# design 1

Fig. 1: design 1, I/O nets highlighted
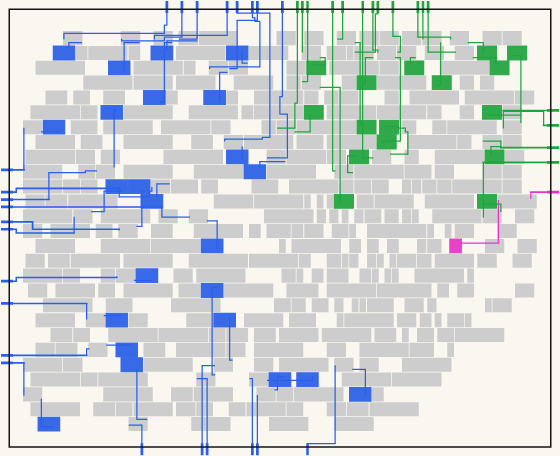

`config.mk`:
```
export PLATFORM = sky130hd
export DESIGN_NAME = mem_cpu_bus_initiator
export DESIGN_NICKNAME = d
export VERILOG_FILES = /design/src/rtl/mem_bus_defs_pkg.sv /design/src/rtl/mem_bus_timeout_timer.sv /design/src/rtl/mem_cpu_bus_initiator.sv
export SDC_FILE = /design/constraint.sdc
export NUM_CORES = 1
export LEC_CHECK = 0
export CAP_MARGIN = 20
export CORE_ASPECT_RATIO = 0.8
export CORE_MARGIN = 2
export CORE_UTILIZATION = 46
export CTS_CLUSTER_SIZE = 25
export DETAILED_ROUTE_END_ITERATION = 8
export PLACE_DENSITY = 0.83
export SYNTH_ARGS = -nofsm -noshare
export SYNTH_HDL_FRONTEND = slang
export SYNTH_SLANG_ARGS = --single-unit
```
`constraint.sdc`:
```
create_clock -name sysclk -period 3.1 [get_ports sysclk]
set_input_delay 0.62 -clock sysclk [delete_from_list [all_inputs] [get_ports sysclk]]
set_output_delay 0.62 -clock sysclk [all_outputs]
set_load 0.05 [all_outputs]
```
`src/rtl/mem_bus_defs_pkg.sv`:
```
// Shared definitions for the CPU-side local memory bus initiator:
// FSM state encodings, completion status codes and a state-class helper.
package mem_bus_defs_pkg;

  typedef enum logic [2:0] {
    ST_IDLE,
    ST_REQ,
    ST_ADDR,
    ST_DATA,
    ST_DONE,
    ST_ABORT
  } state_e;

  localparam logic [1:0] RSP_OK   = 2'b00;
  localparam logic [1:0] RSP_PERR = 2'b01;
  localparam logic [1:0] RSP_MOR  = 2'b10;

  // True while the initiator holds CRQ_n low and the cycle timer runs.
  function automatic logic bus_owned(input state_e s);
    return (s == ST_REQ) || (s == ST_ADDR) || (s == ST_DATA);
  endfunction

endpackage

```
`src/rtl/mem_bus_timeout_timer.sv`:
```
// Cycle timer for one bus transaction: cleared on request accept, counts while
// enabled, flags the terminal count TIMEOUT_CYCLES-1.
module mem_bus_timeout_timer #(
  parameter int TIMEOUT_CYCLES = 64
) (
  input  logic sysclk,
  input  logic sys_rst,
  input  logic clear_i,
  input  logic enable_i,
  output logic tc_o
);

  localparam int W = (TIMEOUT_CYCLES > 2) ? $clog2(TIMEOUT_CYCLES) : 1;
  localparam logic [W-1:0] TC_VAL = W'(TIMEOUT_CYCLES - 1);
  localparam logic [W-1:0] ONE    = W'(1);

  logic [W-1:0] count_q;

  // NOTE: sequential state uses non-blocking assignments so every flop samples pre-edge values.
  always_ff @(posedge sysclk or posedge sys_rst) begin
    if (sys_rst)       count_q <= '0;
    else if (clear_i)  count_q <= '0;
    else if (enable_i) count_q <= count_q + ONE;
  end

  assign tc_o = (count_q == TC_VAL);

endmodule

```
`src/rtl/mem_cpu_bus_initiator.sv`:
```
// CPU-side local bus initiator: arbitrates with CRQ_n/CGNT_n, drives address
// then data on LBD, waits for BDRY_n and reports data, parity or MOR timeout.
module mem_cpu_bus_initiator
  import mem_bus_defs_pkg::*;
#(
  parameter int TIMEOUT_CYCLES = 64,
  parameter int ADDR_CYCLES    = 1
) (
  input  logic        sysclk,
  input  logic        sys_rst,
  input  logic        req_valid,
  output logic        req_ready,
  input  logic        req_write,
  input  logic        req_fetch,
  input  logic [23:0] req_addr,
  input  logic [15:0] req_wdata,
  output logic        rsp_valid,
  output logic [15:0] rsp_rdata,
  output logic [1:0]  rsp_err,
  output logic        CRQ_n,
  input  logic        CGNT_n,
  output logic [23:0] LBD_23_0_OUT,
  output logic        LBD_OE,
  input  logic [15:0] LBD_15_0_IN,
  output logic        WRITE,
  output logic        FETCH,
  input  logic        BDRY_n,
  input  logic        LPERR_n,
  output logic        MOR_n
);

  localparam logic [1:0] ADDR_LAST = 2'(ADDR_CYCLES - 1);

  state_e      state_q, state_d;
  logic [23:0] addr_q;
  logic [15:0] wdata_q;
  logic        write_q, fetch_q;
  logic [1:0]  acnt_q;
  logic [15:0] rdata_q, rdata_d;
  logic [1:0]  err_q, err_d;
  logic        accept, tc;

  mem_bus_timeout_timer #(.TIMEOUT_CYCLES(TIMEOUT_CYCLES)) u_timer (
    .sysclk   (sysclk),
    .sys_rst  (sys_rst),
    .clear_i  (accept),
    .enable_i (bus_owned(state_q)),
    .tc_o     (tc)
  );

  // NOTE: every always_comb output is defaulted first so no path leaves it unassigned (no latches).
  always_comb begin
    state_d = state_q;
    accept  = 1'b0;
    rdata_d = rdata_q;
    err_d   = err_q;
    unique case (state_q)
      ST_IDLE: if (req_valid) begin
        accept  = 1'b1;
        state_d = ST_REQ;
      end
      ST_REQ:  if (tc) state_d = ST_ABORT;
               else if (!CGNT_n) state_d = ST_ADDR;
      ST_ADDR: if (tc) state_d = ST_ABORT;
               else if (acnt_q == ADDR_LAST) state_d = ST_DATA;
      // BDRY_n is checked before the terminal count so a ready on the last cycle completes normally.
      ST_DATA: if (!BDRY_n) begin
        state_d = ST_DONE;
        err_d   = (!write_q && !LPERR_n) ? RSP_PERR : RSP_OK;
        if (!write_q) rdata_d = LBD_15_0_IN;
      end else if (tc) begin
        state_d = ST_ABORT;
      end
      ST_DONE, ST_ABORT: state_d = ST_IDLE;
      default: state_d = ST_IDLE;
    endcase
    if (state_d == ST_ABORT) begin
      rdata_d = '0;
      err_d   = RSP_MOR;
    end
  end

  // NOTE: datapath latches are reset too, so bus outputs are defined from the first cycle.
  always_ff @(posedge sysclk or posedge sys_rst) begin
    if (sys_rst) begin
      state_q <= ST_IDLE;
      addr_q  <= '0;
      wdata_q <= '0;
      write_q <= 1'b0;
      fetch_q <= 1'b0;
      acnt_q  <= '0;
      rdata_q <= '0;
      err_q   <= RSP_OK;
    end else begin
      state_q <= state_d;
      rdata_q <= rdata_d;
      err_q   <= err_d;
      acnt_q  <= (state_q == ST_ADDR) ? acnt_q + 2'd1 : 2'd0;
      if (accept) begin
        addr_q  <= req_addr;
        wdata_q <= req_wdata;
        write_q <= req_write;
        fetch_q <= req_fetch;
      end
    end
  end

  always_comb begin
    LBD_23_0_OUT = '0;
    if (state_q == ST_ADDR)                 LBD_23_0_OUT = addr_q;
    else if (state_q == ST_DATA && write_q) LBD_23_0_OUT = {8'h00, wdata_q};
  end

  assign req_ready = (state_q == ST_IDLE);
  assign rsp_valid = (state_q == ST_DONE) || (state_q == ST_ABORT);
  assign rsp_rdata = rdata_q;
  assign rsp_err   = err_q;
  assign CRQ_n     = !bus_owned(state_q);
  assign LBD_OE    = (state_q == ST_ADDR) || (state_q == ST_DATA && write_q);
  assign WRITE     = write_q && ((state_q == ST_ADDR) || (state_q == ST_DATA));
  assign FETCH     = fetch_q && ((state_q == ST_ADDR) || (state_q == ST_DATA));
  assign MOR_n     = (state_q != ST_ABORT);

endmodule

```
# design 2

## src/rtl/regfile_scoreboard_if.sv

```systemverilog
// Decode/writeback-facing bundle of the integer register file with its
// pending-write scoreboard. The master side is decode plus writeback; the
// slave side is the register file.
interface regfile_scoreboard_if #(
  parameter int XLEN  = 32,
  parameter int NREGS = 32,
  parameter int NREAD = 2
);
  localparam int AW = $clog2(NREGS);

  logic [NREAD*AW-1:0]   rd_addr;
  logic [NREAD*XLEN-1:0] rd_data;
  logic [NREAD-1:0]      rd_busy;
  logic                  wr_en;
  logic [AW-1:0]         wr_addr;
  logic [XLEN-1:0]       wr_data;
  logic                  issue_en;
  logic [AW-1:0]         issue_rd;
  logic [NREGS-1:0]      pending;

  modport master (
    output rd_addr, wr_en, wr_addr, wr_data, issue_en, issue_rd,
    input  rd_data, rd_busy, pending
  );

  modport slave (
    input  rd_addr, wr_en, wr_addr, wr_data, issue_en, issue_rd,
    output rd_data, rd_busy, pending
  );
endinterface

```

## src/rtl/regfile_scoreboard.sv

```systemverilog
// Parametrised RV32I integer register file: NREAD combinational read ports,
// one writeback port, optional same-cycle write-to-read bypass, x0 hardwired
// to zero, and a per-register pending-write scoreboard for RAW hazard checks.
module regfile_scoreboard #(
  parameter int XLEN   = 32,
  parameter int NREGS  = 32,
  parameter int NREAD  = 2,
  parameter int BYPASS = 1
) (
  input  logic               clk,
  input  logic               rst,
  regfile_scoreboard_if.slave bus
);
  localparam int AW = $clog2(NREGS);

  // Entry 0 is never stored; reads of x0 are forced to zero below.
  logic [XLEN-1:0]  regs_r [1:NREGS-1];
  logic [NREGS-1:0] pending_r;
  logic [NREGS-1:0] set_mask_s;
  logic [NREGS-1:0] clr_mask_s;

  // Writeback into the array; writes to x0 are dropped, reset clears everything.
  always_ff @(posedge clk) begin
    if (rst) begin
      for (int r = 1; r < NREGS; r++) begin
        regs_r[r] <= {XLEN{1'b0}};
      end
    end else if (bus.wr_en && (bus.wr_addr != AW'(0))) begin
      regs_r[bus.wr_addr] <= bus.wr_data;
    end
  end

  // Decode issue and writeback strobes into per-register set/clear masks (x0 excluded).
  always_comb begin
    set_mask_s = {NREGS{1'b0}};
    clr_mask_s = {NREGS{1'b0}};
    for (int r = 1; r < NREGS; r++) begin
      set_mask_s[r] = bus.issue_en && (bus.issue_rd == AW'(r));
      clr_mask_s[r] = bus.wr_en && (bus.wr_addr == AW'(r));
    end
  end

  // Scoreboard: a same-cycle issue beats the retiring writeback, since the
  // writeback belongs to the older instruction; bit 0 is held at zero.
  always_ff @(posedge clk) begin
    if (rst) begin
      pending_r <= {NREGS{1'b0}};
    end else begin
      pending_r <= ((pending_r & ~clr_mask_s) | set_mask_s) & {{(NREGS-1){1'b1}}, 1'b0};
    end
  end

  assign bus.pending = pending_r;

  // Read ports: x0 reads zero, a bypass hit returns the incoming writeback
  // data and also hides busy, otherwise the stored value is returned.
  for (genvar i = 0; i < NREAD; i++) begin : g_rd
    logic [AW-1:0] addr_s;
    logic          hit_s;

    assign addr_s = bus.rd_addr[i*AW +: AW];
    assign hit_s  = (BYPASS != 0) && bus.wr_en && (bus.wr_addr == addr_s);

    assign bus.rd_data[i*XLEN +: XLEN] = (addr_s == AW'(0)) ? {XLEN{1'b0}} :
                                         hit_s              ? bus.wr_data  :
                                                              regs_r[addr_s];
    assign bus.rd_busy[i] = pending_r[addr_s] && !hit_s;
  end
endmodule

```

## src/flat_wrapper.sv

```systemverilog
// flat-port wrapper written by rule: the top's interface ports become plain ports
module regfile_scoreboard_flat 
#(
  parameter int XLEN   = 32,
  parameter int NREGS  = 32,
  parameter int NREAD  = 2,
  parameter int BYPASS = 1
)
  (clk, rst, bus_rd_addr, bus_wr_en, bus_wr_addr, bus_wr_data, bus_issue_en, bus_issue_rd, bus_rd_data, bus_rd_busy, bus_pending);
  regfile_scoreboard_if #(.XLEN(XLEN), .NREGS(NREGS), .NREAD(NREAD)) bus_i ();
  input  logic clk;
  input  logic rst;
  input wire logic [$bits(bus_i.rd_addr)-1:0] bus_rd_addr;
  input wire logic [$bits(bus_i.wr_en)-1:0] bus_wr_en;
  input wire logic [$bits(bus_i.wr_addr)-1:0] bus_wr_addr;
  input wire logic [$bits(bus_i.wr_data)-1:0] bus_wr_data;
  input wire logic [$bits(bus_i.issue_en)-1:0] bus_issue_en;
  input wire logic [$bits(bus_i.issue_rd)-1:0] bus_issue_rd;
  output wire logic [$bits(bus_i.rd_data)-1:0] bus_rd_data;
  output wire logic [$bits(bus_i.rd_busy)-1:0] bus_rd_busy;
  output wire logic [$bits(bus_i.pending)-1:0] bus_pending;
  assign bus_i.rd_addr = bus_rd_addr;
  assign bus_i.wr_en = bus_wr_en;
  assign bus_i.wr_addr = bus_wr_addr;
  assign bus_i.wr_data = bus_wr_data;
  assign bus_i.issue_en = bus_issue_en;
  assign bus_i.issue_rd = bus_issue_rd;
  assign bus_rd_data = bus_i.rd_data;
  assign bus_rd_busy = bus_i.rd_busy;
  assign bus_pending = bus_i.pending;
  regfile_scoreboard #(.XLEN(XLEN), .NREGS(NREGS), .NREAD(NREAD), .BYPASS(BYPASS)) u_core (.clk(clk), .rst(rst), .bus(bus_i));
endmodule
```

## config.mk

```make
export PLATFORM = sky130hd
export DESIGN_NAME = regfile_scoreboard_flat
export DESIGN_NICKNAME = d
export VERILOG_FILES = /design/src/rtl/regfile_scoreboard_if.sv /design/src/rtl/regfile_scoreboard.sv /design/src/flat_wrapper.sv
export SDC_FILE = /design/constraint.sdc
export NUM_CORES = 2
export LEC_CHECK = 0
export CORE_ASPECT_RATIO = 0.6
export CORE_MARGIN = 3
export CORE_UTILIZATION = 35
export DETAILED_ROUTE_END_ITERATION = 7
export PLACE_DENSITY = 0.53
export SKIP_LAST_GASP = 1
export SYNTH_ARGS = -nofsm -noshare
export SYNTH_HDL_FRONTEND = slang
export SYNTH_SLANG_ARGS = --single-unit
```

## constraint.sdc

```tcl
create_clock -name clk -period 4.4 [get_ports clk]
set_input_delay 0.88 -clock clk [delete_from_list [all_inputs] [get_ports clk]]
set_output_delay 0.88 -clock clk [all_outputs]
set_load 0.005 [all_outputs]
```

# design 3

$ cat src/rtl/aes_shiftrows_pipe.sv
// Elastic multi-lane AES ShiftRows / InvShiftRows engine with valid/ready on both sides.
// The transform is registered into stage 0; later stages are skid-free elastic registers.
module aes_shiftrows_pipe #(
  parameter int LANES  = 1,
  parameter int STAGES = 2,
  parameter int TAG_W  = 4
) (
  input  logic                   clk,
  input  logic                   rst_n,
  input  logic                   in_valid,
  output logic                   in_ready,
  input  logic                   in_inv,
  input  logic [TAG_W-1:0]       in_tag,
  input  logic [128*LANES-1:0]   in_data,
  output logic                   out_valid,
  input  logic                   out_ready,
  output logic                   out_inv,
  output logic [TAG_W-1:0]       out_tag,
  output logic [128*LANES-1:0]   out_data,
  output logic                   busy
);

  localparam int DW = 128 * LANES;

  // Byte i = 4c + r sits at bits [127-8i -: 8]; the source column wraps via 2-bit truncation.
  function automatic logic [127:0] f_shift(input logic [127:0] s, input logic inv);
    logic [127:0] o;
    logic [1:0]   sc;
    o = '0;
    for (int c = 0; c < 4; c++) begin
      for (int r = 0; r < 4; r++) begin
        sc = inv ? 2'(c - r) : 2'(c + r);
        o[127 - 8 * (4 * c + r) -: 8] = s[127 - 8 * (4 * int'(sc) + r) -: 8];
      end
    end
    return o;
  endfunction

  logic [DW-1:0]     w_xform;
  logic [STAGES-1:0] w_load;
  logic [STAGES-1:0] r_vld;
  logic [STAGES-1:0] r_inv;
  logic [TAG_W-1:0]  r_tag  [STAGES];
  logic [DW-1:0]     r_data [STAGES];

  always_comb begin
    w_xform = '0;
    for (int k = 0; k < LANES; k++) begin
      w_xform[128 * k +: 128] = f_shift(in_data[128 * k +: 128], in_inv);
    end
  end

  // A stage can load whenever any stage from it to the output is empty or the output drains.
  always_comb begin
    w_load = '0;
    for (int s = 0; s < STAGES; s++) begin
      w_load[s] = out_ready;
      for (int t = s; t < STAGES; t++) begin
        if (!r_vld[t]) w_load[s] = 1'b1;
      end
    end
  end

  always_ff @(posedge clk or negedge rst_n) begin
    if (!rst_n) begin
      r_vld <= '0;
      r_inv <= '0;
      for (int s = 0; s < STAGES; s++) begin
        r_tag[s]  <= '0;
        r_data[s] <= '0;
      end
    end else begin
      if (w_load[0]) begin
        r_vld[0] <= in_valid;
        if (in_valid) begin
          r_inv[0]  <= in_inv;
          r_tag[0]  <= in_tag;
          r_data[0] <= w_xform;
        end
      end
      for (int s = 1; s < STAGES; s++) begin
        if (w_load[s]) begin
          r_vld[s] <= r_vld[s-1];
          if (r_vld[s-1]) begin
            r_inv[s]  <= r_inv[s-1];
            r_tag[s]  <= r_tag[s-1];
            r_data[s] <= r_data[s-1];
          end
        end
      end
    end
  end

  assign in_ready  = w_load[0];
  assign out_valid = r_vld[STAGES-1];
  assign out_inv   = r_inv[STAGES-1];
  assign out_tag   = r_tag[STAGES-1];
  assign out_data  = r_data[STAGES-1];
  assign busy      = |r_vld;

endmodule

$ cat config.mk
export PLATFORM = sky130hd
export DESIGN_NAME = aes_shiftrows_pipe
export DESIGN_NICKNAME = d
export VERILOG_FILES = /design/src/rtl/aes_shiftrows_pipe.sv
export SDC_FILE = /design/constraint.sdc
export NUM_CORES = 1
export LEC_CHECK = 0
export CAP_MARGIN = 20
export CORE_ASPECT_RATIO = 1.2
export CORE_UTILIZATION = 50
export CTS_CLUSTER_SIZE = 16
export DETAILED_ROUTE_END_ITERATION = 7
export PLACE_DENSITY = 0.84
export SETUP_SLACK_MARGIN = 0.5
export SYNTH_ARGS = -nofsm -noshare
export SYNTH_HDL_FRONTEND = slang
export SYNTH_SLANG_ARGS = --single-unit
$ cat constraint.sdc
create_clock -name clk -period 1.7 [get_ports clk]
set_input_delay 0.34 -clock clk [delete_from_list [all_inputs] [get_ports clk]]
set_output_delay 0.34 -clock clk [all_outputs]
set_load 0.05 [all_outputs]
Fig. 2: design 2, signal metal coverage by tile
Bar = 200 µm. 26 x 16 tiles, from dark purple (low) to yellow (high), scaled to the fullest tile. Values are wire area over tile area, all layers added.
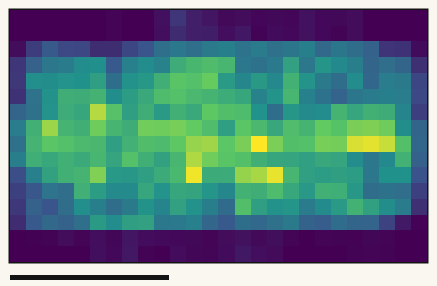
mean over tiles	0.23
nearly empty tiles	15%
fullest tile	0.58
tiles over half the peak	41%
densest ninth of the die	centre

==> flow_metrics.env, design 2 <==
# yosys + openroad results
export IMPL_status="finished, violations left"
export IMPL_violations="setup timing"
export IMPL_gp_congestion=0.865
export IMPL_first_global_vias=37953
export IMPL_num_nonclk_buffers=600
export IMPL_wl_met1_mm=98.3
export IMPL_yosysMostFrequentCell="edfxtp_1"
export IMPL_vdd_drop_max_mv=0.309
export IMPL_fin_ws_ps=-31.0
export IMPL_nMultiInputCombCells=2430
export IMPL_syn_cell_area_um2=56700
export IMPL_nClkBuffers=139
export IMPL_power_switching_mw=6.49
export IMPL_drt_pass1_iterations=5
export IMPL_common_cells="edfxtp_1, and2_1, mux4_2"
export IMPL_drtAntennaViolNets=0
export IMPL_clock_latency_ps=720
export IMPL_synth_cells=3882
export IMPL_fp_util_pct=35.5
export IMPL_warnings=29
export IMPL_die_h_um=318
export IMPL_timing_fmax_ghz=0.226
export IMPL_postCtsHoldBufs=0
export IMPL_final_area_um2=68400
export IMPL_antenna_cells=12
export IMPL_inverters=18
export IMPL_r2r_start="u_core.bus.pending[12]"
export IMPL_logic_area_um2=24300
export IMPL_compound_area_share_pct=4.39
export IMPL_period_minus_slack_ps=4430
export IMPL_path_clk_slew_ps=70
export IMPL_flops=1055
export IMPL_critical_path_arrival_ps=3550
export IMPL_crit_path_cell_trace="buf_6 > buf_4 > nor2_1 > a221oi_2 > nor3_1 > nor4b_2 > buf_4 > a211o_1 > clkdlybuf4s50_1"
export IMPL_cts_buffers=104
export IMPL_chipArea_um2=167000
export IMPL_ys_async_sr_fraction_pct=0
export IMPL_num_rows=113
export IMPL_sh_seq_area_pct=45.9
export IMPL_start_kind="input port"
export IMPL_holdCritStartpoint="u_core.bus.pending[23]"
export IMPL_setup_viol=4
export IMPL_total_power_mw=25.0
export IMPL_largest_class="sequential cells"
export IMPL_flop_cell="edfxtp_1"
export IMPL_syn2layout_area_growth_pct=20.7
export IMPL_track_usage_pct=26.3
export IMPL_dpl_hpwl_mm=147
export IMPL_max_stage_delay_ps=510
export IMPL_yosys_area_top_type_share_pct=54.3
export IMPL_ys_warn_count=0
export IMPL_top_power_group="registers"
export IMPL_drt_iter0_drc=6358
export IMPL_p_leak_nw=23.5
export IMPL_hold_path_depth=2
export IMPL_ys_sh_xor_pct=0.155
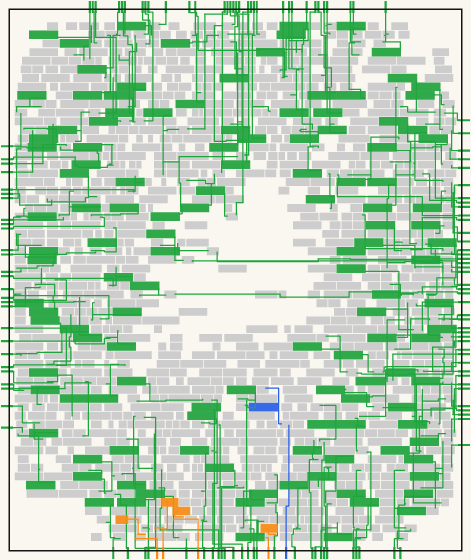
Fig. 3. I/O nets highlighted (design 3).
colour	port	direction	end cells	wire
blue	`out_inv`	output	1	56.6 µm
orange	`in_tag`	input	4	73.9 µm
green	`out_data`	output	128	5410 µm

==> flow_metrics.env, design 3 <==
# yosys + openroad results
export IMPL_largest_class="sequential cells"
export IMPL_ioPinCount=273
export IMPL_required_ps=1360
export IMPL_num_rows=60
export IMPL_rr_endpoint="out_data[26]"
export IMPL_clock_latency_ps=530
export IMPL_p_seq_share_pct=35.1
export IMPL_dr_max_layer_used="met4"
export IMPL_vdd_drop_max_mv=1.09
export IMPL_use_met3_pct=5.90
export IMPL_fin_crit_sh_pct=101
export IMPL_fin_ws_ps=-10.5
export IMPL_flop_cell="dfrtp_1"
export IMPL_start_kind="flip-flop"
export IMPL_drt_pass1_iterations=4
export IMPL_met3WireLength_mm=2.11
export IMPL_grt_pass1_wl_mm=48.0
export IMPL_antenna_found_initial=0
export IMPL_wl_per_cell_um=23.2
export IMPL_cts_tree="done"
export IMPL_nClkBuffers=38
export IMPL_muxShareOfSynthArea_pct=24.9
export IMPL_critPathSlowestCell="dfrtp_2"
export IMPL_path_max_fanout=3
export IMPL_dpl_cell_area_um2=13700
export IMPL_setup_viol=1
export IMPL_critPathBufInv=1
export IMPL_vias_per_cell=5.44
export IMPL_critical_path_top_delay_family="flip-flops"
export IMPL_top_area_cell="dfrtp_1"
export IMPL_drtAntennaViolNets=0
export IMPL_io_buffers=272
export IMPL_final_area_um2=17700
export IMPL_track_usage_pct=26.1
export IMPL_drt_iter0_drc=286
export IMPL_common_cells="dfrtp_1, mux2_2, buf_4"
export IMPL_fp_dieW_um=142
export IMPL_antenna_cells=0
export IMPL_root_buffer="clkbuf_16"
export IMPL_taps=310
export IMPL_hold_class="input port to async pin"
export IMPL_total_power_mw=24.8
export IMPL_clockBufferDepth=3
export IMPL_yosysMostFrequentCell="dfrtp_1"
export IMPL_r2r_slack_ps=60
export IMPL_post_cts_resized=232
export IMPL_fill_cells=1225
export IMPL_first_global_vias=8503
export IMPL_drive_gt1_share_pct=52.1
export IMPL_status="finished, violations left"
export IMPL_grtUsageMet2_pct=47.3
export IMPL_drc=0
export IMPL_period_minus_slack_ps=1710
export IMPL_cts_buffers=28
export IMPL_violations="setup timing"
export IMPL_avgSynthCellArea_um2=13.7
export IMPL_comb_share_pct=25.6
export IMPL_compound_area_share_pct=6.16
export IMPL_cp_end_kind="output pin"
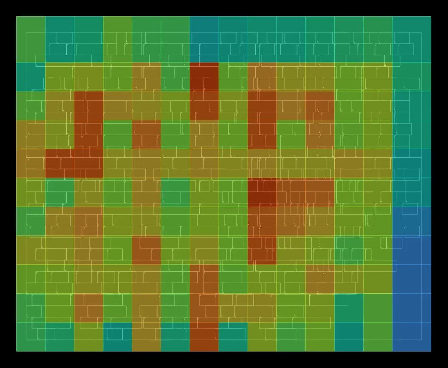
Fig. 4. Routing congestion (design 1).
gr busiest metal: met2
met3 usage: 9.37%
Total GRT Usage: 20.7%
WL/cell: 17.1 µm
met2 Usage GRT: 32.8%

## Picture notes: Fig. 1
colour	port	direction	end cells	wire
magenta	`LBD_OE`	output	1	19.0 µm
green	`LBD_15_0_IN`	input	16	370 µm
blue	`req_addr`	input	24	610 µm

==> flow_metrics.env, design 1 <==
# yosys + openroad results
export IMPL_edf_count=0
export IMPL_yosysMostFrequentCell="dfrtp_1"
export IMPL_met3WireLength_um=642
export IMPL_overflow=0
export IMPL_clockBufferDepth=2
export IMPL_vias=2412
export IMPL_num_rows=27
export IMPL_critPathBufInv=2
export IMPL_crit_path_cell_trace="o21ba_1 > inv_1 > clkdlybuf4s50_1"
export IMPL_top_power_group="combinational logic"
export IMPL_warnings=26
export IMPL_ioPinCount=113
export IMPL_ys_seq_share_pct=53.6
export IMPL_chipArea_um2=7910
export IMPL_synth_cells=258
export IMPL_vias_per_cell=5.25
export IMPL_largest_class="sequential cells"
export IMPL_p_leak_nw=2.04
export IMPL_hold_path_endpoint="acnt_q[0]"
export IMPL_fin_hold_ws_ps=428
export IMPL_grt_max_degree=49
export IMPL_fp_dieW_um=98.9
export IMPL_dpl_cell_area_um2=4720
export IMPL_hold_class="flip-flop to flip-flop"
export IMPL_clk_power_mw=0.979
export IMPL_first_global_vias=2490
export IMPL_cts_htree_levels=3
export IMPL_fin_tns_setup_ps=0
export IMPL_ys_async_sr_fraction_pct=100
export IMPL_relSlewSlack_pct=50.8
export IMPL_taps=87
export IMPL_common_cells="dfrtp_1, mux2_2, mux2i_1"
export IMPL_comb_power_mw=3.06
export IMPL_power_switching_mw=2.36
export IMPL_worstSetupEndpoint="CRQ_n"
export IMPL_syn_nets=324
export IMPL_gr_usage_met1_pct=26.1
export IMPL_status="finished clean"
export IMPL_holdCritStartpoint="acnt_q[0]"
export IMPL_post_cts_resized=0
export IMPL_wl_met1_mm=3.38
export IMPL_dr_max_layer_used="met4"
export IMPL_start_kind="flip-flop"
export IMPL_wl_met2_mm=3.77

==> screenshots <==
Placed cells, one colour a class.
shot_01.png
Bar = 200 µm.
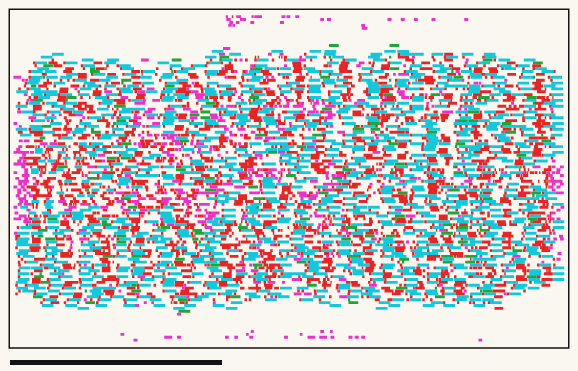
shot_02.png
Bar = 20 µm.
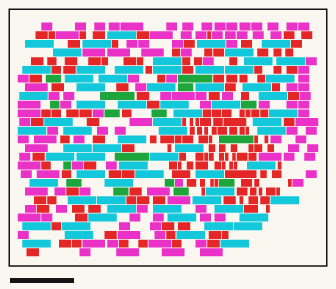
shot_03.png
Bar = 50 µm.
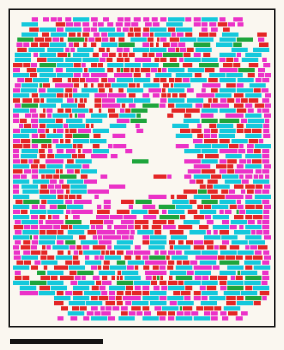
shot_02.png -> design 1
shot_01.png -> design 2
shot_03.png -> design 3

Key to shot_03.png:
colour	class	cells
green	clock drivers and dummy loads	51
red	remaining logic cells	404
cyan	registers	268
magenta	remaining buffers and delay cells	417


# design 4

<file path="src/rtl/alu_if.sv">
// rtl/alu_if.sv - operand, opcode, result and flag bundle for the alu
interface alu_if #(
  parameter int WIDTH = 32
);
  logic [WIDTH-1:0] A;
  logic [WIDTH-1:0] B;
  logic [1:0]       ALUControl;
  logic [WIDTH-1:0] result;
  logic             carry;
  logic             overflow;
  logic             zero;

  modport master (
    output A, B, ALUControl,
    input  result, carry, overflow, zero
  );

  modport slave (
    input  A, B, ALUControl,
    output result, carry, overflow, zero
  );
endinterface

</file>
<file path="src/rtl/alu.sv">
// rtl/alu.sv - ADD/XOR/SUB/SLT alu with sticky overflow; ALU_OUTREG_EN registers the outputs
module alu #(
  parameter int WIDTH = 32
) (
  input  logic  clk,
  input  logic  reset,
  alu_if.slave  bus,
  input  logic  sticky_clr,
  output logic  sticky_ovf
);
  localparam int MSB = WIDTH - 1;

  logic [WIDTH-1:0] b_sel;
  logic [WIDTH:0]   sum;
  logic             add_ovf;
  logic [WIDTH-1:0] res_c;
  logic             carry_c;
  logic             ovf_c;

  // One adder serves ADD, SUB and SLT; ALUControl[1] selects invert-and-increment.
  always_comb begin
    b_sel   = bus.ALUControl[1] ? ~bus.B : bus.B;
    sum     = {1'b0, bus.A} + {1'b0, b_sel} + {{WIDTH{1'b0}}, bus.ALUControl[1]};
    add_ovf = (bus.A[MSB] == b_sel[MSB]) && (sum[MSB] != bus.A[MSB]);
    res_c   = '0;
    carry_c = 1'b0;
    ovf_c   = 1'b0;
    case (bus.ALUControl)
      2'b00, 2'b10: begin
        res_c   = sum[WIDTH-1:0];
        carry_c = sum[WIDTH];
        ovf_c   = add_ovf;
      end
      2'b01:   res_c = bus.A ^ bus.B;
      default: res_c = {{(WIDTH-1){1'b0}}, sum[MSB] ^ add_ovf};
    endcase
  end

`ifdef ALU_OUTREG_EN
  always_ff @(posedge clk) begin
    if (reset) begin
      bus.result   <= '0;
      bus.carry    <= 1'b0;
      bus.overflow <= 1'b0;
      bus.zero     <= 1'b0;
    end else begin
      bus.result   <= res_c;
      bus.carry    <= carry_c;
      bus.overflow <= ovf_c;
      bus.zero     <= ~|res_c;
    end
  end
`else
  always_comb begin
    bus.result   = res_c;
    bus.carry    = carry_c;
    bus.overflow = ovf_c;
    bus.zero     = ~|res_c;
  end
`endif

  // Clear outranks a simultaneous overflow so software can acknowledge reliably.
  always_ff @(posedge clk) begin
    if (reset)           sticky_ovf <= 1'b0;
    else if (sticky_clr) sticky_ovf <= 1'b0;
    else if (ovf_c)      sticky_ovf <= 1'b1;
  end
endmodule

</file>
<file path="src/flat_wrapper.sv">
// flat-port wrapper written by rule: the top's interface ports become plain ports
module alu_flat 
#(
  parameter int WIDTH = 32
)
  (clk, reset, sticky_clr, sticky_ovf, bus_A, bus_B, bus_ALUControl, bus_result, bus_carry, bus_overflow, bus_zero);
  alu_if #(.WIDTH(WIDTH)) bus_i ();
  input  logic clk;
  input  logic reset;
  input  logic sticky_clr;
  output logic sticky_ovf;
  input wire logic [$bits(bus_i.A)-1:0] bus_A;
  input wire logic [$bits(bus_i.B)-1:0] bus_B;
  input wire logic [$bits(bus_i.ALUControl)-1:0] bus_ALUControl;
  output wire logic [$bits(bus_i.result)-1:0] bus_result;
  output wire logic [$bits(bus_i.carry)-1:0] bus_carry;
  output wire logic [$bits(bus_i.overflow)-1:0] bus_overflow;
  output wire logic [$bits(bus_i.zero)-1:0] bus_zero;
  assign bus_i.A = bus_A;
  assign bus_i.B = bus_B;
  assign bus_i.ALUControl = bus_ALUControl;
  assign bus_result = bus_i.result;
  assign bus_carry = bus_i.carry;
  assign bus_overflow = bus_i.overflow;
  assign bus_zero = bus_i.zero;
  alu #(.WIDTH(WIDTH)) u_core (.clk(clk), .reset(reset), .bus(bus_i), .sticky_clr(sticky_clr), .sticky_ovf(sticky_ovf));
endmodule
</file>
<file path="config.mk">
export PLATFORM = sky130hd
export DESIGN_NAME = alu_flat
export DESIGN_NICKNAME = d
export VERILOG_FILES = /design/src/rtl/alu_if.sv /design/src/rtl/alu.sv /design/src/flat_wrapper.sv
export SDC_FILE = /design/constraint.sdc
export NUM_CORES = 1
export LEC_CHECK = 0
export ABC_AREA = 1
export CAP_MARGIN = 30
export CORE_MARGIN = 2
export CORE_UTILIZATION = 51
export DETAILED_ROUTE_END_ITERATION = 6
export PLACE_DENSITY = 0.84
export SYNTH_ARGS = -nofsm -noshare
export SYNTH_HDL_FRONTEND = slang
export SYNTH_SLANG_ARGS = --single-unit
export TNS_END_PERCENT = 20
</file>
<file path="constraint.sdc">
create_clock -name clk -period 5.6 [get_ports clk]
set_clock_uncertainty 0.1 [all_clocks]
set_input_delay 1.4 -clock clk [delete_from_list [all_inputs] [get_ports clk]]
set_output_delay 1.4 -clock clk [all_outputs]
set_load 0.05 [all_outputs]
</file>
# design 5

==> src/rtl/mem_wb_pkg.sv <==
// mem_wb_pkg
// Shared pipeline types and widths for the memory / write-back stage.
//   WORD, ADDR_WIDTH      : data/address width and register address width
//   reg_file_write_sig    : register-file write enable
//   reg_file_data_source  : write-back source (ALU result or memory data)
//   mem_read_signal       : load request from decode/execute
//   mem_write_signal      : store request from decode/execute
//   stall_pipeline_sig    : upstream hold
//   mem_wb_state          : state of the data-memory access FSM
package mem_wb_pkg;

   localparam int WORD       = 32;
   localparam int ADDR_WIDTH = 4;

   typedef enum logic {REG_WRITE_DISABLE = 1'b0, REG_WRITE_ENABLE = 1'b1} reg_file_write_sig;
   typedef enum logic {SRC_ALU = 1'b0, SRC_MEM = 1'b1}                     reg_file_data_source;
   typedef enum logic {MEM_READ_DISABLE = 1'b0, MEM_READ_ENABLE = 1'b1}   mem_read_signal;
   typedef enum logic {MEM_WRITE_DISABLE = 1'b0, MEM_WRITE_ENABLE = 1'b1} mem_write_signal;
   typedef enum logic {NO_STALL = 1'b0, STALL = 1'b1}                     stall_pipeline_sig;

   typedef enum logic {MW_IDLE = 1'b0, MW_ACCESS = 1'b1} mem_wb_state;

   // Word accesses only: the two byte-offset bits must be zero.
   function automatic logic is_word_aligned(input logic [1:0] i_lsb);
      return (i_lsb == 2'b00);
   endfunction

endpackage

==> src/rtl/mem_wb_stage_dmem_access_fsm.sv <==
// dmem_access_fsm
// Runs one data-memory access over the req/ack handshake, with a timeout.
// Handshake: o_req rises the cycle after i_start and, together with o_we,
// o_addr and o_wdata, stays stable up to and including the cycle in which
// i_ack is high; the access completes in that ack cycle and o_req drops on
// the next edge. Without an ack the access is aborted after TIMEOUT_CYCLES
// ACCESS cycles; an ack in the last allowed cycle still completes normally.
// Ports:
//   i_clk, i_rst_n           : clock, asynchronous active-low reset
//   i_start                  : begin an access (only honoured in IDLE)
//   i_we, i_addr, i_wdata    : access direction, word address, store data
//   i_ack                    : memory completed the access this cycle
//   o_req, o_we, o_addr, o_wdata : registered memory request
//   o_stall                  : high for every ACCESS cycle
//   o_done                   : ACCESS cycle with ack (completion this cycle)
//   o_timeout                : ACCESS cycle in which the access is aborted
//   o_state                  : current FSM state (debug/observation)
module dmem_access_fsm
   import mem_wb_pkg::*;
#(
   parameter int TIMEOUT_CYCLES = 16,
   parameter int DATA_W         = WORD
) (
   input  logic              i_clk,
   input  logic              i_rst_n,
   input  logic              i_start,
   input  logic              i_we,
   input  logic [DATA_W-1:0] i_addr,
   input  logic [DATA_W-1:0] i_wdata,
   input  logic              i_ack,
   output logic              o_req,
   output logic              o_we,
   output logic [DATA_W-1:0] o_addr,
   output logic [DATA_W-1:0] o_wdata,
   output stall_pipeline_sig o_stall,
   output logic              o_done,
   output logic              o_timeout,
   output mem_wb_state       o_state
);

   localparam int CNT_W = (TIMEOUT_CYCLES > 2) ? $clog2(TIMEOUT_CYCLES) : 1;
   localparam logic [CNT_W-1:0] CNT_LAST = CNT_W'(TIMEOUT_CYCLES - 1);

   mem_wb_state      r_state;
   mem_wb_state      w_next_state;
   logic [CNT_W-1:0] r_cnt;
   logic             w_done;
   logic             w_timeout;

   always_ff @(posedge i_clk or negedge i_rst_n) begin
      if (!i_rst_n) begin
         r_state <= MW_IDLE;
      end else begin
         r_state <= w_next_state;
      end
   end

   // Ack has priority over the timeout in the last allowed cycle.
   always_comb begin
      w_next_state = r_state;
      w_done       = 1'b0;
      w_timeout    = 1'b0;
      case (r_state)
         MW_IDLE: begin
            if (i_start) begin
               w_next_state = MW_ACCESS;
            end
         end
         MW_ACCESS: begin
            if (i_ack) begin
               w_done       = 1'b1;
               w_next_state = MW_IDLE;
            end else if (r_cnt == CNT_LAST) begin
               w_timeout    = 1'b1;
               w_next_state = MW_IDLE;
            end
         end
         default: w_next_state = MW_IDLE;
      endcase
   end

   // Counter holds the number of ACCESS cycles already spent without ack.
   always_ff @(posedge i_clk or negedge i_rst_n) begin
      if (!i_rst_n) begin
         r_cnt <= '0;
      end else if ((r_state == MW_ACCESS) && (w_next_state == MW_ACCESS)) begin
         r_cnt <= r_cnt + CNT_W'(1);
      end else begin
         r_cnt <= '0;
      end
   end

   // Address and write data stay at their last values after the access;
   // only req/we are cleared so nothing looks like a live request.
   always_ff @(posedge i_clk or negedge i_rst_n) begin
      if (!i_rst_n) begin
         o_req   <= 1'b0;
         o_we    <= 1'b0;
         o_addr  <= '0;
         o_wdata <= '0;
      end else if ((r_state == MW_IDLE) && i_start) begin
         o_req   <= 1'b1;
         o_we    <= i_we;
         o_addr  <= i_addr;
         o_wdata <= i_wdata;
      end else if (w_done || w_timeout) begin
         o_req   <= 1'b0;
         o_we    <= 1'b0;
      end
   end

   assign o_stall   = (r_state == MW_ACCESS) ? STALL : NO_STALL;
   assign o_done    = w_done;
   assign o_timeout = w_timeout;
   assign o_state   = r_state;

endmodule

==> src/rtl/mem_wb_stage.sv <==
// mem_wb_stage
// Memory / write-back end of the pipeline. ALU instructions retire one cycle
// after acceptance; loads and stores go through dmem_access_fsm and retire
// the cycle after ack. Misaligned accesses, simultaneous read+write and
// timeouts set the sticky bus_error_o and produce no write-back.
// Ports:
//   clk_i, reset_i                       : clock, async active-low reset
//   valid_i, alu_result_i, store_data_i  : instruction from execute
//   reg_dest_addr_i, reg_file_write_en_i : destination register and enable
//   reg_file_input_ctrl_sig_i            : write-back source (ALU/MEM)
//   mem_write_en_i, mem_read_en_i        : store / load
//   dmem_req_o, dmem_we_o, dmem_addr_o, dmem_wdata_o : memory request
//   dmem_ack_i, dmem_rdata_i             : memory completion and load data
//   stall_o                              : hold upstream while accessing
//   reg_file_write_en_o, reg_dest_addr_o, reg_data_o : write-back to decode
//   bus_error_o                          : sticky error flag
module mem_wb_stage
   import mem_wb_pkg::*;
#(
   parameter int TIMEOUT_CYCLES = 16,
   parameter int DATA_W         = WORD,
   parameter int RADDR_W        = ADDR_WIDTH
) (
   input  logic                clk_i,
   input  logic                reset_i,
   input  logic                valid_i,
   input  logic [DATA_W-1:0]   alu_result_i,
   input  logic [DATA_W-1:0]   store_data_i,
   input  logic [RADDR_W-1:0]  reg_dest_addr_i,
   input  reg_file_write_sig   reg_file_write_en_i,
   input  reg_file_data_source reg_file_input_ctrl_sig_i,
   input  mem_write_signal     mem_write_en_i,
   input  mem_read_signal      mem_read_en_i,
   output logic                dmem_req_o,
   output logic                dmem_we_o,
   output logic [DATA_W-1:0]   dmem_addr_o,
   output logic [DATA_W-1:0]   dmem_wdata_o,
   input  logic                dmem_ack_i,
   input  logic [DATA_W-1:0]   dmem_rdata_i,
   output stall_pipeline_sig   stall_o,
   output logic                reg_file_write_en_o,
   output logic [RADDR_W-1:0]  reg_dest_addr_o,
   output logic [DATA_W-1:0]   reg_data_o,
   output logic                bus_error_o
);

   logic                w_rd;
   logic                w_wr;
   logic                w_mem_op;
   logic                w_aligned;
   logic                w_accept;
   logic                w_start;
   logic                w_err_set;
   logic                w_done;
   logic                w_timeout;
   logic                w_wen_alu;
   logic                w_wen_mem;
   mem_wb_state         w_fsm_state;

   logic [RADDR_W-1:0]  r_cap_dest;
   logic                r_cap_we;
   logic                r_cap_load;
   reg_file_data_source r_cap_src;

   assign w_rd      = (mem_read_en_i == MEM_READ_ENABLE);
   assign w_wr      = (mem_write_en_i == MEM_WRITE_ENABLE);
   assign w_mem_op  = w_rd | w_wr;
   assign w_aligned = is_word_aligned(alu_result_i[1:0]);

   // valid_i is only looked at while the access FSM is idle.
   assign w_accept  = valid_i && (w_fsm_state == MW_IDLE);
   assign w_start   = w_accept && (w_rd ^ w_wr) && w_aligned;
   assign w_err_set = (w_accept && w_mem_op && ((w_rd && w_wr) || !w_aligned)) || w_timeout;

   assign w_wen_alu = w_accept && !w_mem_op && (reg_file_write_en_i == REG_WRITE_ENABLE);
   assign w_wen_mem = w_done && r_cap_load && r_cap_we;

   dmem_access_fsm #(
      .TIMEOUT_CYCLES (TIMEOUT_CYCLES),
      .DATA_W         (DATA_W)
   ) u_dmem_access_fsm (
      .i_clk     (clk_i),
      .i_rst_n   (reset_i),
      .i_start   (w_start),
      .i_we      (w_wr),
      .i_addr    (alu_result_i),
      .i_wdata   (store_data_i),
      .i_ack     (dmem_ack_i),
      .o_req     (dmem_req_o),
      .o_we      (dmem_we_o),
      .o_addr    (dmem_addr_o),
      .o_wdata   (dmem_wdata_o),
      .o_stall   (stall_o),
      .o_done    (w_done),
      .o_timeout (w_timeout),
      .o_state   (w_fsm_state)
   );

   // Context of the in-flight memory instruction.
   always_ff @(posedge clk_i or negedge reset_i) begin
      if (!reset_i) begin
         r_cap_dest <= '0;
         r_cap_we   <= 1'b0;
         r_cap_load <= 1'b0;
         r_cap_src  <= SRC_ALU;
      end else if (w_start) begin
         r_cap_dest <= reg_dest_addr_i;
         r_cap_we   <= (reg_file_write_en_i == REG_WRITE_ENABLE);
         r_cap_load <= w_rd;
         r_cap_src  <= reg_file_input_ctrl_sig_i;
      end
   end

   // Write-back registers. Data/address only change when the strobe fires.
   // For a load sourced from the ALU, the captured address (dmem_addr_o) is
   // the ALU result of that instruction.
   always_ff @(posedge clk_i or negedge reset_i) begin
      if (!reset_i) begin
         reg_file_write_en_o <= 1'b0;
         reg_dest_addr_o     <= '0;
         reg_data_o          <= '0;
      end else begin
         reg_file_write_en_o <= w_wen_alu | w_wen_mem;
         if (w_wen_alu) begin
            reg_dest_addr_o <= reg_dest_addr_i;
            reg_data_o      <= alu_result_i;
         end else if (w_wen_mem) begin
            reg_dest_addr_o <= r_cap_dest;
            reg_data_o      <= (r_cap_src == SRC_MEM) ? dmem_rdata_i : dmem_addr_o;
         end
      end
   end

   always_ff @(posedge clk_i or negedge reset_i) begin
      if (!reset_i) begin
         bus_error_o <= 1'b0;
      end else if (w_err_set) begin
         bus_error_o <= 1'b1;
      end
   end

endmodule
==> config.mk <==
export PLATFORM = sky130hd
export DESIGN_NAME = mem_wb_stage
export DESIGN_NICKNAME = d
export VERILOG_FILES = /design/src/rtl/mem_wb_pkg.sv /design/src/rtl/mem_wb_stage_dmem_access_fsm.sv /design/src/rtl/mem_wb_stage.sv
export SDC_FILE = /design/constraint.sdc
export NUM_CORES = 1
export LEC_CHECK = 0
export ABC_CLOCK_PERIOD_IN_PS = 1390
export CAP_MARGIN = 20
export CORE_ASPECT_RATIO = 0.8
export CORE_MARGIN = 10
export CORE_UTILIZATION = 34
export DETAILED_ROUTE_END_ITERATION = 16
export GPL_TIMING_DRIVEN = 0
export PLACE_DENSITY = 0.68
export SLEW_MARGIN = 30
export SYNTH_ARGS = -nofsm -noshare
export SYNTH_HDL_FRONTEND = slang
export SYNTH_SLANG_ARGS = --single-unit
==> constraint.sdc <==
create_clock -name clk_i -period 1.39 [get_ports clk_i]
set_input_delay 0.278 -clock clk_i [delete_from_list [all_inputs] [get_ports clk_i]]
set_output_delay 0.278 -clock clk_i [all_outputs]
set_load 0.01 [all_outputs]
# design 6

$ cat config.mk
export PLATFORM = sky130hd
export DESIGN_NAME = demux_1ton_frame
export DESIGN_NICKNAME = d
export VERILOG_FILES = /design/src/rtl/demux_1ton_frame.sv
export SDC_FILE = /design/constraint.sdc
export NUM_CORES = 1
export LEC_CHECK = 0
export ABC_CLOCK_PERIOD_IN_PS = 1830
export CORE_MARGIN = 5
export CORE_UTILIZATION = 41
export DETAILED_ROUTE_END_ITERATION = 10
export PLACE_DENSITY_LB_ADDON = 0.2
export SLEW_MARGIN = 20
export SYNTH_ARGS = -nofsm -noshare
export SYNTH_HDL_FRONTEND = slang
export SYNTH_SLANG_ARGS = --single-unit
$ cat constraint.sdc
create_clock -name clk -period 1.83 [get_ports clk]
set_input_delay 0.366 -clock clk [delete_from_list [all_inputs] [get_ports clk]]
set_output_delay 0.366 -clock clk [all_outputs]
set_load 0.03 [all_outputs]
$ cat src/rtl/demux_1ton_frame.sv
// Registered 1-to-N_OUT word demultiplexer / frame gatherer for the FFT input path.
// A serial sample stream is written onto N_OUT lanes, either addressed by sel or
// auto-sequenced by an internal write pointer. A complete frame is offered downstream
// with a valid/ready handshake.
// Optional feature: define DEMUX_ERR_DET_EN to enable the sticky err flag for
// addressed-mode overwrites and out-of-range sel values.
module demux_1ton_frame #(
   parameter int unsigned WORD_SIZE = 16,
   parameter int unsigned N_OUT     = 4,
   localparam int unsigned SEL_W    = $clog2(N_OUT)
) (
   input  logic                       clk,
   input  logic                       rst_n,
   input  logic [WORD_SIZE-1:0]       in_data,
   input  logic                       in_valid,
   output logic                       in_ready,
   input  logic [SEL_W-1:0]           sel,
   input  logic                       auto_mode,
   input  logic                       clear,
   output logic [N_OUT*WORD_SIZE-1:0] out_data,
   output logic [N_OUT-1:0]           lane_valid,
   output logic                       frame_valid,
   input  logic                       frame_ready,
   output logic                       err
);

   localparam logic [SEL_W:0]   NumLanes = (SEL_W + 1)'(N_OUT);
   localparam logic [SEL_W-1:0] LastLane = SEL_W'(N_OUT - 1);

   logic [N_OUT-1:0][WORD_SIZE-1:0] data_q, data_d;
   logic [N_OUT-1:0]                lane_valid_q, lane_valid_d;
   logic [SEL_W-1:0]                wr_ptr_q, wr_ptr_d;
   logic [SEL_W-1:0]                base_ptr;
   logic [SEL_W-1:0]                lane;
   logic                            accept;
   logic                            consume;
   logic                            lane_ok;

   assign frame_valid = &lane_valid_q;
   assign in_ready    = ~frame_valid | frame_ready;
   assign accept      = in_valid & in_ready;
   assign consume     = frame_valid & frame_ready;

   // A word accepted together with a consume belongs to the new frame, so the
   // auto pointer is seen as already rewound to lane 0.
   assign base_ptr = consume ? '0 : wr_ptr_q;
   assign lane     = auto_mode ? base_ptr : sel;
   // Only matters for non power-of-two N_OUT, where sel can name a missing lane.
   assign lane_ok  = {1'b0, lane} < NumLanes;

   assign out_data   = data_q;
   assign lane_valid = lane_valid_q;

   // Next-state for lane data, lane valid bits and the auto write pointer.
   always_comb begin
      data_d       = data_q;
      lane_valid_d = lane_valid_q;
      wr_ptr_d     = wr_ptr_q;
      if (clear) begin
         // Clear wins over accept and consume; out_data is deliberately kept.
         lane_valid_d = '0;
         wr_ptr_d     = '0;
      end else begin
         if (consume) begin
            lane_valid_d = '0;
            wr_ptr_d     = '0;
         end
         if (accept && lane_ok) begin
            data_d[lane]       = in_data;
            lane_valid_d[lane] = 1'b1;
         end
         if (accept && auto_mode) begin
            // Saturate on the last lane; frame_valid then blocks further accepts.
            wr_ptr_d = (base_ptr == LastLane) ? base_ptr : base_ptr + SEL_W'(1);
         end
      end
   end

   // Frame state registers.
   always_ff @(posedge clk or negedge rst_n) begin
      if (!rst_n) begin
         data_q       <= '0;
         lane_valid_q <= '0;
         wr_ptr_q     <= '0;
      end else begin
         data_q       <= data_d;
         lane_valid_q <= lane_valid_d;
         wr_ptr_q     <= wr_ptr_d;
      end
   end

`ifdef DEMUX_ERR_DET_EN
   logic err_q, err_d;
   logic lane_was_valid;
   logic addr_fault;

   // A lane valid in the frame being consumed is not an overwrite of the new frame.
   assign lane_was_valid = lane_ok ? (lane_valid_q[lane] & ~consume) : 1'b0;
   assign addr_fault     = accept & ~auto_mode & (~lane_ok | lane_was_valid);

   // Sticky error flag, cleared only by clear or reset.
   always_comb begin
      err_d = err_q | addr_fault;
      if (clear) begin
         err_d = 1'b0;
      end
   end

   // Error flag register.
   always_ff @(posedge clk or negedge rst_n) begin
      if (!rst_n) begin
         err_q <= 1'b0;
      end else begin
         err_q <= err_d;
      end
   end

   assign err = err_q;
`else
   assign err = 1'b0;
`endif

endmodule
# design 7

**src/rtl/vram_arbiter.sv**
```systemverilog
`default_nettype none
// vram_arbiter: schedules renderer, command-engine and CPU accesses plus periodic
// auto-refresh onto the single SDRAM controller request port, routing read data back.
module vram_arbiter #(
  parameter int REFRESH_INTERVAL = 405
) (
  input  logic        clk,
  input  logic        resetn,
  input  logic        rnd_req,
  input  logic [22:0] rnd_addr,
  input  logic [1:0]  rnd_size,
  output logic        rnd_ack,
  output logic        rnd_valid,
  output logic [31:0] rnd_data,
  input  logic        cmd_req,
  input  logic        cmd_wr,
  input  logic [22:0] cmd_addr,
  input  logic [1:0]  cmd_size,
  input  logic [31:0] cmd_din,
  output logic        cmd_ack,
  output logic        cmd_valid,
  output logic [31:0] cmd_data,
  input  logic        cpu_req,
  input  logic        cpu_wr,
  input  logic [22:0] cpu_addr,
  input  logic [7:0]  cpu_din,
  output logic        cpu_ack,
  output logic        cpu_valid,
  output logic [7:0]  cpu_data,
  output logic        mem_read,
  output logic        mem_write,
  output logic        mem_refresh,
  output logic [22:0] mem_addr,
  output logic [1:0]  mem_rd_size,
  output logic [1:0]  mem_wr_size,
  output logic [7:0]  mem_din8,
  output logic [15:0] mem_din16,
  output logic [31:0] mem_din32,
  input  logic [31:0] mem_dout32,
  input  logic        mem_busy,
  input  logic        mem_enabled,
  output logic        err_protocol,
  output logic        err_refresh_late
);

  localparam logic [1:0] S_INIT   = 2'd0;
  localparam logic [1:0] S_IDLE   = 2'd1;
  localparam logic [1:0] S_LAUNCH = 2'd2;
  localparam logic [1:0] S_WAIT   = 2'd3;

  localparam logic [1:0] OWN_NONE = 2'd0;
  localparam logic [1:0] OWN_RND  = 2'd1;
  localparam logic [1:0] OWN_CMD  = 2'd2;
  localparam logic [1:0] OWN_CPU  = 2'd3;

  localparam logic [1:0] SZ_8  = 2'b00;
  localparam logic [1:0] SZ_16 = 2'b01;

  localparam int            CW     = $clog2(REFRESH_INTERVAL + 1);
  localparam logic [CW-1:0] RELOAD = CW'(REFRESH_INTERVAL - 1);

  logic [1:0]    state_q, state_d;
  logic [CW-1:0] rfcnt_q, rfcnt_d;
  logic          rfpend_q, rfpend_d;
  logic          rr_q, rr_d;
  logic [1:0]    owner_q, owner_d;
  logic          narrow_q, narrow_d;
  logic          bsel_q, bsel_d;
  logic          chk_q, chk_d;

  logic          rnd_ack_q, rnd_ack_d, rnd_valid_q, rnd_valid_d;
  logic [31:0]   rnd_data_q, rnd_data_d;
  logic          cmd_ack_q, cmd_ack_d, cmd_valid_q, cmd_valid_d;
  logic [31:0]   cmd_data_q, cmd_data_d;
  logic          cpu_ack_q, cpu_ack_d, cpu_valid_q, cpu_valid_d;
  logic [7:0]    cpu_data_q, cpu_data_d;
  logic          mem_read_q, mem_read_d, mem_write_q, mem_write_d;
  logic          mem_refresh_q, mem_refresh_d;
  logic [22:0]   mem_addr_q, mem_addr_d;
  logic [1:0]    mem_rd_size_q, mem_rd_size_d, mem_wr_size_q, mem_wr_size_d;
  logic [7:0]    mem_din8_q, mem_din8_d;
  logic [15:0]   mem_din16_q, mem_din16_d;
  logic [31:0]   mem_din32_q, mem_din32_d;
  logic          err_proto_q, err_proto_d, err_late_q, err_late_d;

  logic          can_grant, gnt_ref, gnt_rnd, gnt_cc, gnt_cmd, gnt_cpu;
  logic [7:0]    ret_byte;

  // Size code 11 is an alias of the 16-bit access.
  function automatic logic [1:0] norm_size(input logic [1:0] s);
    return (s == 2'b11) ? SZ_16 : s;
  endfunction

  assign can_grant = (state_q == S_IDLE) && !mem_busy;
  assign gnt_ref   = can_grant && rfpend_q;
  assign gnt_rnd   = can_grant && !rfpend_q && rnd_req;
  assign gnt_cc    = can_grant && !rfpend_q && !rnd_req;
  assign gnt_cmd   = gnt_cc && cmd_req && (!cpu_req || !rr_q);
  assign gnt_cpu   = gnt_cc && cpu_req && (!cmd_req || rr_q);
  assign ret_byte  = bsel_q ? mem_dout32[15:8] : mem_dout32[7:0];

  always_comb begin
    state_d       = state_q;
    rfcnt_d       = rfcnt_q;
    rfpend_d      = rfpend_q;
    rr_d          = rr_q;
    owner_d       = owner_q;
    narrow_d      = narrow_q;
    bsel_d        = bsel_q;
    chk_d         = (state_q == S_LAUNCH);
    rnd_ack_d     = 1'b0;
    rnd_valid_d   = 1'b0;
    rnd_data_d    = rnd_data_q;
    cmd_ack_d     = 1'b0;
    cmd_valid_d   = 1'b0;
    cmd_data_d    = cmd_data_q;
    cpu_ack_d     = 1'b0;
    cpu_valid_d   = 1'b0;
    cpu_data_d    = cpu_data_q;
    mem_read_d    = 1'b0;
    mem_write_d   = 1'b0;
    mem_refresh_d = 1'b0;
    mem_addr_d    = mem_addr_q;
    mem_rd_size_d = mem_rd_size_q;
    mem_wr_size_d = mem_wr_size_q;
    mem_din8_d    = mem_din8_q;
    mem_din16_d   = mem_din16_q;
    mem_din32_d   = mem_din32_q;
    err_proto_d   = err_proto_q;
    err_late_d    = err_late_q;

    case (state_q)
      S_INIT: begin
        if (mem_enabled && !mem_busy) state_d = S_IDLE;
      end
      S_IDLE: begin
        if (gnt_ref || gnt_rnd || gnt_cmd || gnt_cpu) state_d = S_LAUNCH;
        if (gnt_ref) begin
          mem_refresh_d = 1'b1;
          rfpend_d      = 1'b0;
          owner_d       = OWN_NONE;
        end else if (gnt_rnd) begin
          mem_read_d    = 1'b1;
          rnd_ack_d     = 1'b1;
          mem_addr_d    = rnd_addr;
          mem_rd_size_d = norm_size(rnd_size);
          owner_d       = OWN_RND;
          narrow_d      = 1'b0;
        end else if (gnt_cmd) begin
          cmd_ack_d  = 1'b1;
          mem_addr_d = cmd_addr;
          rr_d       = 1'b1;
          if (cmd_wr) begin
            mem_write_d   = 1'b1;
            mem_wr_size_d = norm_size(cmd_size);
            mem_din8_d    = cmd_din[7:0];
            mem_din16_d   = cmd_din[15:0];
            mem_din32_d   = cmd_din;
            owner_d       = OWN_NONE;
          end else begin
            // Byte reads go out as 16-bit reads; the byte lane is picked on return.
            mem_read_d    = 1'b1;
            mem_rd_size_d = (cmd_size == SZ_8) ? SZ_16 : norm_size(cmd_size);
            owner_d       = OWN_CMD;
            narrow_d      = (cmd_size == SZ_8);
            bsel_d        = cmd_addr[0];
          end
        end else if (gnt_cpu) begin
          cpu_ack_d  = 1'b1;
          mem_addr_d = cpu_addr;
          rr_d       = 1'b0;
          if (cpu_wr) begin
            mem_write_d   = 1'b1;
            mem_wr_size_d = SZ_8;
            mem_din8_d    = cpu_din;
            owner_d       = OWN_NONE;
          end else begin
            mem_read_d    = 1'b1;
            mem_rd_size_d = SZ_16;
            owner_d       = OWN_CPU;
            narrow_d      = 1'b1;
            bsel_d        = cpu_addr[0];
          end
        end
      end
      S_LAUNCH: begin
        state_d = S_WAIT;
      end
      default: begin
        // The controller only raises busy the cycle after the strobe, so the
        // launch check is made on the first WAIT cycle.
        if (!mem_busy) begin
          state_d = S_IDLE;
          if (chk_q) err_proto_d = 1'b1;
          case (owner_q)
            OWN_RND: begin
              rnd_valid_d = 1'b1;
              rnd_data_d  = mem_dout32;
            end
            OWN_CMD: begin
              cmd_valid_d = 1'b1;
              cmd_data_d  = narrow_q ? {24'h0, ret_byte} : mem_dout32;
            end
            OWN_CPU: begin
              cpu_valid_d = 1'b1;
              cpu_data_d  = ret_byte;
            end
            default: ;
          endcase
          owner_d = OWN_NONE;
        end
      end
    endcase

    // Expiry overrides the grant-side clear of the pending flag.
    if (state_q == S_INIT) begin
      rfcnt_d = RELOAD;
    end else if (rfcnt_q == '0) begin
      rfcnt_d  = RELOAD;
      rfpend_d = 1'b1;
      if (rfpend_q && !gnt_ref) err_late_d = 1'b1;
    end else begin
      rfcnt_d = rfcnt_q - 1'b1;
    end
  end

  always_ff @(posedge clk or negedge resetn) begin
    if (!resetn) begin
      state_q       <= S_INIT;
      rfcnt_q       <= RELOAD;
      rfpend_q      <= 1'b0;
      rr_q          <= 1'b0;
      owner_q       <= OWN_NONE;
      narrow_q      <= 1'b0;
      bsel_q        <= 1'b0;
      chk_q         <= 1'b0;
      rnd_ack_q     <= 1'b0;
      rnd_valid_q   <= 1'b0;
      rnd_data_q    <= '0;
      cmd_ack_q     <= 1'b0;
      cmd_valid_q   <= 1'b0;
      cmd_data_q    <= '0;
      cpu_ack_q     <= 1'b0;
      cpu_valid_q   <= 1'b0;
      cpu_data_q    <= '0;
      mem_read_q    <= 1'b0;
      mem_write_q   <= 1'b0;
      mem_refresh_q <= 1'b0;
      mem_addr_q    <= '0;
      mem_rd_size_q <= '0;
      mem_wr_size_q <= '0;
      mem_din8_q    <= '0;
      mem_din16_q   <= '0;
      mem_din32_q   <= '0;
      err_proto_q   <= 1'b0;
      err_late_q    <= 1'b0;
    end else begin
      state_q       <= state_d;
      rfcnt_q       <= rfcnt_d;
      rfpend_q      <= rfpend_d;
      rr_q          <= rr_d;
      owner_q       <= owner_d;
      narrow_q      <= narrow_d;
      bsel_q        <= bsel_d;
      chk_q         <= chk_d;
      rnd_ack_q     <= rnd_ack_d;
      rnd_valid_q   <= rnd_valid_d;
      rnd_data_q    <= rnd_data_d;
      cmd_ack_q     <= cmd_ack_d;
      cmd_valid_q   <= cmd_valid_d;
      cmd_data_q    <= cmd_data_d;
      cpu_ack_q     <= cpu_ack_d;
      cpu_valid_q   <= cpu_valid_d;
      cpu_data_q    <= cpu_data_d;
      mem_read_q    <= mem_read_d;
      mem_write_q   <= mem_write_d;
      mem_refresh_q <= mem_refresh_d;
      mem_addr_q    <= mem_addr_d;
      mem_rd_size_q <= mem_rd_size_d;
      mem_wr_size_q <= mem_wr_size_d;
      mem_din8_q    <= mem_din8_d;
      mem_din16_q   <= mem_din16_d;
      mem_din32_q   <= mem_din32_d;
      err_proto_q   <= err_proto_d;
      err_late_q    <= err_late_d;
    end
  end

  assign rnd_ack          = rnd_ack_q;
  assign rnd_valid        = rnd_valid_q;
  assign rnd_data         = rnd_data_q;
  assign cmd_ack          = cmd_ack_q;
  assign cmd_valid        = cmd_valid_q;
  assign cmd_data         = cmd_data_q;
  assign cpu_ack          = cpu_ack_q;
  assign cpu_valid        = cpu_valid_q;
  assign cpu_data         = cpu_data_q;
  assign mem_read         = mem_read_q;
  assign mem_write        = mem_write_q;
  assign mem_refresh      = mem_refresh_q;
  assign mem_addr         = mem_addr_q;
  assign mem_rd_size      = mem_rd_size_q;
  assign mem_wr_size      = mem_wr_size_q;
  assign mem_din8         = mem_din8_q;
  assign mem_din16        = mem_din16_q;
  assign mem_din32        = mem_din32_q;
  assign err_protocol     = err_proto_q;
  assign err_refresh_late = err_late_q;

endmodule
`default_nettype wire
```
**config.mk**
```make
export PLATFORM = sky130hd
export DESIGN_NAME = vram_arbiter
export DESIGN_NICKNAME = d
export VERILOG_FILES = /design/src/rtl/vram_arbiter.sv
export SDC_FILE = /design/constraint.sdc
export NUM_CORES = 1
export LEC_CHECK = 0
export ABC_CLOCK_PERIOD_IN_PS = 1850
export CORE_MARGIN = 5
export CORE_UTILIZATION = 38
export DETAILED_ROUTE_END_ITERATION = 8
export HOLD_SLACK_MARGIN = 0.15
export MAX_ROUTING_LAYER = met4
export PLACE_DENSITY = 0.82
export SLEW_MARGIN = 0
export SYNTH_ARGS = -nofsm -noshare
export SYNTH_HDL_FRONTEND = slang
export SYNTH_SLANG_ARGS = --single-unit
```
**constraint.sdc**
```tcl
create_clock -name clk -period 1.85 [get_ports clk]
set_input_delay 0.37 -clock clk [delete_from_list [all_inputs] [get_ports clk]]
set_output_delay 0.37 -clock clk [all_outputs]
set_load 0.005 [all_outputs]
```
Fig. 5: design 6, placed cells, one colour a class
Bar = 20 µm.
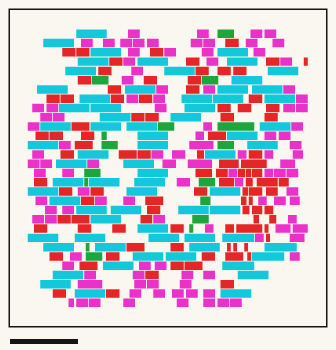
colour	class	cells
red	remaining logic cells	96
magenta	remaining buffers and delay cells	109
green	clock drivers and dummy loads	16
cyan	registers	70

==> flow_metrics.env, design 6 <==
# yosys + openroad results
export IMPL_synth_cells=172
export IMPL_crit_cells=1
export IMPL_chipArea_um2=8590
export IMPL_antenna_cells=0
export IMPL_nClkBuffers=13
export IMPL_ioPinCount=95
export IMPL_drive_gt1_share_pct=39.2
export IMPL_path_max_fanout=2
export IMPL_ys_seq_share_pct=62.5
export IMPL_track_usage_pct=16.1
export IMPL_sh_seq_area_pct=42.1
export IMPL_largest_reg_flops=64
export IMPL_path_clk_slew_ps=70
export IMPL_drt_pass1_iterations=4
export IMPL_final_area_um2=4170
export IMPL_crit_path_cell_trace="clkdlybuf4s50_1"
export IMPL_nMultiInputCombCells=95
export IMPL_num_nonclk_buffers=109
export IMPL_cts_setup_buffers=1
export IMPL_critical_path_top_delay_family="buffers and inverters"
export IMPL_flop_cell="dfrtp_1"
export IMPL_critical_path_arrival_ps=1400
export IMPL_status="finished clean"
export IMPL_fill_cells=540
export IMPL_io_buffers=93
export IMPL_wl_per_cell_um=17.7
export IMPL_clk_power_mw=1.21
export IMPL_cts_tree="done"
export IMPL_max_stage_delay_ps=680
export IMPL_common_cells="dfrtp_1, mux2_2, mux2_4"
export IMPL_wl_met2_mm=3.34
export IMPL_syn2layout_area_growth_pct=49.0
export IMPL_fp_util_pct=41.7
export IMPL_power_switching_mw=1.90
export IMPL_p_seq_share_pct=38.8
export IMPL_largest_class="sequential cells"
export IMPL_cp_end_kind="output pin"
export IMPL_inverters=1
export IMPL_ys_warn_count=0
export IMPL_max_cap_violations=0
export IMPL_core_um2=6720
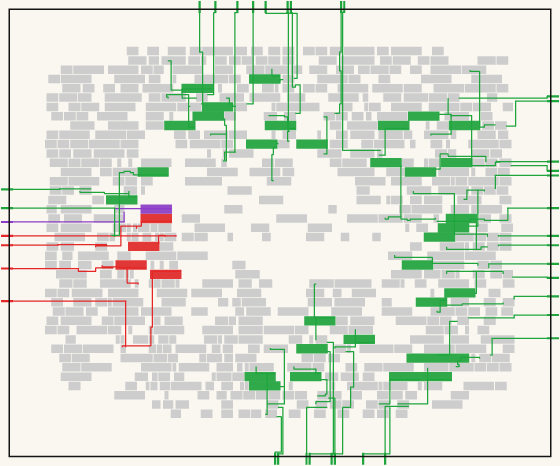
Fig. 6. I/O nets highlighted (design 5).
colour	port	direction	end cells	wire
purple	`reg_file_write_en_o`	output	1	52.3 µm
red	`reg_dest_addr_o`	output	4	250 µm
green	`reg_data_o`	output	32	1490 µm

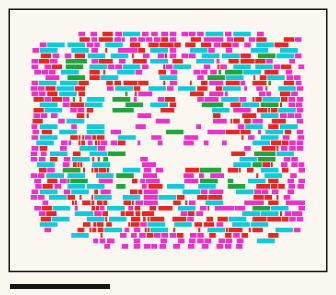
Fig. 7. Placed cells, one colour a class (design 5).
Bar = 50 µm.
colour	class	cells
red	remaining logic cells	217
green	clock drivers and dummy loads	31
cyan	registers	116
magenta	remaining buffers and delay cells	271

==> flow_metrics.env, design 5 <==
# yosys + openroad results
export IMPL_status="finished, violations left"
export IMPL_violations="setup timing"
export IMPL_path_max_fanout=6
export IMPL_top_area_cell="dfrtp_1"
export IMPL_combinationalPowerShare_pct=41.1
export IMPL_setup_viol=91
export IMPL_dpl_hpwl_mm=11.8
export IMPL_critical_path_top_delay_family="flip-flops"
export IMPL_overflow=0
export IMPL_final_area_um2=9130
export IMPL_inverters=4
export IMPL_chipArea_um2=20600
export IMPL_fp_dieW_um=158
export IMPL_largestRegisters="reg_data_o x32, u_dmem_access_fsm.o_addr x32, u_dmem_access_fsm.o_wdata x32"
export IMPL_logic_area_um2=2350
export IMPL_syn_nets=467
export IMPL_fin_ws_ps=-148
export IMPL_p_seq_share_pct=32.8
export IMPL_top_power_group="combinational logic"
export IMPL_drive_gt1_share_pct=32.3
export IMPL_reg2reg_depth=6
export IMPL_clk_share_pct=7.02
export IMPL_clk_power_mw=4.81
export IMPL_vdd_drop_max_mv=0.968
export IMPL_powerDensity_nw_per_um2=2020
export IMPL_area_leaders="dfrtp_1, mux2_4, o221a_2, mux2i_1, mux2_2"
export IMPL_ys_seq_share_pct=56.1
export IMPL_clockBufferDepth=2
export IMPL_yosys_area_top_type_share_pct=56.1
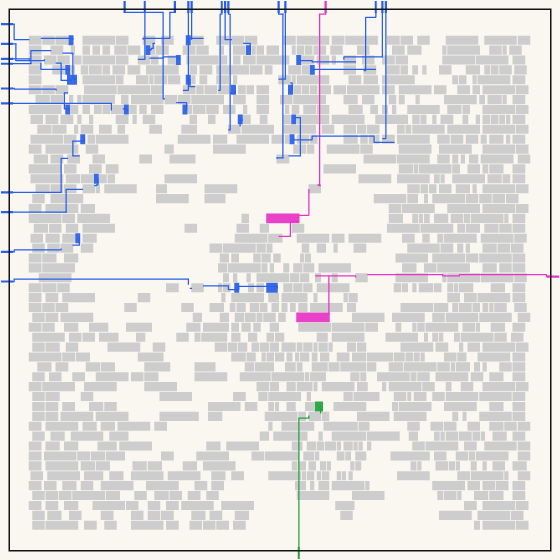
Fig. 8. I/O nets highlighted (design 7).
colour	port	direction	end cells	wire
blue	`cpu_addr`	input	24	707 µm
green	`mem_enabled`	input	1	41.6 µm
magenta	`mem_rd_size`	output	2	142 µm

==> flow_metrics.env, design 7 <==
# yosys + openroad results
export IMPL_avgSynthCellArea_um2=11.6
export IMPL_grtUsageMet2_pct=34.5
export IMPL_setup_viol=0
export IMPL_rsz0062_at_grt="true"
export IMPL_final_cell_mix="clkdlybuf4s50_1, dfrtp_1, nand2_1, mux2_2, o21ai_0"
export IMPL_critical_path_top_delay_family="multiplexers"
export IMPL_crit_path_cell_trace="inv_2 > ha_4 > nor4b_4 > nand2_4 > buf_12 > mux2_4 > mux2_4"
export IMPL_dpl_hpwl_mm=17.3
export IMPL_dr_max_layer_used="met4"
export IMPL_yosysCellCount=626
export IMPL_common_cells="dfrtp_1, nand2_1, mux2_2"
export IMPL_drtAntennaViolNets=0
export IMPL_drt_pass1_iterations=4
export IMPL_fp_dieW_um=148
export IMPL_post_cts_resized=0
export IMPL_grt_max_degree=66
export IMPL_ys_async_sr_fraction_pct=100
export IMPL_start_kind="flip-flop"
export IMPL_compound_area_share_pct=9.47
export IMPL_power_switching_mw=4.83
export IMPL_gp_congestion=0.853
export IMPL_final_cells=1221
export IMPL_vdd_drop_max_mv=0.743
export IMPL_fin_hold_ws_ps=448
export IMPL_ys_seq_share_pct=57.8
export IMPL_dp_cells=1178
export IMPL_status="finished clean"
export IMPL_warnings=31
export IMPL_yosysChipArea_um2=7280
export IMPL_rr_endpoint="mem_din8[6]"
export IMPL_r2r_start="state_q[1]"
export IMPL_die_h_um=148
export IMPL_nets=1130
export IMPL_pre_cts_ws_ps=-359
export IMPL_logic_area_um2=2770
export IMPL_drt_wl_total_mm=22.8
export IMPL_ys_top_logic_family="multiplexers"
export IMPL_synth_cellmix_adderShare_pct=0.860
export IMPL_max_cap_violations=0
export IMPL_layout_area_seq_um2=4210
export IMPL_ys_warn_count=0
export IMPL_muxShareOfSynthArea_pct=15.0
export IMPL_period_minus_slack_ps=1810
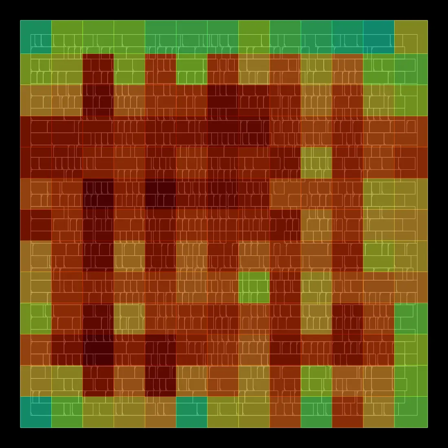
Fig. 9. Routing congestion (design 4).
Total GRT Usage: 34.5%
met2 Usage GRT: 62.0%

==> flow_metrics.env, design 4 <==
# yosys + openroad results
export IMPL_logic_area_um2=3850
export IMPL_top_area_cell="nand2_1"
export IMPL_drc=0
export IMPL_reg2reg_depth=2
export IMPL_final_cells=1015
export IMPL_syn2layout_area_growth_pct=71.4
export IMPL_cp_end_kind="output pin"
export IMPL_worstSetupEndpoint="bus_zero"
export IMPL_setup_viol=2
export IMPL_hold_class="flip-flop to flip-flop"
export IMPL_drt_iter0_drc=730
export IMPL_common_cells="nand2_1, inv_1, nand3_1"
export IMPL_layout_area_seq_um2=20.0
export IMPL_p_seq_share_pct=0.6
export IMPL_avgSynthCellArea_um2=5.01
export IMPL_timing_fmax_ghz=0.172
export IMPL_status="finished, violations left"
export IMPL_final_core_util_pct=90.0
export IMPL_gp_congestion=1.04
export IMPL_yosys_area_top_type_share_pct=26.1
export IMPL_largestRegisters="u_core.sticky_ovf x1"
export IMPL_fin_crit_sh_pct=104
export IMPL_crit_path_cell_trace="buf_4 > clkbuf_16 > buf_12 > xor2_1 > ha_2 > nand2_1 > nand2_1 > nand2_1 > nand2_1 > inv_1 > nand2_1 > inv_1 > nand2_1 > nand2_1 > nand3_1 > nand2_1 > nor3_4 > nand3_2 > nor2_4 > buf_12"
export IMPL_holdCritStartpoint="u_core.sticky_ovf"
export IMPL_violations="setup timing"
export IMPL_max_stage_delay_ps=430
export IMPL_fin_ws_ps=-199
export IMPL_dp_cells=989
export IMPL_ys_top_logic_family="simple AND/OR/NAND/NOR gates"
export IMPL_drv_slew=0
export IMPL_synth_cells=756
export IMPL_comb_share_pct=59.3

==> notes/layouts.md <==
Pictures saved along the way, in no particular order.

Signal metal coverage by tile.
picture 1
Bar = 50 µm. 32 x 26 tiles, from dark purple (low) to yellow (high), scaled to the fullest tile. Values are wire area over tile area, all layers added.
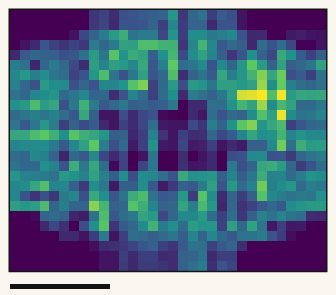
picture 2
Bar = 50 µm. 30 x 30 tiles, from dark purple (low) to yellow (high), scaled to the fullest tile. Values are wire area over tile area, all layers added.
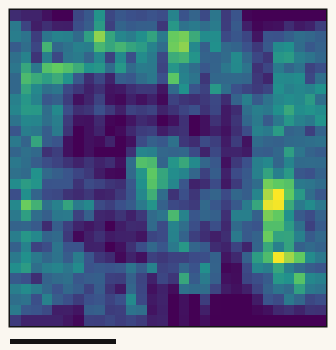
picture 3
Bar = 20 µm. 18 x 18 tiles, from dark purple (low) to yellow (high), scaled to the fullest tile. Values are wire area over tile area, all layers added.
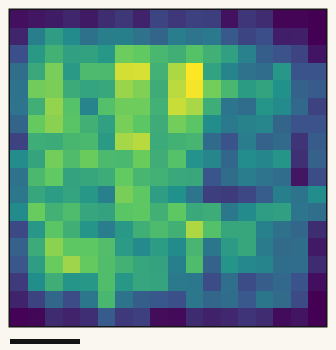
picture 4
Bar = 20 µm. 19 x 19 tiles, from dark purple (low) to yellow (high), scaled to the fullest tile. Values are wire area over tile area, all layers added.
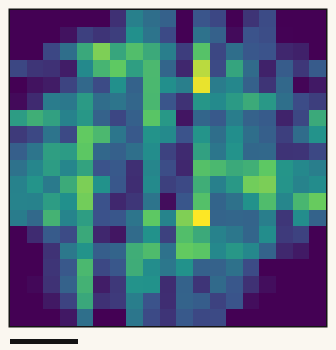
Design 6 is picture 4.
Design 5 is picture 1.
Design 4 is picture 3.
Design 7 is picture 2.



## Gallery

Routing congestion.
Plate I
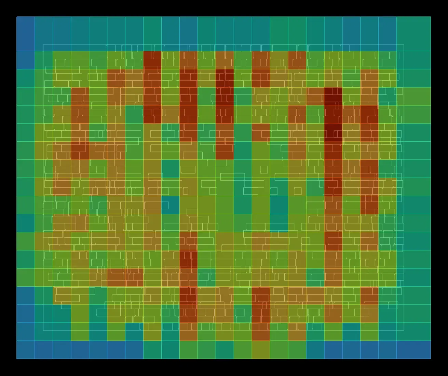
Plate II
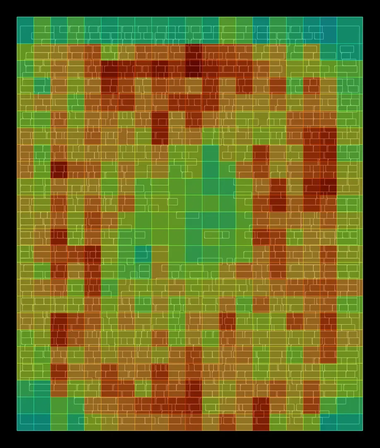
Plate III
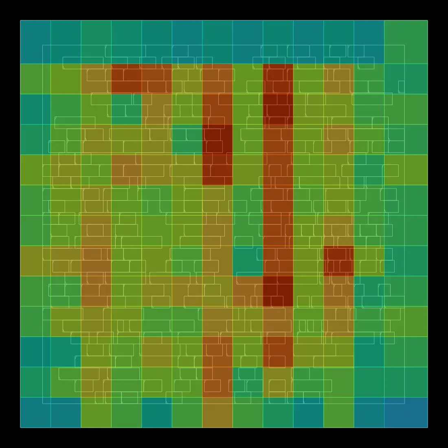
Plate IV
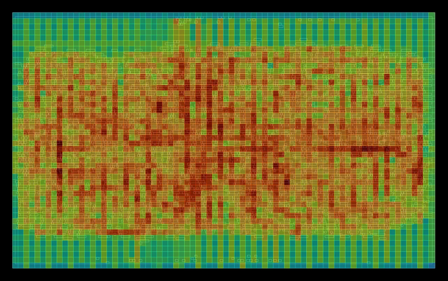
Plate V
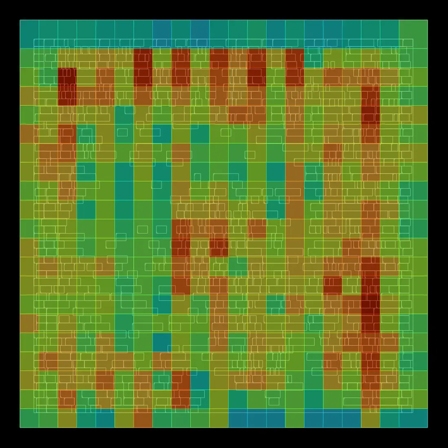
Plate II comes from design 3.
Plate III comes from design 6.
Plate V comes from design 7.
Plate IV comes from design 2.
Plate I comes from design 5.
- lowest utilization: Plate IV
- most wire per cell: Plate IV


==> notes/layouts.md <==
Pictures saved along the way, in no particular order.

Cell sizes after repair.
panel A
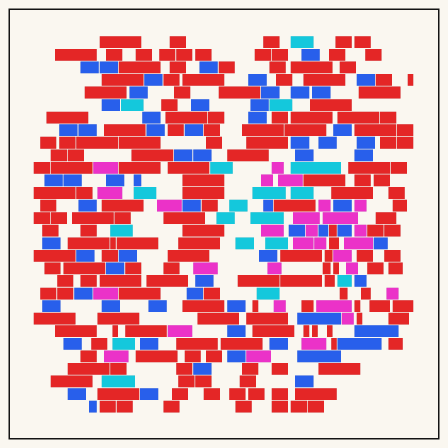
panel B
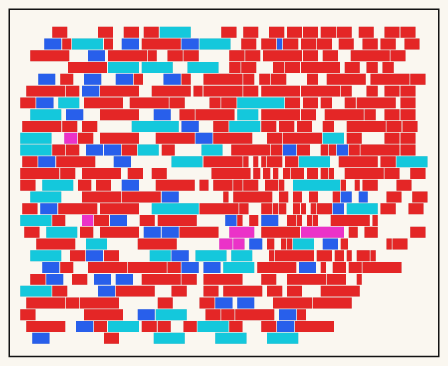
panel C
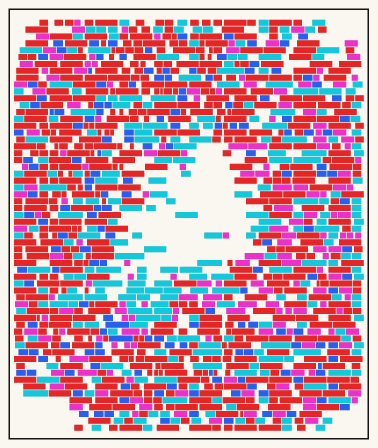
panel D
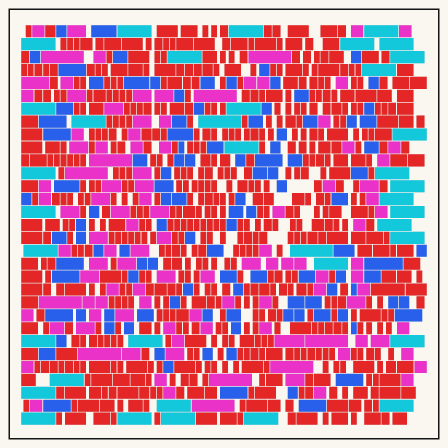
panel E
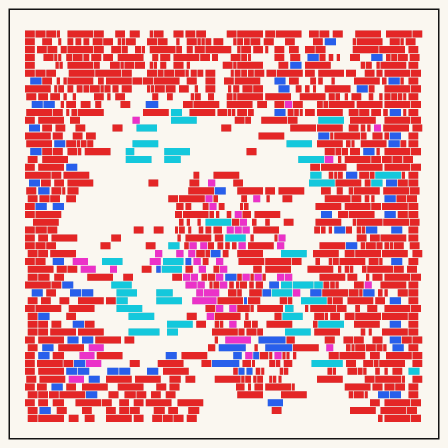
panel F
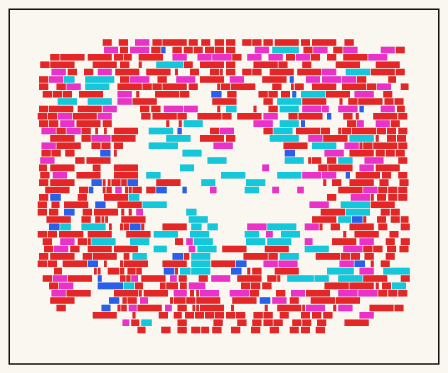
design 5 -> panel F
design 3 -> panel C
design 6 -> panel A
design 4 -> panel D
design 1 -> panel B
design 7 -> panel E
- most cells: panel C

Key to panel E:
colour	size	cells	share	most used
cyan	x6 and larger	43	4.4%	clkbuf_16
magenta	x3 and x4	56	5.7%	buf_4
red	x1 and smaller	802	82%	clkdlybuf4s50_1
blue	x2	83	8.4%	mux2_2

